=== design 1 ===
--- src/rtl/xext_bridge_pkg.sv ---
// Shared definitions for the external parallel-bus bridge: FSM encoding,
// default parameter values and the channel-index width helper.
package xext_bridge_pkg;

  localparam int DEF_DATA_W     = 32;
  localparam int DEF_PAR_ADDR_W = 10;
  localparam int DEF_N_CH       = 4;
  localparam int DEF_TIMEOUT    = 255;

  typedef enum logic [1:0] {
    IDLE   = 2'd0,
    ACCESS = 2'd1,
    DONE   = 2'd2
  } state_e;

  // Channel-select width; a single channel still gets one address bit.
  function automatic int ch_width(input int n);
    return (n <= 1) ? 1 : $clog2(n);
  endfunction

endpackage

--- src/rtl/xext_timer.sv ---
// ACCESS watchdog for xext_bridge: counts enabled cycles since the last clear
// and flags the cycle in which the LIMIT-th enabled cycle completes.
module xext_timer #(
  parameter int LIMIT = 255
) (
  input  logic clk,
  input  logic rst,
  input  logic clear,
  input  logic enable,
  output logic expired
);

  localparam int CW = (LIMIT < 2) ? 1 : $clog2(LIMIT + 1);

  logic [CW-1:0] cnt;

  always_ff @(posedge clk) begin
    if (rst || clear) cnt <= '0;
    else if (enable)  cnt <= cnt + 1'b1;
  end

  // Expiry is seen during the LIMIT-th waiting cycle so the bridge leaves at its end.
  assign expired = enable && (cnt == CW'(LIMIT - 1));

endmodule

--- src/rtl/xext_bridge.sv ---
// Core-to-external parallel bus bridge (IDLE -> ACCESS -> DONE) over N_CH channels.
// Optional ACCESS watchdog enabled by defining XEXT_BRIDGE_TIMEOUT_EN.
module xext_bridge
  import xext_bridge_pkg::*;
#(
  parameter int DATA_W     = DEF_DATA_W,
  parameter int PAR_ADDR_W = DEF_PAR_ADDR_W,
  parameter int N_CH       = DEF_N_CH,
  parameter int TIMEOUT    = DEF_TIMEOUT
) (
  input  logic                                    clk,
  input  logic                                    rst,
  input  logic                                    sel,
  input  logic                                    we,
  input  logic [ch_width(N_CH)+PAR_ADDR_W-1:0]    addr,
  input  logic [DATA_W-1:0]                       data_in,
  output logic [DATA_W-1:0]                       data_out,
  output logic                                    ready,
  output logic                                    err,
  output logic [PAR_ADDR_W-1:0]                   par_addr,
  output logic [DATA_W-1:0]                       par_out,
  output logic [N_CH-1:0]                         par_re,
  output logic [N_CH-1:0]                         par_we,
  input  logic [N_CH*DATA_W-1:0]                  par_in,
  input  logic [N_CH-1:0]                         par_ack
);

  localparam int CH_W = ch_width(N_CH);

  state_e            state;
  logic              we_q;
  logic              err_pend;
  logic [N_CH-1:0]   ch_mask;
  logic [CH_W-1:0]   req_ch;
  logic [N_CH-1:0]   req_dec;
  logic              req_bad;
  logic              ack_hit;
  logic [DATA_W-1:0] rd_word;

  assign req_ch = addr[CH_W+PAR_ADDR_W-1 -: CH_W];

  for (genvar k = 0; k < N_CH; k++) begin : g_dec
    assign req_dec[k] = (req_ch == CH_W'(k));
  end

  // No decoded channel means the index is beyond N_CH.
  assign req_bad = ~|req_dec;

  // Only the latched channel's ack and data are visible; others are masked off.
  always_comb begin
    ack_hit = |(par_ack & ch_mask);
    rd_word = '0;
    for (int k = 0; k < N_CH; k++)
      if (ch_mask[k]) rd_word = rd_word | par_in[k*DATA_W +: DATA_W];
  end

`ifdef XEXT_BRIDGE_TIMEOUT_EN
  logic expired;

  xext_timer #(.LIMIT(TIMEOUT)) u_timer (
    .clk     (clk),
    .rst     (rst),
    .clear   (state == IDLE),
    .enable  ((state == ACCESS) && !ack_hit),
    .expired (expired)
  );
`endif

  always_ff @(posedge clk) begin
    if (rst) begin
      state    <= IDLE;
      we_q     <= 1'b0;
      err_pend <= 1'b0;
      ch_mask  <= '0;
      data_out <= '0;
      ready    <= 1'b0;
      err      <= 1'b0;
      par_addr <= '0;
      par_out  <= '0;
      par_re   <= '0;
      par_we   <= '0;
    end else begin
      case (state)
        IDLE: begin
          ready <= 1'b0;
          err   <= 1'b0;
          if (sel) begin
            we_q     <= we;
            ch_mask  <= req_dec;
            par_addr <= addr[PAR_ADDR_W-1:0];
            par_out  <= data_in;
            if (req_bad) begin
              // Error completes through DONE one cycle later, matching normal latency.
              data_out <= '0;
              err_pend <= 1'b1;
              state    <= DONE;
            end else begin
              par_re <= we ? '0 : req_dec;
              par_we <= we ? req_dec : '0;
              state  <= ACCESS;
            end
          end
        end
        ACCESS: begin
          if (ack_hit) begin
            if (!we_q) data_out <= rd_word;
            par_re <= '0;
            par_we <= '0;
            ready  <= 1'b1;
            state  <= DONE;
          end
`ifdef XEXT_BRIDGE_TIMEOUT_EN
          else if (expired) begin
            data_out <= '0;
            par_re   <= '0;
            par_we   <= '0;
            ready    <= 1'b1;
            err      <= 1'b1;
            state    <= DONE;
          end
`endif
        end
        DONE: begin
          if (err_pend) begin
            err_pend <= 1'b0;
            ready    <= 1'b1;
            err      <= 1'b1;
          end else begin
            ready <= 1'b0;
            err   <= 1'b0;
            state <= IDLE;
          end
        end
        default: state <= IDLE;
      endcase
    end
  end

endmodule

--- config.mk ---
export PLATFORM = sky130hd
export DESIGN_NAME = xext_bridge
export DESIGN_NICKNAME = d
export VERILOG_FILES = /design/src/rtl/xext_bridge_pkg.sv /design/src/rtl/xext_timer.sv /design/src/rtl/xext_bridge.sv
export SDC_FILE = /design/constraint.sdc
export NUM_CORES = 1
export LEC_CHECK = 0
export CAP_MARGIN = 20
export CORE_ASPECT_RATIO = 0.5
export CORE_MARGIN = 2
export CORE_UTILIZATION = 37
export DETAILED_ROUTE_END_ITERATION = 12
export PLACE_DENSITY = 0.88
export SKIP_CTS_REPAIR_TIMING = 1
export SKIP_LAST_GASP = 1
export SYNTH_ARGS = -nofsm -noshare
export SYNTH_HDL_FRONTEND = slang
export SYNTH_SLANG_ARGS = --single-unit
--- constraint.sdc ---
create_clock -name clk -period 2.34 [get_ports clk]
set_input_delay 0.351 -clock clk [delete_from_list [all_inputs] [get_ports clk]]
set_output_delay 0.351 -clock clk [all_outputs]
set_load 0.02 [all_outputs]
=== design 2 ===
$ cat src/rtl/i2c_segment_target_pkg.sv
`default_nettype none
// +--------------------------------------------------------------------------+
// | Package   : i2c_seg_pkg                                                  |
// | Purpose   : Shared types and constants for the I2C segment target:       |
// |             FSM state encoding, R/W bit values and the byte width.       |
// | Revision  : 1.0  initial release                                         |
// +--------------------------------------------------------------------------+
package i2c_seg_pkg;

   localparam int   BYTE_BITS    = 8;
   localparam logic I2C_RW_WRITE = 1'b0;
   localparam logic I2C_RW_READ  = 1'b1;

   typedef enum logic [2:0] {
      ST_IDLE      = 3'd0,
      ST_ADDR      = 3'd1,
      ST_ADDR_ACK  = 3'd2,
      ST_WRITE     = 3'd3,
      ST_WRITE_ACK = 3'd4,
      ST_READ      = 3'd5,
      ST_READ_ACK  = 3'd6
   } seg_state_t;

endpackage
`default_nettype wire

$ cat src/rtl/i2c_segment_target_if.sv
`default_nettype none
// +--------------------------------------------------------------------------+
// | Interface : i2c_segment_target_if                                        |
// | Purpose   : Bundles the I2C pins and the segment-side outputs.           |
// | Signals   : scl_in, sda_in  - raw (async) I2C lines into the target      |
// |             sda_oe          - 1 = target pulls SDA low                   |
// |             seg_out[7:0]    - latched segment pattern (bit0 = seg a)     |
// |             wr_strobe       - 1-cycle pulse when seg_out is updated      |
// |             busy            - transaction in progress                    |
// | Modports  : slave (the target), master (bus / environment side)          |
// | Revision  : 1.0  initial release                                         |
// +--------------------------------------------------------------------------+
interface i2c_segment_target_if;
   import i2c_seg_pkg::*;

   logic                 scl_in;
   logic                 sda_in;
   logic                 sda_oe;
   logic [BYTE_BITS-1:0] seg_out;
   logic                 wr_strobe;
   logic                 busy;

   modport slave  (input  scl_in, sda_in,
                   output sda_oe, seg_out, wr_strobe, busy);
   modport master (output scl_in, sda_in,
                   input  sda_oe, seg_out, wr_strobe, busy);
endinterface
`default_nettype wire

$ cat src/rtl/i2c_segment_target_sync_edge.sv
`default_nettype none
// +--------------------------------------------------------------------------+
// | Module    : i2c_sync_edge                                                |
// | Purpose   : Multi-flop synchroniser for one async line plus edge detect. |
// | Ports     : clk, rst      - clock / synchronous active-high reset        |
// |             din           - asynchronous input                           |
// |             level         - synchronised level                           |
// |             rise, fall    - single-cycle edge pulses on level            |
// | Params    : SYNC_STAGES   - synchroniser depth (>= 2)                    |
// | Revision  : 1.0  initial release                                         |
// +--------------------------------------------------------------------------+
module i2c_sync_edge #(
   parameter int SYNC_STAGES = 2
) (
   input  wire logic clk,
   input  wire logic rst,
   input  wire logic din,
   output logic      level,
   output logic      rise,
   output logic      fall
);

   logic [SYNC_STAGES-1:0] sync;
   logic                   prev;

   // Reset to 1 (idle bus level) so leaving reset never fakes an edge.
   always_ff @(posedge clk) begin
      if (rst) begin
         sync <= '1;
         prev <= 1'b1;
      end else begin
         sync <= {sync[SYNC_STAGES-2:0], din};
         prev <= sync[SYNC_STAGES-1];
      end
   end

   assign level = sync[SYNC_STAGES-1];
   assign rise  = level & ~prev;
   assign fall  = ~level & prev;

endmodule
`default_nettype wire

$ cat src/rtl/i2c_segment_target.sv
`default_nettype none
// +--------------------------------------------------------------------------+
// | Module    : i2c_segment_target                                           |
// | Purpose   : I2C target receiver feeding the 7-segment stage. Write bytes |
// |             addressed to ADDR are latched into seg_out (last wins).      |
// | Ports     : clk, rst - clock / synchronous active-high reset             |
// |             bus      - i2c_segment_target_if.slave (scl_in, sda_in,      |
// |                        sda_oe, seg_out, wr_strobe, busy)                 |
// | Params    : ADDR, SYNC_STAGES, RESET_PATTERN                             |
// | Config    : I2C_SEG_READBACK_EN - when defined, a read of ADDR returns   |
// |             seg_out; otherwise reads are NACKed like a wrong address.    |
// | Revision  : 1.0  initial release                                         |
// +--------------------------------------------------------------------------+
module i2c_segment_target
   import i2c_seg_pkg::*;
#(
   parameter logic [6:0]           ADDR          = 7'h2A,
   parameter int                   SYNC_STAGES   = 2,
   parameter logic [BYTE_BITS-1:0] RESET_PATTERN = 8'h00
) (
   input wire logic             clk,
   input wire logic             rst,
   i2c_segment_target_if.slave  bus
);

   logic scl, scl_rise, scl_fall;
   logic sda, sda_rise, sda_fall;

   i2c_sync_edge #(.SYNC_STAGES(SYNC_STAGES)) u_scl_sync (
      .clk(clk), .rst(rst), .din(bus.scl_in),
      .level(scl), .rise(scl_rise), .fall(scl_fall));

   i2c_sync_edge #(.SYNC_STAGES(SYNC_STAGES)) u_sda_sync (
      .clk(clk), .rst(rst), .din(bus.sda_in),
      .level(sda), .rise(sda_rise), .fall(sda_fall));

   // Bus conditions: SDA edges only count as START/STOP while SCL is high.
   logic start_cond, stop_cond;
   assign start_cond = sda_fall & scl;
   assign stop_cond  = sda_rise & scl;

   seg_state_t           state;
   logic [2:0]           bit_cnt;
   logic [BYTE_BITS-2:0] shift;   // first 7 bits of a byte; 8th comes straight from sda
   logic [BYTE_BITS-1:0] seg_reg;
   logic                 sda_drive;
   logic                 strobe;
   logic                 busy_reg;
`ifdef I2C_SEG_READBACK_EN
   logic                 rd_mode;
   logic [BYTE_BITS-1:0] tx;
`endif

   always_ff @(posedge clk) begin
      if (rst) begin
         state     <= ST_IDLE;
         bit_cnt   <= 3'd0;
         shift     <= '0;
         seg_reg   <= RESET_PATTERN;
         sda_drive <= 1'b0;
         strobe    <= 1'b0;
         busy_reg  <= 1'b0;
`ifdef I2C_SEG_READBACK_EN
         rd_mode   <= 1'b0;
         tx        <= '0;
`endif
      end else begin
         strobe <= 1'b0;
         if (start_cond) begin
            state     <= ST_ADDR;
            bit_cnt   <= 3'd0;
            sda_drive <= 1'b0;
            busy_reg  <= 1'b1;
         end else if (stop_cond) begin
            state     <= ST_IDLE;
            bit_cnt   <= 3'd0;
            sda_drive <= 1'b0;
            busy_reg  <= 1'b0;
         end else begin
            case (state)
               ST_IDLE: ;
               ST_ADDR: begin
                  if (scl_rise) begin
                     shift   <= {shift[BYTE_BITS-3:0], sda};
                     bit_cnt <= bit_cnt + 3'd1;   // 7 -> 0 wrap entering ACK
                     if (bit_cnt == 3'(BYTE_BITS-1)) begin
                        // shift now holds the 7 address bits, sda is R/W
                        if (shift == ADDR && sda == I2C_RW_WRITE) begin
                           state <= ST_ADDR_ACK;
`ifdef I2C_SEG_READBACK_EN
                           rd_mode <= 1'b0;
                        end else if (shift == ADDR && sda == I2C_RW_READ) begin
                           state   <= ST_ADDR_ACK;
                           rd_mode <= 1'b1;
`endif
                        end else begin
                           state    <= ST_IDLE;
                           busy_reg <= 1'b0;
                        end
                     end
                  end
               end
               // First SCL fall after bit 8 asserts ACK, the next one releases.
               ST_ADDR_ACK: begin
                  if (scl_fall) begin
                     if (!sda_drive) begin
                        sda_drive <= 1'b1;
                     end else begin
`ifdef I2C_SEG_READBACK_EN
                        if (rd_mode) begin
                           // Release ACK and present the MSB on the same fall.
                           sda_drive <= ~seg_reg[BYTE_BITS-1];
                           tx        <= {seg_reg[BYTE_BITS-2:0], 1'b0};
                           state     <= ST_READ;
                        end else begin
                           sda_drive <= 1'b0;
                           state     <= ST_WRITE;
                        end
`else
                        sda_drive <= 1'b0;
                        state     <= ST_WRITE;
`endif
                     end
                  end
               end
               ST_WRITE: begin
                  if (scl_rise) begin
                     shift   <= {shift[BYTE_BITS-3:0], sda};
                     bit_cnt <= bit_cnt + 3'd1;
                     if (bit_cnt == 3'(BYTE_BITS-1)) begin
                        seg_reg <= {shift, sda};
                        strobe  <= 1'b1;
                        state   <= ST_WRITE_ACK;
                     end
                  end
               end
               ST_WRITE_ACK: begin
                  if (scl_fall) begin
                     if (!sda_drive) begin
                        sda_drive <= 1'b1;
                     end else begin
                        sda_drive <= 1'b0;
                        state     <= ST_WRITE;
                     end
                  end
               end
`ifdef I2C_SEG_READBACK_EN
               ST_READ: begin
                  if (scl_rise) begin
                     bit_cnt <= bit_cnt + 3'd1;
                     if (bit_cnt == 3'(BYTE_BITS-1))
                        state <= ST_READ_ACK;
                  end else if (scl_fall) begin
                     sda_drive <= ~tx[BYTE_BITS-1];
                     tx        <= {tx[BYTE_BITS-2:0], 1'b0};
                  end
               end
               // Falls here just keep SDA released for the master's ACK bit.
               ST_READ_ACK: begin
                  if (scl_fall) begin
                     sda_drive <= 1'b0;
                  end else if (scl_rise) begin
                     if (sda) begin
                        state    <= ST_IDLE;
                        busy_reg <= 1'b0;
                     end else begin
                        tx    <= seg_reg;
                        state <= ST_READ;
                     end
                  end
               end
`endif
               default: begin
                  state     <= ST_IDLE;
                  sda_drive <= 1'b0;
                  busy_reg  <= 1'b0;
               end
            endcase
         end
      end
   end

   assign bus.sda_oe    = sda_drive;
   assign bus.seg_out   = seg_reg;
   assign bus.wr_strobe = strobe;
   assign bus.busy      = busy_reg;

endmodule
`default_nettype wire

$ cat src/flat_wrapper.sv
// flat-port wrapper written by rule: the top's interface ports become plain ports
module i2c_segment_target_flat import i2c_seg_pkg::*;
#(
   parameter logic [6:0]           ADDR          = 7'h2A,
   parameter int                   SYNC_STAGES   = 2,
   parameter logic [BYTE_BITS-1:0] RESET_PATTERN = 8'h00
)
  (clk, rst, bus_scl_in, bus_sda_in, bus_sda_oe, bus_seg_out, bus_wr_strobe, bus_busy);
  i2c_segment_target_if bus_i ();
  input wire logic clk;
  input wire logic rst;
  input wire logic [$bits(bus_i.scl_in)-1:0] bus_scl_in;
  input wire logic [$bits(bus_i.sda_in)-1:0] bus_sda_in;
  output wire logic [$bits(bus_i.sda_oe)-1:0] bus_sda_oe;
  output wire logic [$bits(bus_i.seg_out)-1:0] bus_seg_out;
  output wire logic [$bits(bus_i.wr_strobe)-1:0] bus_wr_strobe;
  output wire logic [$bits(bus_i.busy)-1:0] bus_busy;
  assign bus_i.scl_in = bus_scl_in;
  assign bus_i.sda_in = bus_sda_in;
  assign bus_sda_oe = bus_i.sda_oe;
  assign bus_seg_out = bus_i.seg_out;
  assign bus_wr_strobe = bus_i.wr_strobe;
  assign bus_busy = bus_i.busy;
  i2c_segment_target #(.ADDR(ADDR), .SYNC_STAGES(SYNC_STAGES), .RESET_PATTERN(RESET_PATTERN)) u_core (.clk(clk), .rst(rst), .bus(bus_i));
endmodule
$ cat config.mk
export PLATFORM = sky130hd
export DESIGN_NAME = i2c_segment_target_flat
export DESIGN_NICKNAME = d
export VERILOG_FILES = /design/src/rtl/i2c_segment_target_pkg.sv /design/src/rtl/i2c_segment_target_if.sv /design/src/rtl/i2c_segment_target_sync_edge.sv /design/src/rtl/i2c_segment_target.sv /design/src/flat_wrapper.sv
export SDC_FILE = /design/constraint.sdc
export NUM_CORES = 1
export LEC_CHECK = 0
export CORE_MARGIN = 2
export CORE_UTILIZATION = 35
export DETAILED_ROUTE_END_ITERATION = 6
export PLACE_DENSITY = 0.58
export RECOVER_POWER = 25
export REMOVE_ABC_BUFFERS = 1
export SLEW_MARGIN = 20
export SYNTH_ARGS = -nofsm -noshare
export SYNTH_HDL_FRONTEND = slang
export SYNTH_SLANG_ARGS = --single-unit
$ cat constraint.sdc
create_clock -name clk -period 1.95 [get_ports clk]
set_clock_uncertainty 0.1 [all_clocks]
set_input_delay 0.195 -clock clk [delete_from_list [all_inputs] [get_ports clk]]
set_output_delay 0.195 -clock clk [all_outputs]
set_load 0.01 [all_outputs]
Design 2, placed standard cells:
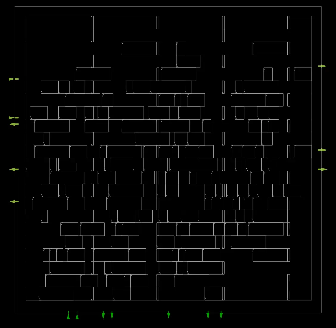
final core utilization: 44.1%
row count: 22

==> run summary, design 2 <==
placed cell count -> 193
Logic Gate Count -> 91
CTS resizes -> 0
clock share of power -> 42.4%
CTS buffer count -> 5
worst-path cell chain -> clkbuf_1 -> nor2b_1 -> nand2_1 -> or4_1 -> a31oi_1
Finished Cell Area -> 1590 um2
# IOs -> 15
Arr. time, crit path -> 1.85 ns
Top Metal Used -> met4
die width -> 64.6 um
Comb area -> 638 um2
Area leader share -> 46.7%
WL final -> 2.49 mm
Late-Pin Clk Latency -> 0.27 ns
Peak VDD IR -> 0.384 mV
number of enable flip-flop cells -> 0
DRC Markers -> 0
WP buf/inv -> 1
Fmax achieved -> 570 MHz
yosys xor share -> 2.63%
Slew headroom -> 67.0%
AO/OA Area Share -> 10.0%
Syn Area/Cell -> 9.82 um2
Flop pwr share -> 53.5%
Tightest Pin Transition -> 0.494 ns
H-Tree Depth -> 2
number of global-route vias before repair -> 972
grt ovf -> 0
Pwr Density -> 737 nW/um2
Lkg Pwr -> 0.576 nW
Worst Hold Class -> reg -> reg
crit path DRT -> 2.05 ns
status -> finished clean
PnR worst setup slack -> 0.195 ns
NonClk Buf Share -> 12.1%
tool warnings -> 25
Synth Register Bits -> 30
reg2reg start -> u_core.u_scl_sync.sync[1]
area leader, netlist -> dfxtp_1
maxcap violations -> 0
initial antenna violation count -> 0
Detailed Route Iter0 Violations -> 45
Flop Count -> 30
logic share of the area -> 40.1%
drt wl/cell -> 12.4 um
critical path depth -> 5
Register Area -> 601 um2
area delta synth->final -> 23.6%
nets@finish -> 158
Worst path slowest cell -> or4_1
setup TNS -> 0 ns
synthesized area -> 1290 um2
met1 Resource Use GR -> 17.9%
Hold Path End -> u_core.u_scl_sync.sync[1]
flop share of the area -> 37.8%
FFs w/ async S/R, synth -> 0%
Total Power -> 1.17 mW
yosys stat area -> 1290 um2
multiplexer area fraction after synthesis -> 14.0%
CTS tree -> done
RSZ-0062 raised after global routing -> no
Synth Warn # -> 0
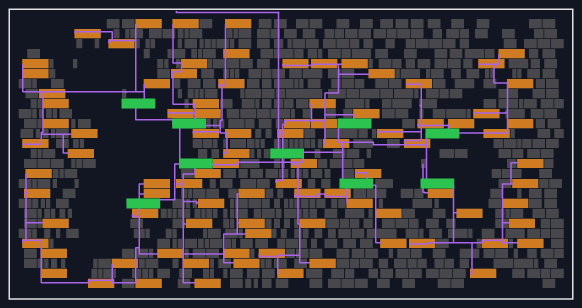
Design 1: clock network drawn from the DEF
Purple marks clock wires, length 1,050 um. Orange marks flip-flops, count 92. Green marks clock-net drivers, count 9.
Position of the flops: spread over the die.

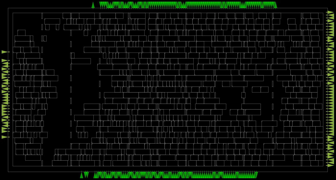
Design 1: placed standard cells
Flop Count: 92
Tapcells: 145
flop share of the area: 25.8%
final std cells w/o fill: 862
Placeable Area: 10,900 um2

==> run summary, design 1 <==
Biggest Area Class -> buffers
PnR worst setup slack -> 0.230 ns
biggest area cells -> dfxtp_1 (45%), a22oi_1 (12%), a311oi_2 (10%)
Arr. time, crit path -> 2.34 ns
combinational share of power -> 37.8%
CTS tree -> done
Late-Pin Clk Latency -> 0.33 ns
Commonest Layout Cell -> clkdlybuf4s50_1
post-synthesis sequential area ratio -> 44.8%
Via density -> 5.31
Hold Fails Final Rpt -> 0
top post-synthesis cells by count -> nand2_1 (94), dfxtp_1 (92), a22oi_1 (65), a21oi_1 (48), nor2_1 (40)
Register Area -> 1840 um2
Clock Path Buffers -> 2
NonClk Buf Share -> 38.7%
final count of pins violating max slew -> 0
invs w/o clock -> 3
yosys xor share -> 0%
hold_ws -> 0.452 ns
status -> finished clean
die width -> 153 um
tool warnings -> 31
Flop+latch power -> 1.89 mW
Setup crit start kind -> flip-flop
DP Area -> 6830 um2
RD Place Congestion -> 0.784
metal2 WL -> 7.71 mm
fin crit period -> 2.11 ns
maxcap violations -> 0
Hold Startpoint -> par_out[2]
crit path DRT -> 2.57 ns
total track usage -> 22.5%
FF-to-FF setup slack -> 0.23 ns

=== design 3 ===
File: src/rtl/uart_rx_pkg.sv
// Shared types and frame-geometry constants for the UART receive timing generator.
// frame_len() gives the total bit count of one frame from the character options.
package uart_rx_pkg;

  typedef enum logic [1:0] {
    ST_IDLE = 2'd0,
    ST_RUN  = 2'd1,
    ST_ERR  = 2'd2
  } state_t;

  localparam int MIN_PRESCALE_DEF = 4;
  localparam int START_BITS       = 1;
  localparam int DATA_BASE        = 5;

  function automatic logic [4:0] frame_len(input logic [1:0] data_bits,
                                           input logic       par_en,
                                           input logic       stop2);
    logic [4:0] stop_bits_s;
    if (stop2) begin
      stop_bits_s = 5'd2;
    end else begin
      stop_bits_s = 5'd1;
    end
    return 5'(START_BITS) + 5'(DATA_BASE) + {3'b000, data_bits} + {4'b0000, par_en} + stop_bits_s;
  endfunction

endpackage

File: src/rtl/uart_rx_edge_cnt.sv
// Wrapping edge counter: counts 0..max_val while en is high, returns to 0 when en is low.
// tc flags the terminal count and depends on registered state only.
module uart_rx_edge_cnt #(
  parameter int W = 6
) (
  input  logic         clk,
  input  logic         rst,
  input  logic         en,
  input  logic [W-1:0] max_val,
  output logic [W-1:0] cnt,
  output logic         tc
);

  assign tc = (cnt == max_val);

  // Edge position within the current bit
  always_ff @(posedge clk or posedge rst) begin
    if (rst) begin
      cnt <= '0;
    end else if (!en) begin
      cnt <= '0;
    end else if (tc) begin
      cnt <= '0;
    end else begin
      cnt <= cnt + W'(1);
    end
  end

endmodule

File: src/rtl/uart_rx_timing_gen.sv
// Receive-side bit timing for a UART: tracks edge/bit position within a frame and
// decodes the mid-bit sample strobes, bit and frame boundaries from registered state.
module uart_rx_timing_gen
  import uart_rx_pkg::*;
#(
  parameter int PRESCALE_W   = 6,
  parameter int BITCNT_W     = 4,
  parameter int MIN_PRESCALE = MIN_PRESCALE_DEF
) (
  input  logic                  clk,
  input  logic                  rst,
  input  logic                  enable,
  input  logic [PRESCALE_W-1:0] prescale,
  input  logic [1:0]            data_bits,
  input  logic                  par_en,
  input  logic                  stop2,
  output logic [PRESCALE_W-1:0] edge_cnt,
  output logic [BITCNT_W-1:0]   bit_cnt,
  output logic                  sample_stb,
  output logic [1:0]            sample_idx,
  output logic                  bit_end,
  output logic                  frame_end,
  output logic                  cfg_err
);

  state_t                state_r;
  logic [PRESCALE_W-1:0] prescale_r;
  logic [1:0]            data_bits_r;
  logic                  par_en_r;
  logic                  stop2_r;
  logic                  cfg_err_r;
  logic [BITCNT_W-1:0]   bit_cnt_r;

  logic                  run_s;
  logic                  adv_s;
  logic                  tc_s;
  logic                  last_bit_s;
  logic [PRESCALE_W-1:0] edge_max_s;
  logic [PRESCALE_W-1:0] mid_s;
  logic [BITCNT_W-1:0]   fl_m1_s;

  logic                  sample_stb_s;
  logic [1:0]            sample_idx_s;
  logic                  bit_end_s;
  logic                  frame_end_s;

  assign run_s      = (state_r == ST_RUN);
  assign adv_s      = run_s & enable;
  assign edge_max_s = prescale_r - PRESCALE_W'(1);
  assign mid_s      = prescale_r >> 1;
  assign fl_m1_s    = BITCNT_W'(frame_len(data_bits_r, par_en_r, stop2_r)) - BITCNT_W'(1);
  assign last_bit_s = (bit_cnt_r == fl_m1_s);

  uart_rx_edge_cnt #(
    .W (PRESCALE_W)
  ) u_edge_cnt (
    .clk     (clk),
    .rst     (rst),
    .en      (adv_s),
    .max_val (edge_max_s),
    .cnt     (edge_cnt),
    .tc      (tc_s)
  );

  // Frame state, configuration latch and sticky configuration error
  always_ff @(posedge clk or posedge rst) begin
    if (rst) begin
      state_r     <= ST_IDLE;
      prescale_r  <= '0;
      data_bits_r <= 2'd0;
      par_en_r    <= 1'b0;
      stop2_r     <= 1'b0;
      cfg_err_r   <= 1'b0;
    end else begin
      case (state_r)
        ST_IDLE: begin
          if (enable) begin
            prescale_r  <= prescale;
            data_bits_r <= data_bits;
            par_en_r    <= par_en;
            stop2_r     <= stop2;
            if (prescale >= PRESCALE_W'(MIN_PRESCALE)) begin
              state_r   <= ST_RUN;
              cfg_err_r <= 1'b0;
            end else begin
              state_r   <= ST_ERR;
              cfg_err_r <= 1'b1;
            end
          end
        end
        ST_RUN: begin
          if (!enable) begin
            state_r <= ST_IDLE;
          end
        end
        ST_ERR: begin
          if (!enable) begin
            state_r <= ST_IDLE;
          end
        end
        default: begin
          state_r <= ST_IDLE;
        end
      endcase
    end
  end

  // Bit index: advances on each bit's last edge, wraps after the final stop bit
  always_ff @(posedge clk or posedge rst) begin
    if (rst) begin
      bit_cnt_r <= '0;
    end else if (!adv_s) begin
      bit_cnt_r <= '0;
    end else if (tc_s) begin
      if (last_bit_s) begin
        bit_cnt_r <= '0;
      end else begin
        bit_cnt_r <= bit_cnt_r + BITCNT_W'(1);
      end
    end
  end

  // Strobe decode; the three samples straddle the bit centre at mid-1, mid, mid+1
  always_comb begin
    sample_stb_s = 1'b0;
    sample_idx_s = 2'd0;
    bit_end_s    = 1'b0;
    frame_end_s  = 1'b0;
    if (run_s) begin
      bit_end_s   = tc_s;
      frame_end_s = tc_s & last_bit_s;
      if (edge_cnt == mid_s - PRESCALE_W'(1)) begin
        sample_stb_s = 1'b1;
        sample_idx_s = 2'd0;
      end else if (edge_cnt == mid_s) begin
        sample_stb_s = 1'b1;
        sample_idx_s = 2'd1;
      end else if (edge_cnt == mid_s + PRESCALE_W'(1)) begin
        sample_stb_s = 1'b1;
        sample_idx_s = 2'd2;
      end else begin
        sample_stb_s = 1'b0;
        sample_idx_s = 2'd0;
      end
    end else begin
      sample_stb_s = 1'b0;
      sample_idx_s = 2'd0;
      bit_end_s    = 1'b0;
      frame_end_s  = 1'b0;
    end
  end

  assign bit_cnt    = bit_cnt_r;
  assign cfg_err    = cfg_err_r;
  assign sample_stb = sample_stb_s;
  assign sample_idx = sample_idx_s;
  assign bit_end    = bit_end_s;
  assign frame_end  = frame_end_s;

endmodule

File: config.mk
export PLATFORM = sky130hd
export DESIGN_NAME = uart_rx_timing_gen
export DESIGN_NICKNAME = d
export VERILOG_FILES = /design/src/rtl/uart_rx_pkg.sv /design/src/rtl/uart_rx_edge_cnt.sv /design/src/rtl/uart_rx_timing_gen.sv
export SDC_FILE = /design/constraint.sdc
export NUM_CORES = 1
export LEC_CHECK = 0
export CAP_MARGIN = 15
export CELL_PAD_IN_SITES_DETAIL_PLACEMENT = 0
export CELL_PAD_IN_SITES_GLOBAL_PLACEMENT = 1
export CORE_ASPECT_RATIO = 0.75
export CORE_MARGIN = 2
export CORE_UTILIZATION = 30
export DETAILED_ROUTE_END_ITERATION = 7
export PLACE_DENSITY_LB_ADDON = 0.1
export SETUP_SLACK_MARGIN = 0.15
export SYNTH_ARGS = -nofsm -noshare
export SYNTH_HDL_FRONTEND = slang
export SYNTH_SLANG_ARGS = --single-unit
File: constraint.sdc
create_clock -name clk -period 3.3 [get_ports clk]
set_input_delay 0.66 -clock clk [delete_from_list [all_inputs] [get_ports clk]]
set_output_delay 0.66 -clock clk [all_outputs]
set_load 0.1 [all_outputs]
=== design 4 ===
[config.mk]
export PLATFORM = sky130hd
export DESIGN_NAME = ship_motion_ctrl
export DESIGN_NICKNAME = d
export VERILOG_FILES = /design/src/rtl/ship_motion_ctrl.sv
export SDC_FILE = /design/constraint.sdc
export NUM_CORES = 1
export LEC_CHECK = 0
export CORE_ASPECT_RATIO = 1.5
export CORE_MARGIN = 3
export CORE_UTILIZATION = 40
export CTS_BUF_LIST = sky130_fd_sc_hd__clkbuf_8
export DETAILED_ROUTE_END_ITERATION = 8
export GPL_TIMING_DRIVEN = 0
export REMOVE_ABC_BUFFERS = 1
export SLEW_MARGIN = 15
export SYNTH_ARGS = -nofsm -noshare
export SYNTH_HDL_FRONTEND = slang
export SYNTH_SLANG_ARGS = --single-unit
[constraint.sdc]
create_clock -name clk -period 6.6 [get_ports clk]
set_input_delay 0.66 -clock clk [delete_from_list [all_inputs] [get_ports clk]]
set_output_delay 0.66 -clock clk [all_outputs]
set_load 0.01 [all_outputs]
[src/rtl/ship_motion_ctrl.sv]
// Frame-synchronous ship x-position controller: synchronised, debounced buttons
// drive a left/right motion FSM with a per-frame speed ramp and wall clamping.
//
// state  | meaning
// IDLE   | no motion, ship_x held
// MOVE_L | moving left, ship_x decreases by speed each frame
// MOVE_R | moving right, ship_x increases by speed each frame
module ship_motion_ctrl #(
  parameter int CORDW       = 16,
  parameter int X_MAX       = 512,
  parameter int X_INIT      = 256,
  parameter int DB_CYCLES   = 250000,
  parameter int SPEED_MIN   = 1,
  parameter int SPEED_MAX   = 8,
  parameter int RAMP_FRAMES = 8
) (
  input  logic             clk,
  input  logic             rst_n,
  input  logic             frame,
  input  logic             btn_right_n,
  input  logic             btn_left_n,
  input  logic             recenter,
  output logic [CORDW-1:0] ship_x,
  output logic             moving,
  output logic             dir,
  output logic             at_left,
  output logic             at_right
);

  localparam int DBW = $clog2(DB_CYCLES + 1);
  localparam int SPW = $clog2(SPEED_MAX + 1);
  localparam int RW  = (RAMP_FRAMES > 1) ? $clog2(RAMP_FRAMES) : 1;
  localparam int XW  = CORDW + 1;

  typedef enum logic [1:0] {IDLE, MOVE_L, MOVE_R} state_t;

  // Synchronisers hold raw polarity; reset to the released level.
  logic [1:0] sync_r, sync_l, sync_c;
  logic [2:0] in_sync;
  logic [2:0] db_val;
  logic [DBW-1:0] db_cnt [3];

  always_ff @(posedge clk) begin
    if (!rst_n) begin
      sync_r <= 2'b11;
      sync_l <= 2'b11;
      sync_c <= 2'b00;
    end else begin
      sync_r <= {sync_r[0], btn_right_n};
      sync_l <= {sync_l[0], btn_left_n};
      sync_c <= {sync_c[0], recenter};
    end
  end

  assign in_sync = {sync_c[1], ~sync_l[1], ~sync_r[1]};

  for (genvar i = 0; i < 3; i++) begin : g_db
    always_ff @(posedge clk) begin
      if (!rst_n) begin
        db_cnt[i] <= '0;
        db_val[i] <= 1'b0;
      end else if (in_sync[i] != db_val[i]) begin
        if (db_cnt[i] == DBW'(DB_CYCLES - 1)) begin
          db_cnt[i] <= '0;
          db_val[i] <= in_sync[i];
        end else begin
          db_cnt[i] <= db_cnt[i] + 1'b1;
        end
      end else begin
        db_cnt[i] <= '0;
      end
    end
  end

  logic db_r, db_l, db_c;
  assign db_r = db_val[0];
  assign db_l = db_val[1];
  assign db_c = db_val[2];

  state_t           state, state_n, want;
  logic [SPW-1:0]   speed, speed_n;
  logic [RW-1:0]    ramp, ramp_n;
  logic [CORDW-1:0] x_n;
  logic             dir_n;
  logic [XW-1:0]    sum_r;

  assign sum_r = {1'b0, ship_x} + XW'(speed);

  always_comb begin
    state_n = state;
    speed_n = speed;
    ramp_n  = ramp;
    x_n     = ship_x;
    dir_n   = dir;
    want    = IDLE;
    if (frame) begin
      if (db_c) begin
        state_n = IDLE;
        x_n     = CORDW'(X_INIT);
        speed_n = SPW'(SPEED_MIN);
        ramp_n  = '0;
      end else begin
        // Position moves with the state and speed in force before this frame.
        case (state)
          MOVE_R: x_n = (sum_r > XW'(X_MAX)) ? CORDW'(X_MAX) : sum_r[CORDW-1:0];
          MOVE_L: x_n = (ship_x < CORDW'(speed)) ? '0 : ship_x - CORDW'(speed);
          default: x_n = ship_x;
        endcase
        if (db_r && !db_l)      want = MOVE_R;
        else if (db_l && !db_r) want = MOVE_L;
        else                    want = IDLE;
        state_n = want;
        if (want != IDLE) begin
          dir_n = (want == MOVE_R);
          if (want == state) begin
            if (ramp == RW'(RAMP_FRAMES - 1)) begin
              ramp_n = '0;
              if (speed < SPW'(SPEED_MAX)) speed_n = speed + 1'b1;
            end else begin
              ramp_n = ramp + 1'b1;
            end
          end else begin
            speed_n = SPW'(SPEED_MIN);
            ramp_n  = '0;
          end
        end
      end
    end
  end

  always_ff @(posedge clk) begin
    if (!rst_n) begin
      state    <= IDLE;
      speed    <= SPW'(SPEED_MIN);
      ramp     <= '0;
      ship_x   <= CORDW'(X_INIT);
      dir      <= 1'b0;
      at_left  <= (X_INIT == 0);
      at_right <= (X_INIT == X_MAX);
    end else begin
      state    <= state_n;
      speed    <= speed_n;
      ramp     <= ramp_n;
      ship_x   <= x_n;
      dir      <= dir_n;
      at_left  <= (x_n == '0);
      at_right <= (x_n == CORDW'(X_MAX));
    end
  end

  assign moving = (state != IDLE);

endmodule


==> notes/layouts.md <==
Pictures saved along the way, in no particular order.

Placed standard cells.
Plate I
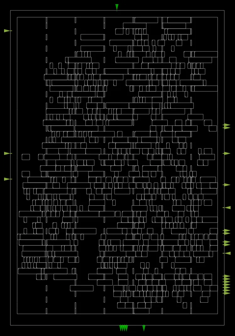
Plate II
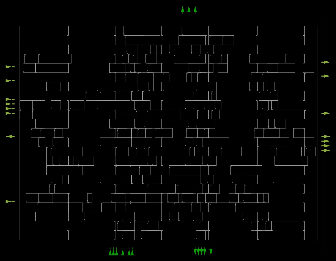
Of these, most cells: Plate I
Of these, most sequential cells: Plate I
Plate II is design 3.
Plate I is design 4.

Design 4, metal layers overlaid:
Bar = 20 um. Only two layers are drawn.
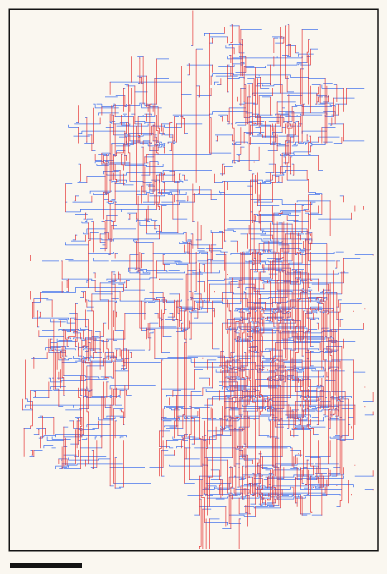
Blue marks M1, wire length 5,070 um. Red marks M2, wire length 6,170 um.

==> run summary, design 4 <==
clock share of power -> 33.9%
met3 usage in global routing -> 2.41%
AO/OA Area Share -> 12.7%
status -> finished clean
fin crit period -> 3.61 ns
post-synthesis sequential area ratio -> 42.6%
most numerous logic cells after layout -> nor2_1 (92), edfxtp_1 (54), conb_1 (54)
CP Class -> in -> reg
final core utilization -> 46.2%
Combinational Power -> 0.0371 mW
Mapped Cells -> 608
Lkg Pwr -> 2.19 nW
M1 WL -> 5.07 mm
Max Fanout on Critical Path -> 16
# diodes -> 0
Top reg by flops -> db_cnt
Top Registers -> db_cnt x54, ship_x x16, speed x4
clk tree area frac -> 2.70%
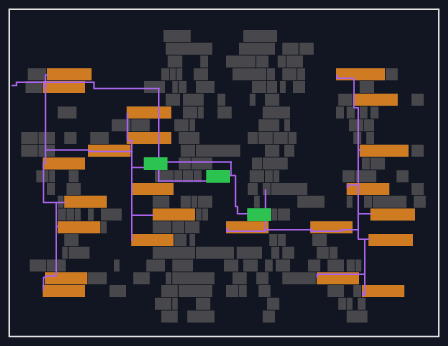
Design 3: clock network drawn from the DEF
Green marks clock-net drivers, count 3. Purple marks clock wires, length 326 um. Orange marks flip-flops, count 23.
There are 4 routed clock nets.

==> run summary, design 3 <==
post-DP HPWL -> 3.25 mm
RSZ-0062 raised after global routing -> yes
yosys xor share -> 12.3%
root buf cell -> clkbuf_8
largest net degree at the start of global routing -> 24
Worst-path clk slew -> 0.08 ns
Largest stage delay, worst path -> 0.42 ns
nets@finish -> 230
drt wl/cell -> 15.1 um
Area leader share -> 33.6%
WP buf/inv -> 2
Pwr Density -> 761 nW/um2
most numerous logic cells after layout -> dfrtp_1 (15), buf_4 (15), clkdlybuf4s50_1 (12)
Synth Register Bits -> 23
yosys stat area -> 1710 um2
Final ANT Viol Nets -> 0
CP Class -> reg -> out
number of global-route vias before repair -> 1,450
CP dominant cell by count -> ha_4
FP Core Util -> 31.5%
CP endpoint kind -> output port
Via density -> 5.03
Clock Path Buffers -> 2
FFs w/ async S/R, synth -> 100%
DRC Markers -> 0
total track usage -> 14.3%
Top Consumer -> combinational logic
M1 WL -> 2.01 mm
Slew headroom -> 39.4%
syn_nets -> 202
Biggest Area Class -> multi-input combinational cells
Final Skew -> 0.00368 ns
Die Area -> 6340 um2
number of enable flip-flop cells -> 0
Detailed Route Iter0 Violations -> 33
die width -> 91.3 um
first-pass GRT wire length -> 7.28 mm
hold buffers post-CTS -> 0
1st-pass router iterations -> 4
worst-path cell chain -> ha_4 -> inv_2 -> ha_4 -> fa_2 -> xnor2_2 -> xnor2_1 -> o2111ai_2 -> nor4_4 -> buf_12
Flop Count -> 23
invs w/o clock -> 12
post-synthesis sequential area ratio -> 33.6%
top post-synthesis cells by count -> dfrtp_1 (23), xnor2_1 (14), inv_1 (12), ha_1 (11), nand3_1 (11)
final core utilization -> 41.7%
H-Tree Depth -> 1
Worst Reg-to-Reg Cells -> 9
Pint -> 0.917 mW
clock share of power -> 10.1%
status -> finished clean
number of cells in Yosys stat -> 176
Mapped Cells -> 176
share of post-route cells with drive strength above 1 -> 29.1%
Fmax achieved -> 316 MHz
port buffer count -> 28
clkbuf count -> 3
fillers -> 511
delay-heaviest family, CP -> adder cells
clk tree area frac -> 2.04%

=== design 5 ===
Design 5, placed cells, one colour a class:
Bar = 20 um.
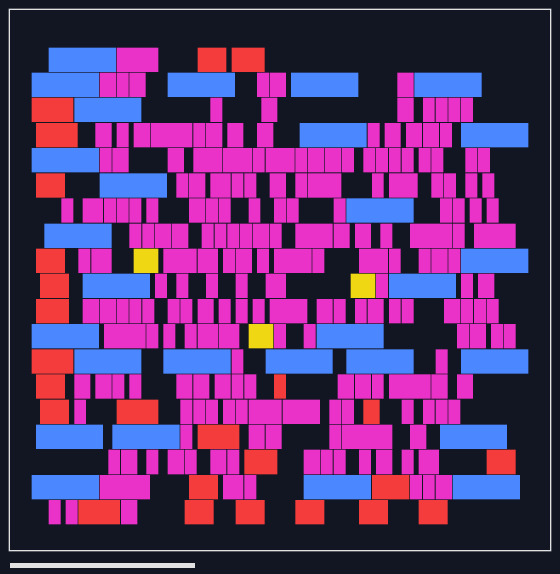

### src/rtl/game_controller_if.sv
// game_controller_if: frame/start/miss events into the pong sequencer and its registered status back out
interface game_controller_if #(parameter int SCORE_W = 4);
   logic new_frame_i, start_i, miss_left_i, miss_right_i;
   logic run_o, serve_o, serve_dir_o, blink_o, blink_sel_o, game_over_o;
   logic [SCORE_W-1:0] score_left_o, score_right_o;
   logic [2:0] state_o;
   modport master (
      output new_frame_i, start_i, miss_left_i, miss_right_i,
      input run_o, serve_o, serve_dir_o, blink_o, blink_sel_o, game_over_o, score_left_o, score_right_o, state_o
   );
   modport slave (
      input new_frame_i, start_i, miss_left_i, miss_right_i,
      output run_o, serve_o, serve_dir_o, blink_o, blink_sel_o, game_over_o, score_left_o, score_right_o, state_o
   );
endinterface

### src/rtl/game_controller.sv
// game_controller: pong game sequencer owning serve timing, scores, score blink and game-over
module game_controller #(
   parameter int SCORE_W = 4,
   parameter int WIN_SCORE = 9,
   parameter int SERVE_FRAMES = 60,
   parameter int POINT_FRAMES = 90,
   parameter int BLINK_FRAMES = 8,
   parameter int CNT_W = 8
) (
   input logic clk_i,
   input logic rst_i,
   game_controller_if.slave bus
);
   localparam logic [CNT_W-1:0] SERVE_LD = CNT_W'(SERVE_FRAMES == 0 ? 1 : SERVE_FRAMES);
   localparam logic [CNT_W-1:0] POINT_LD = CNT_W'(POINT_FRAMES == 0 ? 1 : POINT_FRAMES);
   localparam logic [CNT_W-1:0] ONE = CNT_W'(1);
   localparam int BW = BLINK_FRAMES > 1 ? $clog2(BLINK_FRAMES) : 1;
   localparam logic [BW-1:0] PH_LAST = BW'(BLINK_FRAMES - 1);
   localparam logic [SCORE_W-1:0] WIN = SCORE_W'(WIN_SCORE);
   typedef enum logic [2:0] {IDLE = 3'd0, SERVE = 3'd1, PLAY = 3'd2, POINT = 3'd3, OVER = 3'd4} state_t;
   state_t state, state_n;
   logic [CNT_W-1:0] cnt, cnt_n;
   logic [SCORE_W-1:0] sl, sl_n, sr, sr_n;
   logic [BW-1:0] ph, ph_n;
   logic dir, dir_n, sel, sel_n, blink, blink_n, serve, serve_n, run, go;
   logic miss, restart, frame_last;
   assign miss = bus.miss_left_i | bus.miss_right_i;
   assign frame_last = bus.new_frame_i && cnt <= ONE;
   assign restart = bus.start_i && (state == IDLE || state == OVER);
   always_comb begin
      state_n = state;
      cnt_n = cnt;
      sl_n = sl;
      sr_n = sr;
      ph_n = ph;
      dir_n = dir;
      sel_n = sel;
      blink_n = blink;
      serve_n = 1'b0;
      unique case (state)
         SERVE: begin
            cnt_n = bus.new_frame_i ? cnt - ONE : cnt;
            serve_n = frame_last;
            state_n = frame_last ? PLAY : SERVE;
         end
         PLAY: begin
            if (bus.miss_left_i && bus.miss_right_i) begin
               cnt_n = SERVE_LD;
               state_n = SERVE;
            end else if (miss) begin
               sr_n = sr + SCORE_W'(bus.miss_left_i);
               sl_n = sl + SCORE_W'(bus.miss_right_i);
               sel_n = bus.miss_left_i;
               dir_n = bus.miss_right_i;
               blink_n = 1'b1;
               ph_n = '0;
               cnt_n = POINT_LD;
               state_n = (sr_n == WIN || sl_n == WIN) ? OVER : POINT;
            end
         end
         POINT, OVER: begin
            // blink phase advances per frame; the score hides/shows once per BLINK_FRAMES frames
            if (bus.new_frame_i) begin
               ph_n = (ph == PH_LAST) ? '0 : ph + 1'b1;
               blink_n = blink ^ (ph == PH_LAST);
            end
            if (state == POINT && bus.new_frame_i) begin
               cnt_n = frame_last ? SERVE_LD : cnt - ONE;
               blink_n = frame_last ? 1'b0 : blink_n;
               state_n = frame_last ? SERVE : POINT;
            end
         end
         default: state_n = IDLE;
      endcase
      if (restart) begin
         sl_n = '0;
         sr_n = '0;
         dir_n = 1'b1;
         blink_n = 1'b0;
         cnt_n = SERVE_LD;
         state_n = SERVE;
      end
   end
   always_ff @(posedge clk_i) begin
      if (rst_i) begin
         state <= IDLE;
         cnt <= '0;
         sl <= '0;
         sr <= '0;
         ph <= '0;
         dir <= 1'b0;
         sel <= 1'b0;
         blink <= 1'b0;
         serve <= 1'b0;
         run <= 1'b0;
         go <= 1'b0;
      end else begin
         state <= state_n;
         cnt <= cnt_n;
         sl <= sl_n;
         sr <= sr_n;
         ph <= ph_n;
         dir <= dir_n;
         sel <= sel_n;
         blink <= blink_n;
         serve <= serve_n;
         run <= state_n == PLAY;
         go <= state_n == OVER;
      end
   end
   assign bus.run_o = run;
   assign bus.serve_o = serve;
   assign bus.serve_dir_o = dir;
   assign bus.score_left_o = sl;
   assign bus.score_right_o = sr;
   assign bus.blink_o = blink;
   assign bus.blink_sel_o = sel;
   assign bus.game_over_o = go;
   assign bus.state_o = state;
endmodule

### src/flat_wrapper.sv
// flat-port wrapper written by rule: the top's interface ports become plain ports
module game_controller_flat 
#(
   parameter int SCORE_W = 4,
   parameter int WIN_SCORE = 9,
   parameter int SERVE_FRAMES = 60,
   parameter int POINT_FRAMES = 90,
   parameter int BLINK_FRAMES = 8,
   parameter int CNT_W = 8
)
  (clk_i, rst_i, bus_new_frame_i, bus_start_i, bus_miss_left_i, bus_miss_right_i, bus_run_o, bus_serve_o, bus_serve_dir_o, bus_blink_o, bus_blink_sel_o, bus_game_over_o, bus_score_left_o, bus_score_right_o, bus_state_o);
  game_controller_if #(.SCORE_W(SCORE_W)) bus_i ();
  input logic clk_i;
  input logic rst_i;
  input wire logic [$bits(bus_i.new_frame_i)-1:0] bus_new_frame_i;
  input wire logic [$bits(bus_i.start_i)-1:0] bus_start_i;
  input wire logic [$bits(bus_i.miss_left_i)-1:0] bus_miss_left_i;
  input wire logic [$bits(bus_i.miss_right_i)-1:0] bus_miss_right_i;
  output wire logic [$bits(bus_i.run_o)-1:0] bus_run_o;
  output wire logic [$bits(bus_i.serve_o)-1:0] bus_serve_o;
  output wire logic [$bits(bus_i.serve_dir_o)-1:0] bus_serve_dir_o;
  output wire logic [$bits(bus_i.blink_o)-1:0] bus_blink_o;
  output wire logic [$bits(bus_i.blink_sel_o)-1:0] bus_blink_sel_o;
  output wire logic [$bits(bus_i.game_over_o)-1:0] bus_game_over_o;
  output wire logic [$bits(bus_i.score_left_o)-1:0] bus_score_left_o;
  output wire logic [$bits(bus_i.score_right_o)-1:0] bus_score_right_o;
  output wire logic [$bits(bus_i.state_o)-1:0] bus_state_o;
  assign bus_i.new_frame_i = bus_new_frame_i;
  assign bus_i.start_i = bus_start_i;
  assign bus_i.miss_left_i = bus_miss_left_i;
  assign bus_i.miss_right_i = bus_miss_right_i;
  assign bus_run_o = bus_i.run_o;
  assign bus_serve_o = bus_i.serve_o;
  assign bus_serve_dir_o = bus_i.serve_dir_o;
  assign bus_blink_o = bus_i.blink_o;
  assign bus_blink_sel_o = bus_i.blink_sel_o;
  assign bus_game_over_o = bus_i.game_over_o;
  assign bus_score_left_o = bus_i.score_left_o;
  assign bus_score_right_o = bus_i.score_right_o;
  assign bus_state_o = bus_i.state_o;
  game_controller #(.SCORE_W(SCORE_W), .WIN_SCORE(WIN_SCORE), .SERVE_FRAMES(SERVE_FRAMES), .POINT_FRAMES(POINT_FRAMES), .BLINK_FRAMES(BLINK_FRAMES), .CNT_W(CNT_W)) u_core (.clk_i(clk_i), .rst_i(rst_i), .bus(bus_i));
endmodule
### config.mk
export PLATFORM = sky130hd
export DESIGN_NAME = game_controller_flat
export DESIGN_NICKNAME = d
export VERILOG_FILES = /design/src/rtl/game_controller_if.sv /design/src/rtl/game_controller.sv /design/src/flat_wrapper.sv
export SDC_FILE = /design/constraint.sdc
export NUM_CORES = 1
export LEC_CHECK = 0
export ABC_AREA = 1
export CORE_MARGIN = 2
export CORE_UTILIZATION = 54
export DETAILED_ROUTE_END_ITERATION = 10
export GPL_TIMING_DRIVEN = 0
export PLACE_DENSITY_LB_ADDON = 0.08
export SETUP_SLACK_MARGIN = 0.05
export SLEW_MARGIN = 10
export SYNTH_ARGS = -nofsm -noshare
export SYNTH_HDL_FRONTEND = slang
export SYNTH_SLANG_ARGS = --single-unit
### constraint.sdc
create_clock -name clk_i -period 2.17 [get_ports clk_i]
set_clock_uncertainty 0.2 [all_clocks]
set_input_delay 0.434 -clock clk_i [delete_from_list [all_inputs] [get_ports clk_i]]
set_output_delay 0.434 -clock clk_i [all_outputs]
set_load 0.05 [all_outputs]
=== design 6 ===
===== src/rtl/uart_transmit.sv =====
// rtl/uart_transmit.sv - buffered 8N1 UART transmitter, LSB first, FIFO-fed
// Define UART_TX_PARITY_EN to insert an even-parity bit (8E1 frame).
module uart_transmit #(
  parameter int CLKS_PER_BIT = 217,
  parameter int FIFO_DEPTH   = 4
) (
  input  logic       i_CLK,
  input  logic       i_RST_N,
  input  logic       i_DataValid,
  input  logic [7:0] i_Tx_Byte,
  output logic       o_Ready,
  output logic       o_Tx_Serial,
  output logic       o_Active,
  output logic       o_Done,
  output logic       o_Overflow
);

  localparam int AW = $clog2(FIFO_DEPTH);
  localparam int BW = $clog2(CLKS_PER_BIT);
  localparam logic [BW-1:0] BAUD_LAST = BW'(CLKS_PER_BIT - 1);
  localparam logic [AW:0]   FULL_CNT  = FIFO_DEPTH[AW:0];

`ifdef UART_TX_PARITY_EN
  typedef enum logic [2:0] {IDLE, START, DATA, PARITY, STOP} state_t;
`else
  typedef enum logic [2:0] {IDLE, START, DATA, STOP} state_t;
`endif

  state_t          state, state_next;
  logic [7:0]      mem [FIFO_DEPTH];
  logic [AW:0]     wr_ptr, rd_ptr, count, count_next;
  logic            push, pop, empty;
  logic [BW-1:0]   baud;
  logic            baud_last;
  logic [2:0]      bit_idx;
  logic [7:0]      shift;
`ifdef UART_TX_PARITY_EN
  logic            par_bit;
`endif

  assign push       = i_DataValid && o_Ready;
  assign count      = wr_ptr - rd_ptr;
  assign empty      = (count == '0);
  assign count_next = count + {{AW{1'b0}}, push} - {{AW{1'b0}}, pop};
  assign baud_last  = (baud == BAUD_LAST);

  // Storage is not reset; emptiness is defined by the pointers alone.
  always_ff @(posedge i_CLK) begin
    if (push) mem[wr_ptr[AW-1:0]] <= i_Tx_Byte;
  end

  always_ff @(posedge i_CLK or negedge i_RST_N) begin
    if (!i_RST_N) begin
      wr_ptr     <= '0;
      rd_ptr     <= '0;
      o_Ready    <= 1'b1;
      o_Overflow <= 1'b0;
    end else begin
      wr_ptr     <= wr_ptr + {{AW{1'b0}}, push};
      rd_ptr     <= rd_ptr + {{AW{1'b0}}, pop};
      o_Ready    <= (count_next != FULL_CNT);
      o_Overflow <= i_DataValid && !o_Ready;
    end
  end

  always_comb begin
    state_next = state;
    pop        = 1'b0;
    case (state)
      IDLE: begin
        if (!empty) begin
          pop        = 1'b1;
          state_next = START;
        end
      end
      START: if (baud_last) state_next = DATA;
      DATA: begin
        if (baud_last && bit_idx == 3'd7) begin
`ifdef UART_TX_PARITY_EN
          state_next = PARITY;
`else
          state_next = STOP;
`endif
        end
      end
`ifdef UART_TX_PARITY_EN
      PARITY: if (baud_last) state_next = STOP;
`endif
      STOP: begin
        if (baud_last) begin
          if (!empty) begin
            pop        = 1'b1;
            state_next = START;
          end else begin
            state_next = IDLE;
          end
        end
      end
      default: state_next = IDLE;
    endcase
  end

  // Line outputs are registered from the current state, so the line lags the FSM by one clock.
  always_ff @(posedge i_CLK or negedge i_RST_N) begin
    if (!i_RST_N) begin
      state       <= IDLE;
      baud        <= '0;
      bit_idx     <= 3'd0;
      shift       <= 8'h00;
`ifdef UART_TX_PARITY_EN
      par_bit     <= 1'b0;
`endif
      o_Tx_Serial <= 1'b1;
      o_Active    <= 1'b0;
      o_Done      <= 1'b0;
    end else begin
      state <= state_next;
      if (state == IDLE || baud_last) baud <= '0;
      else                            baud <= baud + BW'(1);
      if (pop) begin
        shift   <= mem[rd_ptr[AW-1:0]];
        bit_idx <= 3'd0;
`ifdef UART_TX_PARITY_EN
        par_bit <= ^mem[rd_ptr[AW-1:0]];
`endif
      end else if (state == DATA && baud_last) begin
        shift   <= {1'b0, shift[7:1]};
        bit_idx <= bit_idx + 3'd1;
      end
      case (state)
        START:   o_Tx_Serial <= 1'b0;
        DATA:    o_Tx_Serial <= shift[0];
`ifdef UART_TX_PARITY_EN
        PARITY:  o_Tx_Serial <= par_bit;
`endif
        default: o_Tx_Serial <= 1'b1;
      endcase
      o_Active <= (state != IDLE);
      o_Done   <= (state == STOP) && baud_last;
    end
  end

endmodule

===== config.mk =====
export PLATFORM = sky130hd
export DESIGN_NAME = uart_transmit
export DESIGN_NICKNAME = d
export VERILOG_FILES = /design/src/rtl/uart_transmit.sv
export SDC_FILE = /design/constraint.sdc
export NUM_CORES = 1
export LEC_CHECK = 0
export CORE_ASPECT_RATIO = 0.5
export CORE_MARGIN = 8
export CORE_UTILIZATION = 47
export CTS_BUF_LIST = sky130_fd_sc_hd__clkbuf_8
export DETAILED_ROUTE_END_ITERATION = 12
export PLACE_DENSITY = 0.65
export SLEW_MARGIN = 20
export SYNTH_ARGS = -nofsm -noshare
export SYNTH_HDL_FRONTEND = slang
export SYNTH_SLANG_ARGS = --single-unit

===== constraint.sdc =====
create_clock -name i_CLK -period 5.3 [get_ports i_CLK]
set_input_delay 1.06 -clock i_CLK [delete_from_list [all_inputs] [get_ports i_CLK]]
set_output_delay 1.06 -clock i_CLK [all_outputs]
set_load 0.03 [all_outputs]

=== design 7 ===
<file path="src/rtl/fifo_stat.sv">
// Synchronous FIFO with first-word-fall-through read, occupancy count, almost-full/empty
// thresholds, synchronous flush and sticky overflow/underflow flags.
module fifo_stat #(
    parameter int BITWIDTH   = 8,
    parameter int BITDEPTH   = 2,
    parameter int AFULL_THR  = 3,
    parameter int AEMPTY_THR = 1
) (
    input  logic                clk6x,
    input  logic                reset,
    input  logic                clear_i,
    input  logic [BITWIDTH-1:0] wport_i,
    input  logic                wenq_i,
    output logic [BITWIDTH-1:0] rport_o,
    input  logic                rdeq_i,
    output logic                full_o,
    output logic                empty_o,
    output logic                afull_o,
    output logic                aempty_o,
    output logic [BITDEPTH:0]   count_o,
    output logic                ovf_o,
    output logic                unf_o,
    input  logic                errclr_i
);
    localparam int DEPTH = 2**BITDEPTH;
    localparam logic [BITDEPTH:0] FULL_CNT   = (BITDEPTH+1)'(DEPTH);
    localparam logic [BITDEPTH:0] AFULL_CNT  = (BITDEPTH+1)'(AFULL_THR);
    localparam logic [BITDEPTH:0] AEMPTY_CNT = (BITDEPTH+1)'(AEMPTY_THR);

    logic [BITWIDTH-1:0] mem [DEPTH];
    logic [BITDEPTH-1:0] wr, rd;
    logic                acc_enq, acc_deq, ovf_evt, unf_evt;

    assign full_o   = (count_o == FULL_CNT);
    assign empty_o  = (count_o == '0);
    assign afull_o  = (count_o >= AFULL_CNT);
    assign aempty_o = (count_o <= AEMPTY_CNT);
    assign rport_o  = mem[rd];

    // A full FIFO still takes a write when the head leaves in the same cycle.
    always_comb begin
        acc_enq = 1'b0;
        acc_deq = 1'b0;
        ovf_evt = 1'b0;
        unf_evt = 1'b0;
        if (!clear_i) begin
            acc_enq = wenq_i && (!full_o || rdeq_i);
            acc_deq = rdeq_i && !empty_o;
            ovf_evt = wenq_i && full_o && !rdeq_i;
            unf_evt = rdeq_i && empty_o;
        end
    end

    always_ff @(posedge clk6x or posedge reset) begin
        if (reset) begin
            wr      <= '0;
            rd      <= '0;
            count_o <= '0;
        end else if (clear_i) begin
            wr      <= '0;
            rd      <= '0;
            count_o <= '0;
        end else begin
            if (acc_enq) wr <= wr + BITDEPTH'(1);
            if (acc_deq) rd <= rd + BITDEPTH'(1);
            case ({acc_enq, acc_deq})
                2'b10:   count_o <= count_o + (BITDEPTH+1)'(1);
                2'b01:   count_o <= count_o - (BITDEPTH+1)'(1);
                default: count_o <= count_o;
            endcase
        end
    end

    // A fresh error event beats errclr_i in the same cycle.
    always_ff @(posedge clk6x or posedge reset) begin
        if (reset) begin
            ovf_o <= 1'b0;
            unf_o <= 1'b0;
        end else begin
            ovf_o <= ovf_evt || (ovf_o && !errclr_i);
            unf_o <= unf_evt || (unf_o && !errclr_i);
        end
    end

    // Storage is intentionally not reset.
    always_ff @(posedge clk6x) begin
        if (acc_enq) mem[wr] <= wport_i;
    end
endmodule

</file>
<file path="config.mk">
export PLATFORM = sky130hd
export DESIGN_NAME = fifo_stat
export DESIGN_NICKNAME = d
export VERILOG_FILES = /design/src/rtl/fifo_stat.sv
export SDC_FILE = /design/constraint.sdc
export NUM_CORES = 1
export LEC_CHECK = 0
export ABC_AREA = 1
export CORE_ASPECT_RATIO = 1.25
export CORE_UTILIZATION = 49
export CTS_BUF_LIST = sky130_fd_sc_hd__clkbuf_8
export CTS_CLUSTER_SIZE = 40
export DETAILED_ROUTE_END_ITERATION = 7
export PLACE_DENSITY = 0.77
export SYNTH_ARGS = -nofsm -noshare
export SYNTH_HDL_FRONTEND = slang
export SYNTH_SLANG_ARGS = --single-unit
</file>
<file path="constraint.sdc">
create_clock -name clk6x -period 1.6 [get_ports clk6x]
set_input_delay 0.4 -clock clk6x [delete_from_list [all_inputs] [get_ports clk6x]]
set_output_delay 0.4 -clock clk6x [all_outputs]
set_load 0.01 [all_outputs]
</file>
=== design 8 ===
===== config.mk =====
export PLATFORM = sky130hd
export DESIGN_NAME = prism_in_cond
export DESIGN_NICKNAME = d
export VERILOG_FILES = /design/src/rtl/prism_in_cond.sv
export SDC_FILE = /design/constraint.sdc
export NUM_CORES = 1
export LEC_CHECK = 0
export CORE_ASPECT_RATIO = 0.75
export CORE_MARGIN = 2
export CORE_UTILIZATION = 55
export CTS_BUF_LIST = sky130_fd_sc_hd__clkbuf_8
export DETAILED_ROUTE_END_ITERATION = 16
export PLACE_DENSITY = 0.84
export SETUP_SLACK_MARGIN = 0.02
export SYNTH_ARGS = -nofsm -noshare
export SYNTH_HDL_FRONTEND = slang
export SYNTH_SLANG_ARGS = --single-unit

===== constraint.sdc =====
create_clock -name clk -period 4.09 [get_ports clk]
set_input_delay 0.818 -clock clk [delete_from_list [all_inputs] [get_ports clk]]
set_output_delay 0.818 -clock clk [all_outputs]
set_load 0.01 [all_outputs]

===== src/rtl/prism_in_cond.sv =====
// rtl/prism_in_cond.sv - per-channel glitch filter, edge detect, sticky flags and timestamped event FIFO
module prism_in_cond #(
    parameter int WIDTH  = 7,
    parameter int FILT_W = 4,
    parameter int DEPTH  = 4,
    parameter int TS_W   = 16
) (
    input  logic              clk,
    input  logic              rst,
    input  logic [WIDTH-1:0]  pin_in,
    input  logic              cfg_wr,
    input  logic [1:0]        cfg_addr,
    input  logic [31:0]       cfg_wdata,
    output logic [31:0]       cfg_rdata,
    output logic [WIDTH-1:0]  cond_out,
    output logic              irq
);
    localparam int AW = $clog2(DEPTH);
    localparam int CW = 3;

    // configuration and status state
    logic [FILT_W-1:0] thresh;
    logic              filt_en;
    logic [WIDTH-1:0]  rise_en;
    logic [WIDTH-1:0]  fall_en;
    logic [WIDTH-1:0]  flags;
    logic              ovf;
    logic [WIDTH-1:0]  cond;
    logic [FILT_W-1:0] cnt [WIDTH];
    logic [TS_W-1:0]   ts;

    // FIFO pointers carry one extra wrap bit to tell full from empty
    logic [AW:0]       wr_ptr;
    logic [AW:0]       rd_ptr;
    logic [TS_W-1:0]   fifo_ts    [DEPTH];
    logic [CW-1:0]     fifo_chan  [DEPTH];
    logic              fifo_dir   [DEPTH];
    logic              fifo_multi [DEPTH];

    logic wr_ctrl, wr_edge, wr_flags, wr_fifo;
    logic unused_wdata;

    assign wr_ctrl  = cfg_wr && (cfg_addr == 2'd0);
    assign wr_edge  = cfg_wr && (cfg_addr == 2'd1);
    assign wr_flags = cfg_wr && (cfg_addr == 2'd2);
    assign wr_fifo  = cfg_wr && (cfg_addr == 2'd3);
    assign unused_wdata = ^cfg_wdata;

    logic [WIDTH-1:0]  cond_nxt;
    logic [FILT_W-1:0] cnt_nxt [WIDTH];

    // glitch filter: a changed pin must persist thresh+1 samples before cond follows
    always_comb begin
        for (int i = 0; i < WIDTH; i++) begin
            cond_nxt[i] = cond[i];
            cnt_nxt[i]  = '0;
            if (!filt_en) begin
                cond_nxt[i] = pin_in[i];
            end else if (pin_in[i] != cond[i]) begin
                if (cnt[i] == thresh) begin
                    cond_nxt[i] = pin_in[i];
                end else begin
                    cnt_nxt[i] = cnt[i] + 1'b1;
                end
            end
        end
    end

    logic [WIDTH-1:0] ev;
    logic [CW-1:0]    ev_chan;
    logic             ev_dir;
    logic             ev_multi;

    assign ev       = (cond_nxt & ~cond & rise_en) | (~cond_nxt & cond & fall_en);
    assign ev_multi = (ev & (ev - 1'b1)) != '0;

    // lowest-indexed event channel wins the single FIFO slot this cycle
    always_comb begin
        ev_chan = '0;
        ev_dir  = 1'b0;
        for (int i = WIDTH - 1; i >= 0; i--) begin
            if (ev[i]) begin
                ev_chan = CW'(i);
                ev_dir  = cond_nxt[i];
            end
        end
    end

    logic fifo_empty, fifo_full, push, pop, do_push, drop;
    logic [WIDTH-1:0] flag_clr;

    assign fifo_empty = (wr_ptr == rd_ptr);
    assign fifo_full  = (wr_ptr[AW] != rd_ptr[AW]) && (wr_ptr[AW-1:0] == rd_ptr[AW-1:0]);
    assign push       = |ev;
    assign pop        = wr_fifo && !fifo_empty;
    assign do_push    = push && (!fifo_full || pop);
    assign drop       = push && fifo_full && !pop;
    assign flag_clr   = wr_flags ? cfg_wdata[WIDTH-1:0] : '0;

    // control registers, filter state, sticky flags, timestamp and FIFO pointers
    always_ff @(posedge clk) begin
        if (rst) begin
            thresh  <= '0;
            filt_en <= 1'b0;
            rise_en <= '0;
            fall_en <= '0;
            flags   <= '0;
            ovf     <= 1'b0;
            cond    <= '0;
            ts      <= '0;
            wr_ptr  <= '0;
            rd_ptr  <= '0;
            for (int i = 0; i < WIDTH; i++) begin
                cnt[i] <= '0;
            end
        end else begin
            if (wr_ctrl) begin
                thresh  <= cfg_wdata[FILT_W-1:0];
                filt_en <= cfg_wdata[8];
            end
            if (wr_edge) begin
                rise_en <= cfg_wdata[WIDTH-1:0];
                fall_en <= cfg_wdata[WIDTH+15:16];
            end
            // a new event beats a simultaneous clear
            flags <= (flags & ~flag_clr) | ev;
            ovf   <= (ovf & ~(wr_flags & cfg_wdata[31])) | drop;
            cond  <= cond_nxt;
            for (int i = 0; i < WIDTH; i++) begin
                cnt[i] <= cnt_nxt[i];
            end
            ts <= ts + 1'b1;
            if (do_push) begin
                wr_ptr <= wr_ptr + 1'b1;
            end
            if (pop) begin
                rd_ptr <= rd_ptr + 1'b1;
            end
        end
    end

    // FIFO storage; contents need no reset because valid comes from the pointers
    always_ff @(posedge clk) begin
        if (!rst && do_push) begin
            fifo_ts[wr_ptr[AW-1:0]]    <= ts;
            fifo_chan[wr_ptr[AW-1:0]]  <= ev_chan;
            fifo_dir[wr_ptr[AW-1:0]]   <= ev_dir;
            fifo_multi[wr_ptr[AW-1:0]] <= ev_multi;
        end
    end

    logic [AW-1:0] rd_idx;
    assign rd_idx = rd_ptr[AW-1:0];

    // register read mux; forced to reset values while rst is held
    always_comb begin
        cfg_rdata = '0;
        if (!rst) begin
            case (cfg_addr)
                2'd0: begin
                    cfg_rdata[FILT_W-1:0] = thresh;
                    cfg_rdata[8]          = filt_en;
                end
                2'd1: begin
                    cfg_rdata[WIDTH-1:0]     = rise_en;
                    cfg_rdata[WIDTH+15:16]   = fall_en;
                end
                2'd2: begin
                    cfg_rdata[WIDTH-1:0] = flags;
                    cfg_rdata[31]        = ovf;
                end
                default: begin
                    if (!fifo_empty) begin
                        cfg_rdata[31]       = 1'b1;
                        cfg_rdata[30]       = ovf;
                        cfg_rdata[29]       = fifo_multi[rd_idx];
                        cfg_rdata[28]       = fifo_dir[rd_idx];
                        cfg_rdata[26:24]    = fifo_chan[rd_idx];
                        cfg_rdata[TS_W-1:0] = fifo_ts[rd_idx];
                    end
                end
            endcase
        end
    end

    assign cond_out = rst ? '0 : cond;
    assign irq      = !rst && ((|flags) || ovf || !fifo_empty);

endmodule



==> layout pictures side by side <==
Clock network drawn from the DEF.
shot_01.png
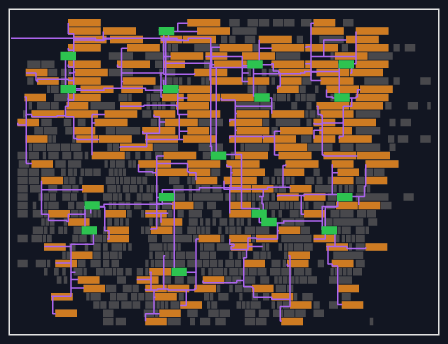
shot_02.png
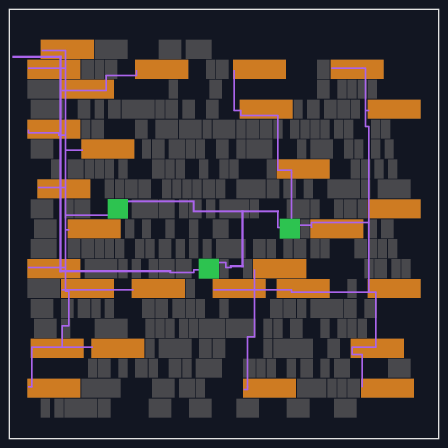
shot_03.png
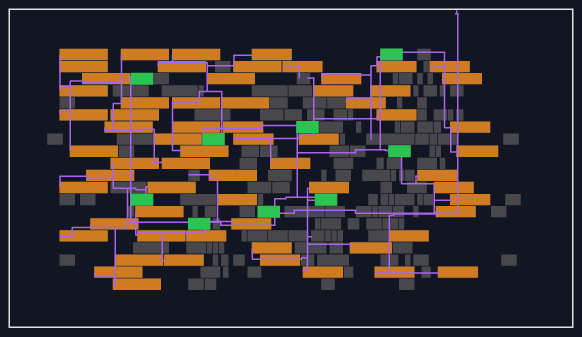
shot_04.png
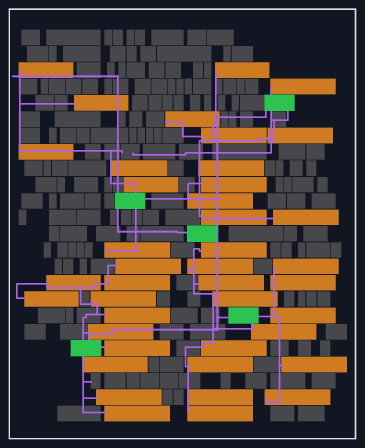
- fewest sequential cells: shot_02.png
- most sequential cells: shot_01.png
shot_01.png -> design 8
shot_04.png -> design 7
shot_03.png -> design 6
shot_02.png -> design 5

Key to shot_03.png:
Purple marks clock wires, length 807 um. Green marks clock-net drivers, count 9. Orange marks flip-flops, count 64.
There are 10 routed clock nets.

Design 7, metal layers overlaid:
Bar = 20 um. Only two layers are drawn.
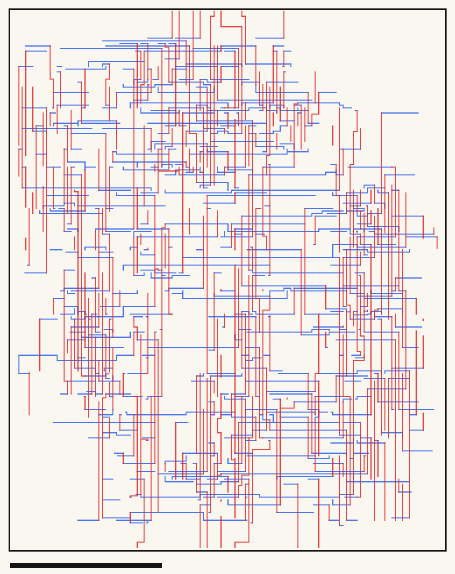
Blue marks M1, wire length 1,790 um. Red marks M2, wire length 2,410 um.

==> run summary, design 7 <==
status -> finished, violations left
failing checks -> design-rule violations, negative setup slack
Worst Reg-to-Reg Cells -> 8
yosys stat area -> 1880 um2
RSZ-0062 raised after global routing -> yes
AO/OA Area Share -> 10.2%
crit path launch -> rd[0]
met3 usage in global routing -> 5.78%
syn_nets -> 188
PnR worst setup slack -> -0.187 ns
logic share of the area -> 29.7%
GRT busiest layer -> met2
clock share of power -> 19.5%
reg2reg start -> count_o[0]
maxcap violations -> 0
metal3 WL -> 147 um
Biggest Area Class -> flip-flops and latches
hold_ws -> 0.367 ns
delay-heaviest family, CP -> flip-flops
Die Area -> 4090 um2
Commonest flop -> edfxtp_1
flop share of the area -> 42.9%
Flop pwr share -> 37.4%
number of global-route vias before repair -> 1,474
Final Setup Violations -> 47
Largest stage delay, worst path -> 0.47 ns
setup TNS -> -6.73 ns
Placeable Area -> 3570 um2
Fmax achieved -> 560 MHz
drt wl/cell -> 16.7 um
most frequent cell after synthesis -> edfxtp_1
DRC Markers -> 1
fin crit period -> 1.79 ns
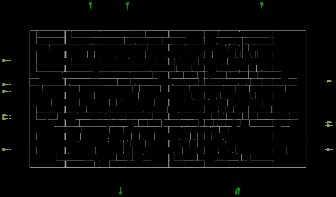
Design 6: placed standard cells
final core utilization: 55.1%
Tapcells: 77
flop share of the area: 53.6%

==> run summary, design 6 <==
biggest area cells -> edfxtp_1 (34%), dfrtp_1 (26%), ha_1 (6.6%)
Synth Register Bits -> 64
Comb area -> 1010 um2
maxcap violations -> 0
Arr. time, crit path -> 3.81 ns
PnR worst setup slack -> 1.74 ns
setup TNS -> 0 ns
Syn Area/Cell -> 15.6 um2
Max Fanout on Critical Path -> 13
grt ovf -> 0
Register Area -> 1760 um2
CP endpoint kind -> flip-flop
number of global-route vias before repair -> 1,612
post-route clock period utilization -> 67.1%
area leader, netlist -> edfxtp_1
drt wl/cell -> 16.0 um
syn_nets -> 212
top post-synthesis cells by count -> edfxtp_1 (32), dfrtp_1 (30), nor2_1 (16), ha_1 (15), inv_1 (13)
Synth Area in Adders -> 7.95%
worst-path cell chain -> ha_1 -> fa_1 -> xor3_2 -> nor2_1 -> nor3_2 -> buf_4 -> ha_1 -> inv_1 -> ha_1 -> fa_1 -> xor2_1 -> xnor2_1 -> or3_1
combinational share of power -> 36.5%
Flop Count -> 64
area delta synth->final -> 14.9%
Pint -> 1.26 mW
Pwr Density -> 569 nW/um2
yosys xor share -> 4.24%
die width -> 126 um
fillers -> 489
Flop+latch power -> 0.782 mW
Synth Warn # -> 0
Mapped Cells -> 184
logic share of the area -> 30.6%
Clock Path Buffers -> 2
status -> finished clean
GRT busiest layer -> met2
CTS buffer count -> 9
CP Class -> reg -> reg
Hold Startpoint -> wr_ptr[2]
CTS Sinks -> 64
met2 Use GR -> 17.5%
first-pass GRT wire length -> 7.93 mm
met3 usage in global routing -> 4.66%
Peak VDD IR -> 0.205 mV
final std cells w/o fill -> 290
critical path depth -> 13
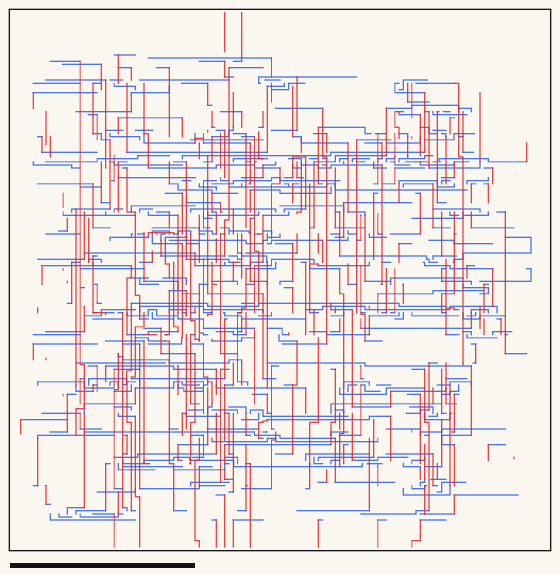
Design 5: metal layers overlaid
Bar = 20 um. Only two layers are drawn.
Blue marks M1, wire length 1,750 um. Red marks M2, wire length 1,540 um.

Notes on 'placed cells, one colour a class' of design 5 above:
Red marks remaining buffers and delay cells, cells 25, share of their area 13%. Blue marks registers, cells 28, share of their area 30%. Yellow marks clock-net drivers, cells 3, share of their area 1.2%. Magenta marks remaining logic cells, cells 210, share of their area 56%.

==> run summary, design 5 <==
status -> finished clean
dpl ws -> -0.334 ns
final count of pins violating max slew -> 0
Worst Reg-to-Reg Cells -> 11
H-Tree Depth -> 1
PnR worst setup slack -> 0.139 ns
drt wl/cell -> 11.7 um
DRC Markers -> 0
Detailed Route Iter0 Violations -> 72
final std cells w/o fill -> 297
logic share of the area -> 48.3%
FFs w/ async S/R, synth -> 0%
Repair and plain buffers -> 25
crit path launch -> u_core.bus.state_o[0]
Top Metal Used -> met4
Tightest Pin Transition -> 0.530 ns
Final ANT Viol Nets -> 0
CP endpoint kind -> output port
Arr. time, crit path -> 1.40 ns
Fmax achieved -> 492 MHz
Logic Gate Count -> 179
Max Fanout on Critical Path -> 7
hold_ws -> 0.271 ns
Largest stage delay, worst path -> 0.57 ns
post-route clock period utilization -> 93.6%
Die Area -> 3410 um2
Worst path slowest cell -> dlygate4sd2_1
metal2 WL -> 1.54 mm
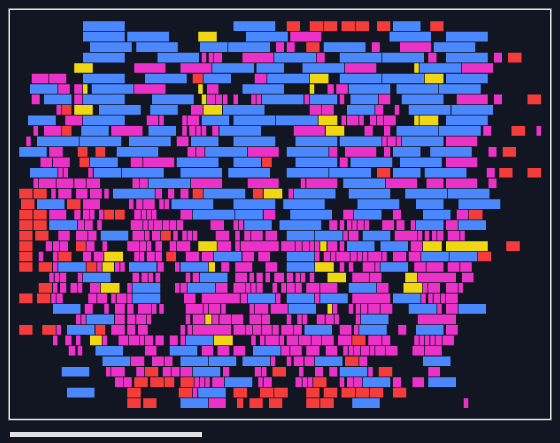
Design 8: placed cells, one colour a class
Bar = 50 um.
Red marks remaining buffers and delay cells, cells 82, share of their area 8.9%. Blue marks registers, cells 170, share of their area 49%. Yellow marks clock drivers and dummy loads, cells 32, share of their area 4.0%. Magenta marks remaining logic cells, cells 459, share of their area 38%.

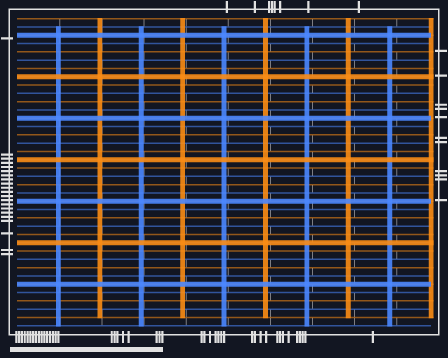
Design 8: power grid
Bar = 50 um. Pins as bars on the die edge. Tap cells in grey.
Orange marks VDD. Blue marks VSS.
38 met1 rails follow the rows. 175 tap cells. The core has 37 rows. 84 signal pins sit on the boundary.

==> run summary, design 8 <==
clock share of power -> 33.2%
most frequent cell after synthesis -> dfxtp_1
Largest stage delay, worst path -> 0.67 ns
Pint -> 2.41 mW
Combinational Power -> 0.257 mW
clk tree area frac -> 3.90%
CP Class -> in -> out
final core utilization -> 64.9%
Fmax achieved -> 256 MHz
hold_ws -> 0.471 ns
flop share of the area -> 47.9%
logic share of the area -> 36.2%
fin crit period -> 3.91 ns
Hold Fails Final Rpt -> 0
Flop+latch power -> 1.84 mW
Via density -> 5.75
Finished Cell Area -> 8870 um2
Synth Warn # -> 0
main kind of combinational logic by area -> simple AND/OR/NAND/NOR gates
total track usage -> 23.3%
status -> finished clean

=== design 9 ===
Design 9, metal layers overlaid:
Bar = 50 um. Only two layers are drawn.
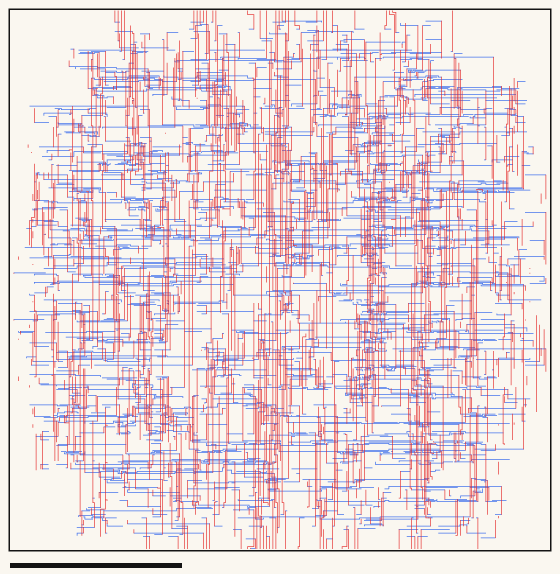

**src/rtl/alu_pipe2.sv**
```systemverilog
// alu_pipe2: two-stage ALU with the carry chain split at SPLIT and valid/ready on both sides.
// Define ALU_SHIFT_EN to add SLL (Sel 100) and SRL (Sel 101), barrel-shifted in stage 2.
module alu_pipe2 #(
    parameter int WIDTH = 32,
    parameter int SPLIT = WIDTH / 2,
    parameter int TAG_W = 4
) (
    input  logic             clk,
    input  logic             rst_n,
    input  logic             InValid,
    output logic             InReady,
    input  logic [2:0]       Sel,
    input  logic [WIDTH-1:0] DataA,
    input  logic [WIDTH-1:0] DataB,
    input  logic [TAG_W-1:0] TagIn,
    output logic             OutValid,
    input  logic             OutReady,
    output logic [WIDTH-1:0] DataOut,
    output logic [TAG_W-1:0] TagOut,
    output logic             Zero,
    output logic             Overflow,
    output logic             CarryOut
);
    localparam int HI_W = WIDTH - SPLIT;
`ifdef ALU_SHIFT_EN
    localparam int SH_W = $clog2(WIDTH);
`endif

    logic                 s1_valid_q, s2_valid_q, s1_load, s2_load;
    logic [SPLIT-1:0]     lo_sum_q;
    logic                 lo_carry_q;
    logic [WIDTH-1:0]     a_q, b_q;
    logic [WIDTH-1:SPLIT] bn_hi_q;
    logic [2:0]           sel_q;
    logic [TAG_W-1:0]     tag_q;
    logic [WIDTH-1:0]     data_q;
    logic [TAG_W-1:0]     tag_out_q;
    logic                 zero_q, ovf_q, carry_q;

    logic                 cin_d;
    logic [WIDTH-1:0]     bn_d;
    logic [SPLIT:0]       lo_d;
    logic [HI_W:0]        hi_d;
    logic [WIDTH-1:0]     sum_d, res_d;
    logic                 ovf_d, arith_d;

    assign s2_load = ~s2_valid_q | OutReady;
    assign s1_load = ~s1_valid_q | s2_load;
    assign InReady = s1_load;

    // SUB and SLT subtract as A + ~B + 1
    assign cin_d = (Sel == 3'b110) | (Sel == 3'b111);
    assign bn_d  = cin_d ? ~DataB : DataB;
    assign lo_d  = {1'b0, DataA[SPLIT-1:0]} + {1'b0, bn_d[SPLIT-1:0]} + {{SPLIT{1'b0}}, cin_d};

    assign hi_d    = {1'b0, a_q[WIDTH-1:SPLIT]} + {1'b0, bn_hi_q} + {{HI_W{1'b0}}, lo_carry_q};
    assign sum_d   = {hi_d[HI_W-1:0], lo_sum_q};
    assign ovf_d   = (a_q[WIDTH-1] == bn_hi_q[WIDTH-1]) & (sum_d[WIDTH-1] != a_q[WIDTH-1]);
    assign arith_d = (sel_q == 3'b010) | (sel_q == 3'b110);

    always_comb begin
        res_d = '0;
        case (sel_q)
            3'b000:         res_d = a_q & b_q;
            3'b001:         res_d = a_q | b_q;
            3'b011:         res_d = ~(a_q | b_q);
            3'b010, 3'b110: res_d = sum_d;
            3'b111:         res_d = {{(WIDTH-1){1'b0}}, sum_d[WIDTH-1] ^ ovf_d};
`ifdef ALU_SHIFT_EN
            3'b100:         res_d = a_q << b_q[SH_W-1:0];
            3'b101:         res_d = a_q >> b_q[SH_W-1:0];
`endif
            default:        res_d = '0;
        endcase
    end

    always_ff @(posedge clk or negedge rst_n) begin
        if (!rst_n) begin
            s1_valid_q <= 1'b0;
            lo_sum_q   <= '0;
            lo_carry_q <= 1'b0;
            a_q        <= '0;
            b_q        <= '0;
            bn_hi_q    <= '0;
            sel_q      <= '0;
            tag_q      <= '0;
        end else if (s1_load) begin
            s1_valid_q <= InValid;
            if (InValid) begin
                lo_sum_q   <= lo_d[SPLIT-1:0];
                lo_carry_q <= lo_d[SPLIT];
                a_q        <= DataA;
                b_q        <= DataB;
                bn_hi_q    <= bn_d[WIDTH-1:SPLIT];
                sel_q      <= Sel;
                tag_q      <= TagIn;
            end
        end
    end

    always_ff @(posedge clk or negedge rst_n) begin
        if (!rst_n) begin
            s2_valid_q <= 1'b0;
            data_q     <= '0;
            tag_out_q  <= '0;
            zero_q     <= 1'b0;
            ovf_q      <= 1'b0;
            carry_q    <= 1'b0;
        end else if (s2_load) begin
            s2_valid_q <= s1_valid_q;
            if (s1_valid_q) begin
                data_q    <= res_d;
                tag_out_q <= tag_q;
                zero_q    <= (res_d == '0);
                ovf_q     <= arith_d & ovf_d;
                carry_q   <= arith_d & hi_d[HI_W];
            end
        end
    end

    assign OutValid = s2_valid_q;
    assign DataOut  = data_q;
    assign TagOut   = tag_out_q;
    assign Zero     = zero_q;
    assign Overflow = ovf_q;
    assign CarryOut = carry_q;
endmodule

```
**config.mk**
```make
export PLATFORM = sky130hd
export DESIGN_NAME = alu_pipe2
export DESIGN_NICKNAME = d
export VERILOG_FILES = /design/src/rtl/alu_pipe2.sv
export SDC_FILE = /design/constraint.sdc
export NUM_CORES = 1
export LEC_CHECK = 0
export CAP_MARGIN = 20
export CELL_PAD_IN_SITES_DETAIL_PLACEMENT = 1
export CELL_PAD_IN_SITES_GLOBAL_PLACEMENT = 2
export CORE_MARGIN = 1.5
export CORE_UTILIZATION = 34
export CTS_CLUSTER_DIAMETER = 50
export CTS_CLUSTER_SIZE = 28
export DETAILED_ROUTE_END_ITERATION = 10
export PLACE_DENSITY_LB_ADDON = 0.1
export RECOVER_POWER = 50
export SKIP_CTS_REPAIR_TIMING = 1
export SLEW_MARGIN = 20
export SYNTH_ARGS = -nofsm -noshare
export SYNTH_HDL_FRONTEND = slang
export SYNTH_SLANG_ARGS = --single-unit
```
**constraint.sdc**
```tcl
create_clock -name clk -period 9.4 [get_ports clk]
set_input_delay 1.88 -clock clk [delete_from_list [all_inputs] [get_ports clk]]
set_output_delay 1.88 -clock clk [all_outputs]
set_load 0.01 [all_outputs]
```
=== design 10 ===
$ cat src/rtl/node_in_queue.sv
// Per-input-port packet queue of a maze node: stores packets with their route request,
// presents the head's outstanding requests to the output arbiters and retires it once all are accepted.
module node_in_queue #(
  parameter int PYLD_W = 32,
  parameter int DEPTH  = 4,
  parameter int NDIR   = 7
) (
  input  logic                         clk,
  input  logic                         rst,
  input  logic                         ibuf_vld,
  output logic                         ibuf_rdy,
  input  logic [PYLD_W-1:0]            payload_i,
  input  logic [NDIR-1:0]              route_req,
  output logic [NDIR-1:0]              arb_req,
  input  logic [NDIR-1:0]              arb_gnt,
  input  logic [NDIR-1:0]              obuf_rdy,
  output logic [PYLD_W-1:0]            payload_o,
  output logic [$clog2(DEPTH+1)-1:0]   occ,
  output logic [7:0]                   drop_cnt
);

  localparam int AW = $clog2(DEPTH);
  localparam int OW = $clog2(DEPTH+1);
  localparam logic [OW-1:0] FULL_C = OW'(DEPTH);

  function automatic logic [7:0] sat_inc8(input logic [7:0] v);
    return (v == 8'hFF) ? v : v + 8'd1;
  endfunction

  logic [PYLD_W-1:0] r_pyld_mem  [DEPTH];
  logic [NDIR-1:0]   r_route_mem [DEPTH];
  logic [AW-1:0]     r_wr_ptr;
  logic [AW-1:0]     r_rd_ptr;
  logic [OW-1:0]     r_occ;
  logic [NDIR-1:0]   r_served;
  logic [7:0]        r_drop_cnt;

  logic              w_head_vld;
  logic [NDIR-1:0]   w_head_route;
  logic [NDIR-1:0]   w_acc;
  logic              w_push;
  logic              w_done;
  logic              w_unroutable;
  logic              w_pop;

  // Ready looks only at the registered count, so a pop in the same cycle never frees a slot early.
  assign ibuf_rdy     = ~rst & (r_occ < FULL_C);
  assign w_push       = ibuf_vld & ibuf_rdy;

  assign w_head_vld   = (r_occ != '0);
  assign w_head_route = r_route_mem[r_rd_ptr];
  assign payload_o    = r_pyld_mem[r_rd_ptr];

  assign arb_req      = (~rst & w_head_vld) ? (w_head_route & ~r_served) : '0;
  assign w_acc        = arb_gnt & arb_req & obuf_rdy;

  // A multicast head retires only when the accumulated accepts cover every requested output.
  assign w_done       = w_head_vld & (w_head_route != '0) & ((r_served | w_acc) == w_head_route);
  assign w_unroutable = w_head_vld & (w_head_route == '0);
  assign w_pop        = w_done | w_unroutable;

  always_ff @(posedge clk) begin
    if (w_push) begin
      r_pyld_mem[r_wr_ptr]  <= payload_i;
      r_route_mem[r_wr_ptr] <= route_req;
    end
  end

  always_ff @(posedge clk) begin
    if (rst) begin
      r_wr_ptr   <= '0;
      r_rd_ptr   <= '0;
      r_occ      <= '0;
      r_served   <= '0;
      r_drop_cnt <= '0;
    end else begin
      if (w_push) r_wr_ptr <= r_wr_ptr + AW'(1);
      if (w_pop)  r_rd_ptr <= r_rd_ptr + AW'(1);
      case ({w_push, w_pop})
        2'b10:   r_occ <= r_occ + OW'(1);
        2'b01:   r_occ <= r_occ - OW'(1);
        default: r_occ <= r_occ;
      endcase
      r_served <= w_pop ? '0 : (r_served | w_acc);
      if (w_unroutable) r_drop_cnt <= sat_inc8(r_drop_cnt);
    end
  end

  assign occ      = r_occ;
  assign drop_cnt = r_drop_cnt;

endmodule
$ cat config.mk
export PLATFORM = sky130hd
export DESIGN_NAME = node_in_queue
export DESIGN_NICKNAME = d
export VERILOG_FILES = /design/src/rtl/node_in_queue.sv
export SDC_FILE = /design/constraint.sdc
export NUM_CORES = 1
export LEC_CHECK = 0
export ABC_AREA = 1
export CAP_MARGIN = 30
export CELL_PAD_IN_SITES_DETAIL_PLACEMENT = 1
export CELL_PAD_IN_SITES_GLOBAL_PLACEMENT = 2
export CORE_ASPECT_RATIO = 0.7
export CORE_MARGIN = 1
export CORE_UTILIZATION = 30
export DETAILED_ROUTE_END_ITERATION = 7
export GPL_ROUTABILITY_DRIVEN = 0
export HOLD_SLACK_MARGIN = 0.05
export PLACE_DENSITY_LB_ADDON = 0.1
export SLEW_MARGIN = 20
export SYNTH_ARGS = -nofsm -noshare
export SYNTH_HDL_FRONTEND = slang
export SYNTH_SLANG_ARGS = --single-unit
$ cat constraint.sdc
create_clock -name clk -period 6.5 [get_ports clk]
set_input_delay 0.975 -clock clk [delete_from_list [all_inputs] [get_ports clk]]
set_output_delay 0.975 -clock clk [all_outputs]
set_load 0.02 [all_outputs]
Design 10, placed standard cells:
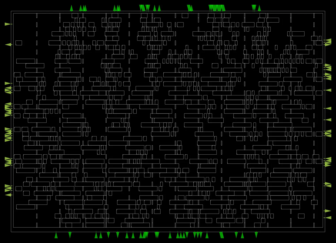
fillers: 2,592
Flop Count: 180
Tapcells: 318

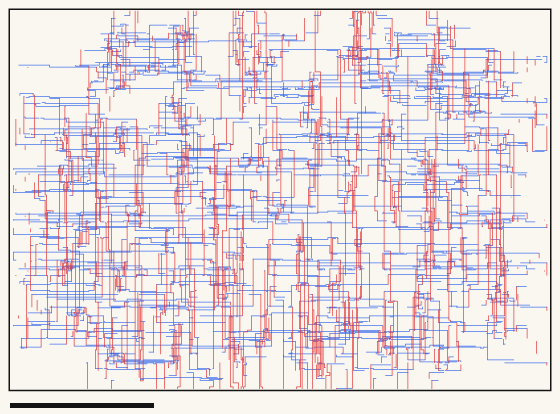
Design 10: metal layers overlaid
Bar = 50 um. Only two layers are drawn.
Red marks M2, wire length 8,330 um. Blue marks M1, wire length 9,000 um.

==> run summary, design 10 <==
CTS buffer count -> 17
RSZ-0062 raised after global routing -> no
number of global-route vias before repair -> 5,141
CTS Sinks -> 180
Worst path slowest cell -> clkdlybuf4s50_1
Setup crit start kind -> primary input
Pwr Density -> 271 nW/um2
Syn Area/Cell -> 11.9 um2
met1 Resource Use GR -> 20.6%
Commonest flop -> edfxtp_1
status -> finished clean
Logic Gate Count -> 354
Clk power -> 1.06 mW
flop share of the area -> 55.9%
Flop+latch power -> 1.29 mW
AO/OA Area Share -> 10.2%
clkbuf count -> 19
nets@finish -> 772
post-CTS setup buffer count -> 0
multiplexer area fraction after synthesis -> 0%
total track usage -> 15.3%
# diodes -> 1
main kind of combinational logic by area -> simple AND/OR/NAND/NOR gates
Synth Warn # -> 0
fin crit period -> 4.24 ns
grt ovf -> 0
Largest stage delay, worst path -> 0.67 ns
Top reg by flops -> r_pyld_mem
Tightest Pin Transition -> 0.897 ns
final std cells w/o fill -> 1,041
WL final -> 18.1 mm
Arr. time, crit path -> 3.27 ns
met3 usage in global routing -> 3.99%
Final ANT Viol Nets -> 0
number of cells in Yosys stat -> 606
area delta synth->final -> 27.8%
hold buffers post-CTS -> 0
die width -> 188 um
Top Metal Used -> met4
largest net degree at the start of global routing -> 79
Register Area -> 5170 um2
area leader, netlist -> edfxtp_1
number of enable flip-flop cells -> 156
WP buf/inv -> 3
top post-synthesis cells by count -> edfxtp_1 (156), nor2_1 (99), o21ai_0 (73), nand2_1 (72), inv_1 (39)
Repair and plain buffers -> 113
Late-Pin Clk Latency -> 0.43 ns
post-synthesis sequential area ratio -> 71.4%
M1 WL -> 9.00 mm
crit path DRT -> 5.52 ns
synthesized area -> 7230 um2
Total Power -> 2.50 mW
row count -> 47
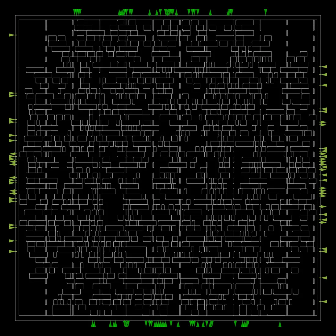
Design 9: placed standard cells
fillers: 2,634
Tapcells: 319
row count: 56

About 'metal layers overlaid' of design 9:
Blue marks M1, wire length 10,800 um. Red marks M2, wire length 12,400 um.

==> run summary, design 9 <==
status -> finished, violations left
failing checks -> max-capacitance violations, max-slew violations
Lkg Pwr -> 4.19 nW
Hold Path End -> TagOut[0]
grt ovf -> 0
synthesized area -> 8110 um2
biggest area cells -> dfrtp_1 (45%), mux2_2 (12%), ha_1 (4.6%)
DRC Markers -> 0
maxcap violations -> 3
worst-path cell chain -> clkbuf_1
Biggest Area Class -> multi-input combinational cells
Comb area -> 4200 um2
clock share of power -> 30.3%
main kind of combinational logic by area -> AND-OR/OR-AND gates
number of global-route vias before repair -> 6,999
CP Capture Point -> DataOut[12]
Synth Area in Adders -> 8.09%
WP buf/inv -> 1
Pwr Density -> 227 nW/um2
H-Tree Depth -> 4
post-DP HPWL -> 16.7 mm
setup TNS -> 0 ns
final count of pins violating max slew -> 155

==> gallery <==
Power grid.
Bar = 50 um. Pins as bars on the die edge. Tap cells in grey.
picture 1
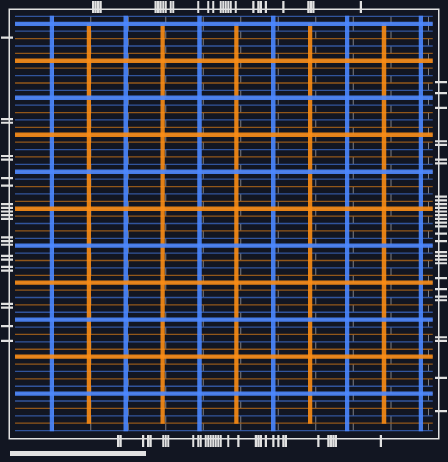
picture 2
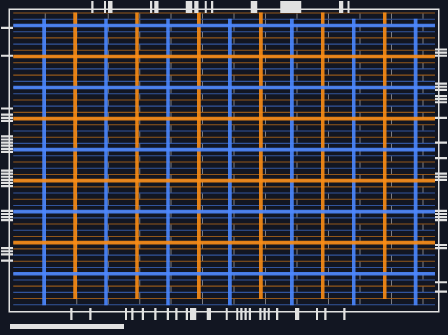
For design 10, see picture 2.
For design 9, see picture 1.


=== design 11 ===
Design 11, power grid:
Bar = 20 um. Pins as bars on the die edge. Tap cells in grey.
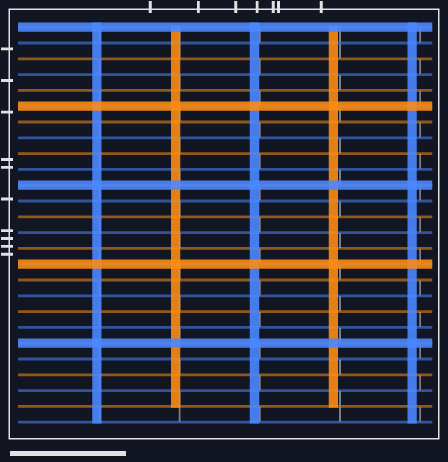

## config.mk

```make
export PLATFORM = sky130hd
export DESIGN_NAME = uart_rx_param
export DESIGN_NICKNAME = d
export VERILOG_FILES = /design/src/rtl/uart_rx_param.sv
export SDC_FILE = /design/constraint.sdc
export NUM_CORES = 1
export LEC_CHECK = 0
export ABC_CLOCK_PERIOD_IN_PS = 2700
export CORE_MARGIN = 1
export CORE_UTILIZATION = 44
export CTS_CLUSTER_SIZE = 28
export DETAILED_ROUTE_END_ITERATION = 6
export GPL_TIMING_DRIVEN = 0
export PLACE_DENSITY = 0.64
export SLEW_MARGIN = 40
export SYNTH_ARGS = -nofsm -noshare
export SYNTH_HDL_FRONTEND = slang
export SYNTH_SLANG_ARGS = --single-unit
export TNS_END_PERCENT = 100
```

## constraint.sdc

```tcl
create_clock -name clk -period 2.7 [get_ports clk]
set_input_delay 0.81 -clock clk [delete_from_list [all_inputs] [get_ports clk]]
set_output_delay 0.81 -clock clk [all_outputs]
set_load 0.03 [all_outputs]
```

## src/rtl/uart_rx_param.sv

```systemverilog
// uart_rx_param: parametrised UART receiver with 2-flop input synchronizer, mid-bit sampling,
// parity/framing/overrun reporting and a valid/ready output register. Build macro: RX_MAJORITY_VOTE_EN.
module uart_rx_param #(
   parameter int CLK_RATE    = 100000000,
   parameter int BAUD_RATE   = 19200,
   parameter int DATA_BITS   = 8,
   parameter int PARITY_MODE = 2,
   parameter int STOP_BITS   = 1
) (
   input  logic                 clk,
   input  logic                 rst_n,
   input  logic                 rx_in,
   output logic [DATA_BITS-1:0] dout,
   output logic                 dout_valid,
   input  logic                 dout_ready,
   output logic                 parity_error,
   output logic                 framing_error,
   output logic                 overrun,
   output logic                 busy
);

   // state     | meaning
   // WAIT_HIGH | after reset, wait for a settled high line
   // IDLE      | line idle, waiting for a falling edge
   // START     | validate start bit at half a bit period
   // DATA      | sample DATA_BITS data bits, LSB first
   // PARITY    | sample parity bit
   // STOP      | sample STOP_BITS stop bits
   // DONE      | one cycle: deliver word or flag overrun

   localparam int BAUD_DIV = CLK_RATE / BAUD_RATE;
   localparam int HALF_DIV = BAUD_DIV / 2;
`ifdef RX_MAJORITY_VOTE_EN
   localparam int CNT_W = $clog2(BAUD_DIV + 1);
`else
   localparam int CNT_W = $clog2(BAUD_DIV);
`endif
   localparam int BIT_W = $clog2(DATA_BITS + 1);

   localparam logic [CNT_W-1:0] HALF_TGT = CNT_W'(HALF_DIV - 1);
   localparam logic [CNT_W-1:0] BAUD_TGT = CNT_W'(BAUD_DIV - 1);
`ifdef RX_MAJORITY_VOTE_EN
   localparam logic [CNT_W-1:0] RELOAD = CNT_W'(1);
`else
   localparam logic [CNT_W-1:0] RELOAD = CNT_W'(0);
`endif

   if (PARITY_MODE < 0 || PARITY_MODE > 2) begin : g_bad_parity
      $error("uart_rx_param: PARITY_MODE must be 0, 1 or 2");
   end
   if (DATA_BITS < 5 || DATA_BITS > 9) begin : g_bad_width
      $error("uart_rx_param: DATA_BITS must be 5..9");
   end
   if (STOP_BITS < 1 || STOP_BITS > 2) begin : g_bad_stop
      $error("uart_rx_param: STOP_BITS must be 1 or 2");
   end

   typedef enum logic [2:0] {
      WAIT_HIGH, IDLE, START, DATA, PARITY, STOP, DONE
   } state_t;

   state_t               state;
   logic [1:0]           sync;
   logic                 rx_s;
   logic [CNT_W-1:0]     cnt;
   logic [BIT_W-1:0]     bit_cnt;
   logic [DATA_BITS-1:0] shreg;
   logic                 par_bit;
   logic                 frame_err;
   logic [CNT_W-1:0]     tgt;
   logic                 hit;
   logic                 bit_s;
   logic                 par_err;
`ifdef RX_MAJORITY_VOTE_EN
   logic                 v_a;
   logic                 v_b;
`endif

   assign rx_s = sync[1];

   always_comb begin
      tgt = (state == START) ? HALF_TGT : BAUD_TGT;
`ifdef RX_MAJORITY_VOTE_EN
      hit   = (cnt == tgt + CNT_W'(1));
      bit_s = (v_a & v_b) | (v_a & rx_s) | (v_b & rx_s);
`else
      hit   = (cnt == tgt);
      bit_s = rx_s;
`endif
   end

   always_comb begin
      par_err = 1'b0;
      if (PARITY_MODE == 1)
         par_err = ^shreg ^ par_bit;
      else if (PARITY_MODE == 2)
         par_err = ~(^shreg ^ par_bit);
   end

   always_ff @(posedge clk) begin
      if (!rst_n) begin
         state         <= WAIT_HIGH;
         sync          <= 2'b11;
         cnt           <= '0;
         bit_cnt       <= '0;
         shreg         <= '0;
         par_bit       <= 1'b0;
         frame_err     <= 1'b0;
         dout          <= '0;
         dout_valid    <= 1'b0;
         parity_error  <= 1'b0;
         framing_error <= 1'b0;
         overrun       <= 1'b0;
         busy          <= 1'b1;
`ifdef RX_MAJORITY_VOTE_EN
         v_a           <= 1'b1;
         v_b           <= 1'b1;
`endif
      end else begin
         sync <= {sync[0], rx_in};
         cnt  <= cnt + CNT_W'(1);
`ifdef RX_MAJORITY_VOTE_EN
         if (cnt == tgt - CNT_W'(1)) v_a <= rx_s;
         if (cnt == tgt)             v_b <= rx_s;
`endif
         if (dout_valid && dout_ready) begin
            dout_valid <= 1'b0;
            overrun    <= 1'b0;
         end

         case (state)
            // The first two cycles after reset only show the synchronizer reset value.
            WAIT_HIGH: if (rx_s && cnt >= CNT_W'(2)) begin
               state <= IDLE;
               cnt   <= '0;
               busy  <= 1'b0;
            end
            IDLE: if (!rx_s) begin
               state     <= START;
               cnt       <= '0;
               bit_cnt   <= '0;
               frame_err <= 1'b0;
               busy      <= 1'b1;
            end
            START: if (hit) begin
               cnt <= RELOAD;
               if (bit_s) begin
                  state <= IDLE;
                  busy  <= 1'b0;
               end else begin
                  state <= DATA;
               end
            end
            DATA: if (hit) begin
               shreg <= {bit_s, shreg[DATA_BITS-1:1]};
               cnt   <= RELOAD;
               if (bit_cnt == BIT_W'(DATA_BITS - 1)) begin
                  bit_cnt <= '0;
                  state   <= (PARITY_MODE != 0) ? PARITY : STOP;
               end else begin
                  bit_cnt <= bit_cnt + BIT_W'(1);
               end
            end
            PARITY: if (hit) begin
               par_bit <= bit_s;
               cnt     <= RELOAD;
               state   <= STOP;
            end
            STOP: if (hit) begin
               if (!bit_s) frame_err <= 1'b1;
               cnt <= RELOAD;
               if (bit_cnt == BIT_W'(STOP_BITS - 1)) begin
                  bit_cnt <= '0;
                  state   <= DONE;
               end else begin
                  bit_cnt <= bit_cnt + BIT_W'(1);
               end
            end
            DONE: begin
               cnt       <= '0;
               bit_cnt   <= '0;
               frame_err <= 1'b0;
               if (!dout_valid || dout_ready) begin
                  dout          <= shreg;
                  parity_error  <= par_err;
                  framing_error <= frame_err;
                  dout_valid    <= 1'b1;
               end else begin
                  overrun <= 1'b1;
               end
               if (rx_s) begin
                  state <= IDLE;
                  busy  <= 1'b0;
               end else begin
                  state <= START;
                  busy  <= 1'b1;
               end
            end
            default: begin
               state <= WAIT_HIGH;
               cnt   <= '0;
               busy  <= 1'b1;
            end
         endcase
      end
   end

endmodule

```

=== design 12 ===
### src/rtl/pipeline_ctrl_pkg.sv
// Purpose: shared types and constants for the pipeline hazard/stall controller.
// Latency: n/a (declarations only).
// Backpressure: n/a.
package pipeline_ctrl_pkg;

   typedef enum logic [1:0] {
      RUN      = 2'd0,
      MEM_WAIT = 2'd1,
      HALT     = 2'd2
   } ctrl_state_t;

   // Architectural zero register: reads as zero, writes are discarded.
   localparam logic [4:0] XZR = 5'd31;

endpackage

### src/rtl/pipeline_ctrl_if.sv
// Purpose: bundles the pipeline-side inputs and the enable/flush outputs of pipeline_ctrl.
// Latency: n/a (wiring only).
// Backpressure: n/a; the master modport is the pipeline side, the slave modport is the controller.
interface pipeline_ctrl_if #(
   parameter int CNT_W = 32
);
   logic [4:0]       ifid_rn;
   logic [4:0]       ifid_rm;
   logic             ifid_uses_rm;
   logic [4:0]       idex_rd;
   logic             idex_memread;
   logic             branch_taken;
   logic             mem_req;
   logic             mem_ready;
   logic             pc_en;
   logic             ifid_en;
   logic             idex_en;
   logic             exmem_en;
   logic             memwr_en;
   logic             ifid_flush;
   logic             idex_bubble;
   logic [CNT_W-1:0] stall_count;
   logic             err;

   modport master (
      output ifid_rn, ifid_rm, ifid_uses_rm, idex_rd, idex_memread,
             branch_taken, mem_req, mem_ready,
      input  pc_en, ifid_en, idex_en, exmem_en, memwr_en,
             ifid_flush, idex_bubble, stall_count, err
   );

   modport slave (
      input  ifid_rn, ifid_rm, ifid_uses_rm, idex_rd, idex_memread,
             branch_taken, mem_req, mem_ready,
      output pc_en, ifid_en, idex_en, exmem_en, memwr_en,
             ifid_flush, idex_bubble, stall_count, err
   );
endinterface

### src/rtl/pipeline_ctrl_hazard_detect.sv
// Purpose: load-use comparator between the load in ID/EX and the source fields in IF/ID.
// Latency: combinational.
// Backpressure: none.
// Ports: idex_memread_i/idex_rd_i (producer), ifid_rn_i/ifid_rm_i/ifid_uses_rm_i (consumer), hazard_o.
module hazard_detect
   import pipeline_ctrl_pkg::*;
(
   input  logic       idex_memread_i,
   input  logic [4:0] idex_rd_i,
   input  logic [4:0] ifid_rn_i,
   input  logic [4:0] ifid_rm_i,
   input  logic       ifid_uses_rm_i,
   output logic       hazard_o
);

   logic rn_match;
   logic rm_match;

   assign rn_match = (idex_rd_i == ifid_rn_i);
   assign rm_match = ifid_uses_rm_i && (idex_rd_i == ifid_rm_i);

   // A load into XZR produces no value, so nothing can depend on it.
   assign hazard_o = idex_memread_i && (idex_rd_i != XZR) && (rn_match || rm_match);

endmodule

### src/rtl/pipeline_ctrl.sv
// Purpose: pipeline register enable/flush controller: memory freeze, load-use stall, branch flush.
// Latency: outputs combinational from state and inputs; state/counters update on the next clk edge.
// Backpressure: a memory wait freezes the whole pipe; a wait longer than TIMEOUT halts until reset.
// Ports: clk, reset (sync, active-high), bus (pipeline_ctrl_if.slave).
module pipeline_ctrl
   import pipeline_ctrl_pkg::*;
#(
   parameter int TIMEOUT = 16,
   parameter int CNT_W   = 32
) (
   input  logic             clk,
   input  logic             reset,
   pipeline_ctrl_if.slave   bus
);

   localparam int WAIT_W = $clog2(TIMEOUT + 1);

   ctrl_state_t       state_q, state_d;
   logic [WAIT_W-1:0] wait_q, wait_d;
   logic [CNT_W-1:0]  stall_q, stall_d;
   logic              err_q, err_d;

   logic              hazard;
   logic              freeze;
   logic [WAIT_W-1:0] wait_inc;
   logic              pc_en;
   logic              ifid_en;
   logic              pipe_en;
   logic              flush;
   logic              bubble;

   hazard_detect u_hazard_detect (
      .idex_memread_i (bus.idex_memread),
      .idex_rd_i      (bus.idex_rd),
      .ifid_rn_i      (bus.ifid_rn),
      .ifid_rm_i      (bus.ifid_rm),
      .ifid_uses_rm_i (bus.ifid_uses_rm),
      .hazard_o       (hazard)
   );

   assign freeze   = bus.mem_req && !bus.mem_ready;
   assign wait_inc = wait_q + 1'b1;

   always_comb begin
      state_d = state_q;
      wait_d  = wait_q;
      err_d   = err_q;
      pc_en   = 1'b1;
      ifid_en = 1'b1;
      pipe_en = 1'b1;
      flush   = 1'b0;
      bubble  = 1'b0;

      case (state_q)
         RUN, MEM_WAIT: begin
            if (freeze) begin
               pc_en   = 1'b0;
               ifid_en = 1'b0;
               pipe_en = 1'b0;
               wait_d  = wait_inc;
               // The cycle that completes TIMEOUT waits is the last one tolerated.
               if (wait_inc >= WAIT_W'(TIMEOUT)) begin
                  state_d = HALT;
                  err_d   = 1'b1;
               end else begin
                  state_d = MEM_WAIT;
               end
            end else if (state_q == MEM_WAIT) begin
               // Release cycle: everything advances so the returned data is captured.
               state_d = RUN;
               wait_d  = '0;
            end else begin
               wait_d = '0;
               // Hazard masks the branch; the branch is seen again next cycle.
               if (hazard) begin
                  pc_en   = 1'b0;
                  ifid_en = 1'b0;
                  bubble  = 1'b1;
               end else if (bus.branch_taken) begin
                  flush = 1'b1;
               end
            end
         end
         HALT: begin
            pc_en   = 1'b0;
            ifid_en = 1'b0;
            pipe_en = 1'b0;
            err_d   = 1'b1;
         end
         default: begin
            state_d = RUN;
            wait_d  = '0;
         end
      endcase
   end

   // Saturating count of cycles in which the PC did not advance.
   assign stall_d = (!pc_en && (stall_q != {CNT_W{1'b1}})) ? stall_q + 1'b1 : stall_q;

   always_ff @(posedge clk) begin
      if (reset) begin
         state_q <= RUN;
         wait_q  <= '0;
         stall_q <= '0;
         err_q   <= 1'b0;
      end else begin
         state_q <= state_d;
         wait_q  <= wait_d;
         stall_q <= stall_d;
         err_q   <= err_d;
      end
   end

   assign bus.pc_en       = pc_en;
   assign bus.ifid_en     = ifid_en;
   assign bus.idex_en     = pipe_en;
   assign bus.exmem_en    = pipe_en;
   assign bus.memwr_en    = pipe_en;
   assign bus.ifid_flush  = flush;
   assign bus.idex_bubble = bubble;
   assign bus.stall_count = stall_q;
   assign bus.err         = err_q;

endmodule

### src/flat_wrapper.sv
// flat-port wrapper written by rule: the top's interface ports become plain ports
module pipeline_ctrl_flat import pipeline_ctrl_pkg::*;
#(
   parameter int TIMEOUT = 16,
   parameter int CNT_W   = 32
)
  (clk, reset, bus_ifid_rn, bus_ifid_rm, bus_ifid_uses_rm, bus_idex_rd, bus_idex_memread, bus_branch_taken, bus_mem_req, bus_mem_ready, bus_pc_en, bus_ifid_en, bus_idex_en, bus_exmem_en, bus_memwr_en, bus_ifid_flush, bus_idex_bubble, bus_stall_count, bus_err);
  pipeline_ctrl_if #(.CNT_W(CNT_W)) bus_i ();
  input  logic clk;
  input  logic reset;
  input wire logic [$bits(bus_i.ifid_rn)-1:0] bus_ifid_rn;
  input wire logic [$bits(bus_i.ifid_rm)-1:0] bus_ifid_rm;
  input wire logic [$bits(bus_i.ifid_uses_rm)-1:0] bus_ifid_uses_rm;
  input wire logic [$bits(bus_i.idex_rd)-1:0] bus_idex_rd;
  input wire logic [$bits(bus_i.idex_memread)-1:0] bus_idex_memread;
  input wire logic [$bits(bus_i.branch_taken)-1:0] bus_branch_taken;
  input wire logic [$bits(bus_i.mem_req)-1:0] bus_mem_req;
  input wire logic [$bits(bus_i.mem_ready)-1:0] bus_mem_ready;
  output wire logic [$bits(bus_i.pc_en)-1:0] bus_pc_en;
  output wire logic [$bits(bus_i.ifid_en)-1:0] bus_ifid_en;
  output wire logic [$bits(bus_i.idex_en)-1:0] bus_idex_en;
  output wire logic [$bits(bus_i.exmem_en)-1:0] bus_exmem_en;
  output wire logic [$bits(bus_i.memwr_en)-1:0] bus_memwr_en;
  output wire logic [$bits(bus_i.ifid_flush)-1:0] bus_ifid_flush;
  output wire logic [$bits(bus_i.idex_bubble)-1:0] bus_idex_bubble;
  output wire logic [$bits(bus_i.stall_count)-1:0] bus_stall_count;
  output wire logic [$bits(bus_i.err)-1:0] bus_err;
  assign bus_i.ifid_rn = bus_ifid_rn;
  assign bus_i.ifid_rm = bus_ifid_rm;
  assign bus_i.ifid_uses_rm = bus_ifid_uses_rm;
  assign bus_i.idex_rd = bus_idex_rd;
  assign bus_i.idex_memread = bus_idex_memread;
  assign bus_i.branch_taken = bus_branch_taken;
  assign bus_i.mem_req = bus_mem_req;
  assign bus_i.mem_ready = bus_mem_ready;
  assign bus_pc_en = bus_i.pc_en;
  assign bus_ifid_en = bus_i.ifid_en;
  assign bus_idex_en = bus_i.idex_en;
  assign bus_exmem_en = bus_i.exmem_en;
  assign bus_memwr_en = bus_i.memwr_en;
  assign bus_ifid_flush = bus_i.ifid_flush;
  assign bus_idex_bubble = bus_i.idex_bubble;
  assign bus_stall_count = bus_i.stall_count;
  assign bus_err = bus_i.err;
  pipeline_ctrl #(.TIMEOUT(TIMEOUT), .CNT_W(CNT_W)) u_core (.clk(clk), .reset(reset), .bus(bus_i));
endmodule
### config.mk
export PLATFORM = sky130hd
export DESIGN_NAME = pipeline_ctrl_flat
export DESIGN_NICKNAME = d
export VERILOG_FILES = /design/src/rtl/pipeline_ctrl_pkg.sv /design/src/rtl/pipeline_ctrl_if.sv /design/src/rtl/pipeline_ctrl_hazard_detect.sv /design/src/rtl/pipeline_ctrl.sv /design/src/flat_wrapper.sv
export SDC_FILE = /design/constraint.sdc
export NUM_CORES = 1
export LEC_CHECK = 0
export CAP_MARGIN = 20
export CORE_ASPECT_RATIO = 1.4
export CORE_UTILIZATION = 50
export CTS_CLUSTER_DIAMETER = 30
export CTS_CLUSTER_SIZE = 30
export DETAILED_ROUTE_END_ITERATION = 8
export PLACE_DENSITY_LB_ADDON = 0.25
export SLEW_MARGIN = 10
export SYNTH_ARGS = -nofsm -noshare
export SYNTH_HDL_FRONTEND = slang
export SYNTH_SLANG_ARGS = --single-unit
### constraint.sdc
create_clock -name clk -period 6.6 [get_ports clk]
set_clock_uncertainty 0.2 [all_clocks]
set_input_delay 1.98 -clock clk [delete_from_list [all_inputs] [get_ports clk]]
set_output_delay 1.98 -clock clk [all_outputs]
set_load 0.05 [all_outputs]
Design 12, power grid:
Bar = 20 um. Pins as bars on the die edge. Tap cells in grey.
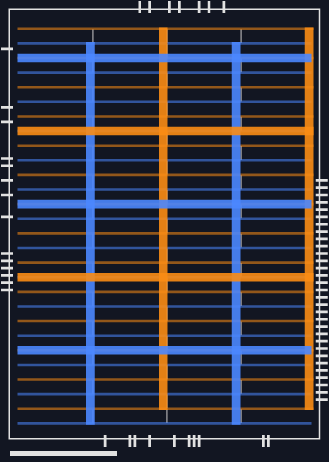
Orange marks VDD. Blue marks VSS.
5 straps on met5. 62 signal pins sit on the boundary. 4 straps on met4. 28 met1 rails follow the rows.

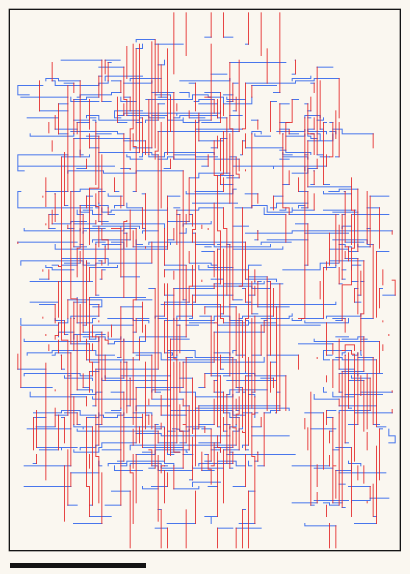
Design 12: metal layers overlaid
Bar = 20 um. Only two layers are drawn.
Red marks M2, wire length 2,630 um. Blue marks M1, wire length 2,110 um.

==> run summary, design 12 <==
hold buffers post-CTS -> 0
hold_ws -> 0.271 ns
Worst-path clk slew -> 0.08 ns
final core utilization -> 72.7%
top post-synthesis cells by count -> dfxtp_1 (40), nor2_1 (36), xnor2_1 (33), nand3_1 (19), nand2_1 (18)
Via density -> 5.73
grt ovf -> 0
syn_nets -> 285
area leader, netlist -> dfxtp_1
DRC Markers -> 7
library cells used by synthesis -> 46
Clk power -> 0.277 mW
Die H -> 79.7 um
FF-to-FF setup slack -> 3.53 ns
final count of pins violating max slew -> 0
AO/OA Area Share -> 9.12%
Lkg Pwr -> 0.949 nW
Fmax achieved -> 159 MHz
M1 WL -> 2.11 mm
failing checks -> design-rule violations
largest net degree at the start of global routing -> 25
most frequent cell after synthesis -> dfxtp_1
met2 Use GR -> 42.2%
fillers -> 321
yosys stat area -> 2150 um2
status -> finished, violations left
die width -> 57.5 um
Comb area -> 1270 um2
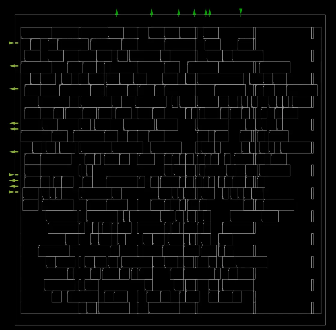
Design 11: placed standard cells
Placeable Area: 4850 um2
Tapcells: 67
fillers: 469
row count: 25
final std cells w/o fill: 343

## Picture notes: 'power grid' of design 11
Blue marks VSS. Orange marks VDD.
5 straps on met5. 26 met1 rails follow the rows. 5 straps on met4. 67 tap cells. The core has 25 rows.

==> run summary, design 11 <==
Comb area -> 1260 um2
FP Core Util -> 46.6%
Die Area -> 5430 um2
status -> finished clean
Hold Startpoint -> sync[0]
RD Place Congestion -> 0.796
Synth Area in Adders -> 2.21%
critical path depth -> 8
Worst path slowest cell -> or3b_2
reg2reg start -> cnt[0]
share of post-route cells with drive strength above 1 -> 10.5%
delay-heaviest family, CP -> simple AND/OR/NAND/NOR gates
main kind of combinational logic by area -> simple AND/OR/NAND/NOR gates
Syn Area/Cell -> 8.97 um2
Final Skew -> 0.00906 ns
Synth Register Bits -> 45
Top Consumer -> sequential cells
Repair and plain buffers -> 30
Hold Fails Final Rpt -> 0
yosys stat area -> 2260 um2
Flop+latch power -> 0.721 mW

==> layout pictures side by side <==
Clock network drawn from the DEF.
(a)
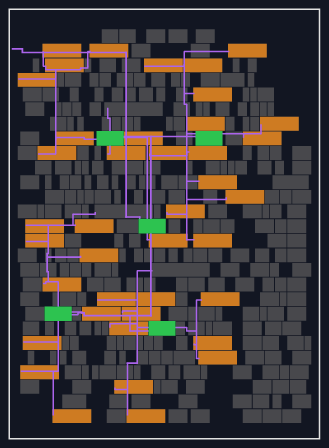
(b)
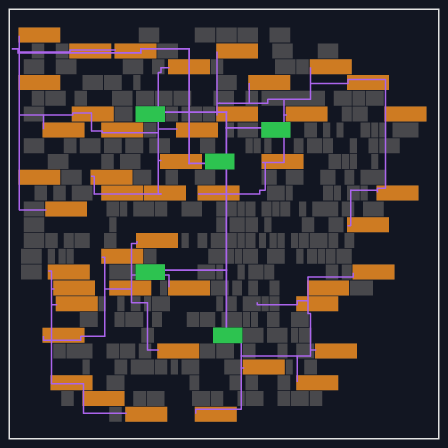
(b) is design 11.
(a) is design 12.

Key to (a):
Orange marks flip-flops, count 40. Purple marks clock wires, length 478 um. Green marks clock-net drivers, count 5.
There are 6 routed clock nets.



==> notes/layouts.md <==
Pictures saved along the way, in no particular order.

Power grid.
image #1
Bar = 20 um. Pins as bars on the die edge. Tap cells in grey.
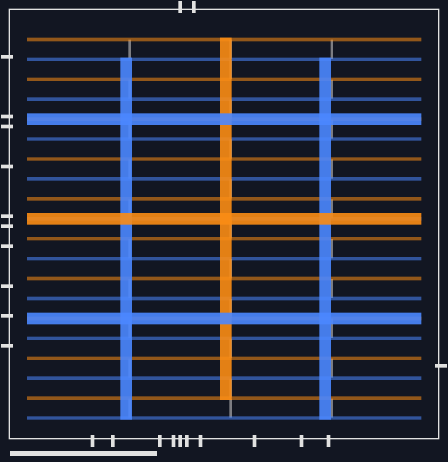
image #2
Bar = 20 um. Pins as bars on the die edge. Tap cells in grey.
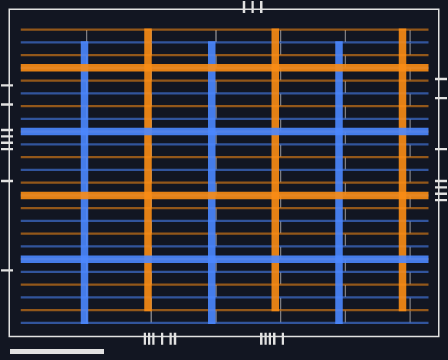
image #3
Bar = 20 um. Pins as bars on the die edge. Tap cells in grey.
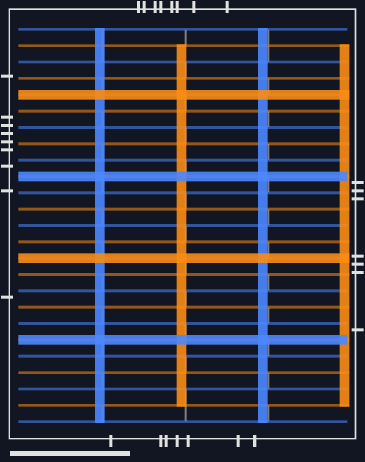
image #4
Bar = 20 um. Pins as bars on the die edge. Tap cells in grey.
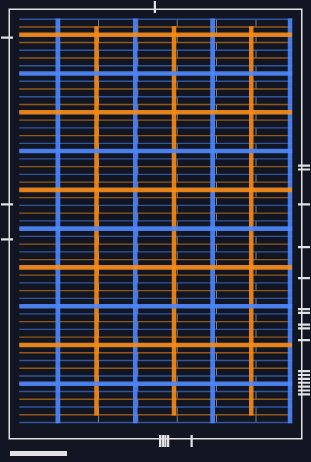
image #5
Bar = 20 um. Pins as bars on the die edge. Tap cells in grey.
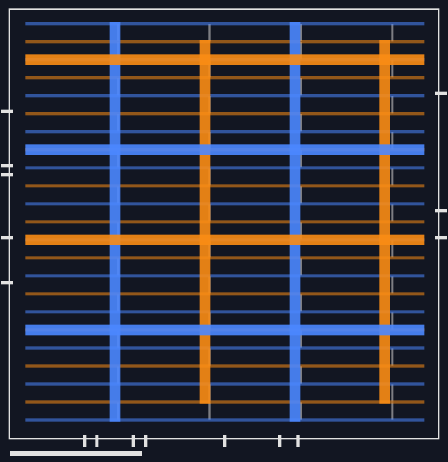
image #6
Bar = 50 um. Pins as bars on the die edge. Tap cells in grey.
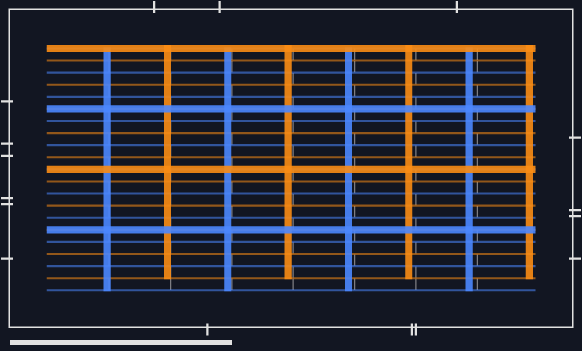
The one with the largest die is image #4.
The one with the smallest die is image #1.
| from | picture |
|---|---|
| design 6 | image #6 |
| design 7 | image #3 |
| design 5 | image #1 |
| design 4 | image #4 |
| design 2 | image #5 |
| design 3 | image #2 |

Key to image #6:
Blue marks VSS. Orange marks VDD.
16 signal pins sit on the boundary. 4 straps on met5. 8 straps on met4. 77 tap cells.


==> layout pictures side by side <==
Placed standard cells.
panel A
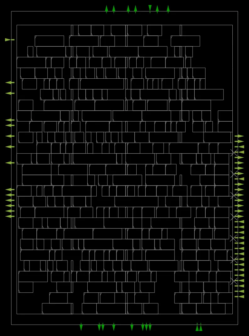
panel B
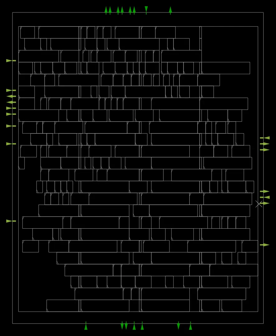
panel C
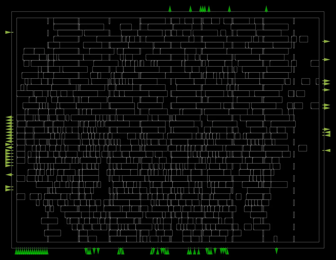
panel D
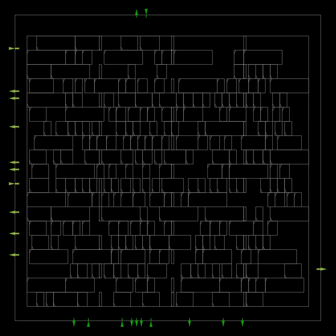
- most cells: panel C
- most sequential cells: panel C
- panel D = design 5
- panel C = design 8
- panel B = design 7
- panel A = design 12

Power and IR drop assume default switching activity.
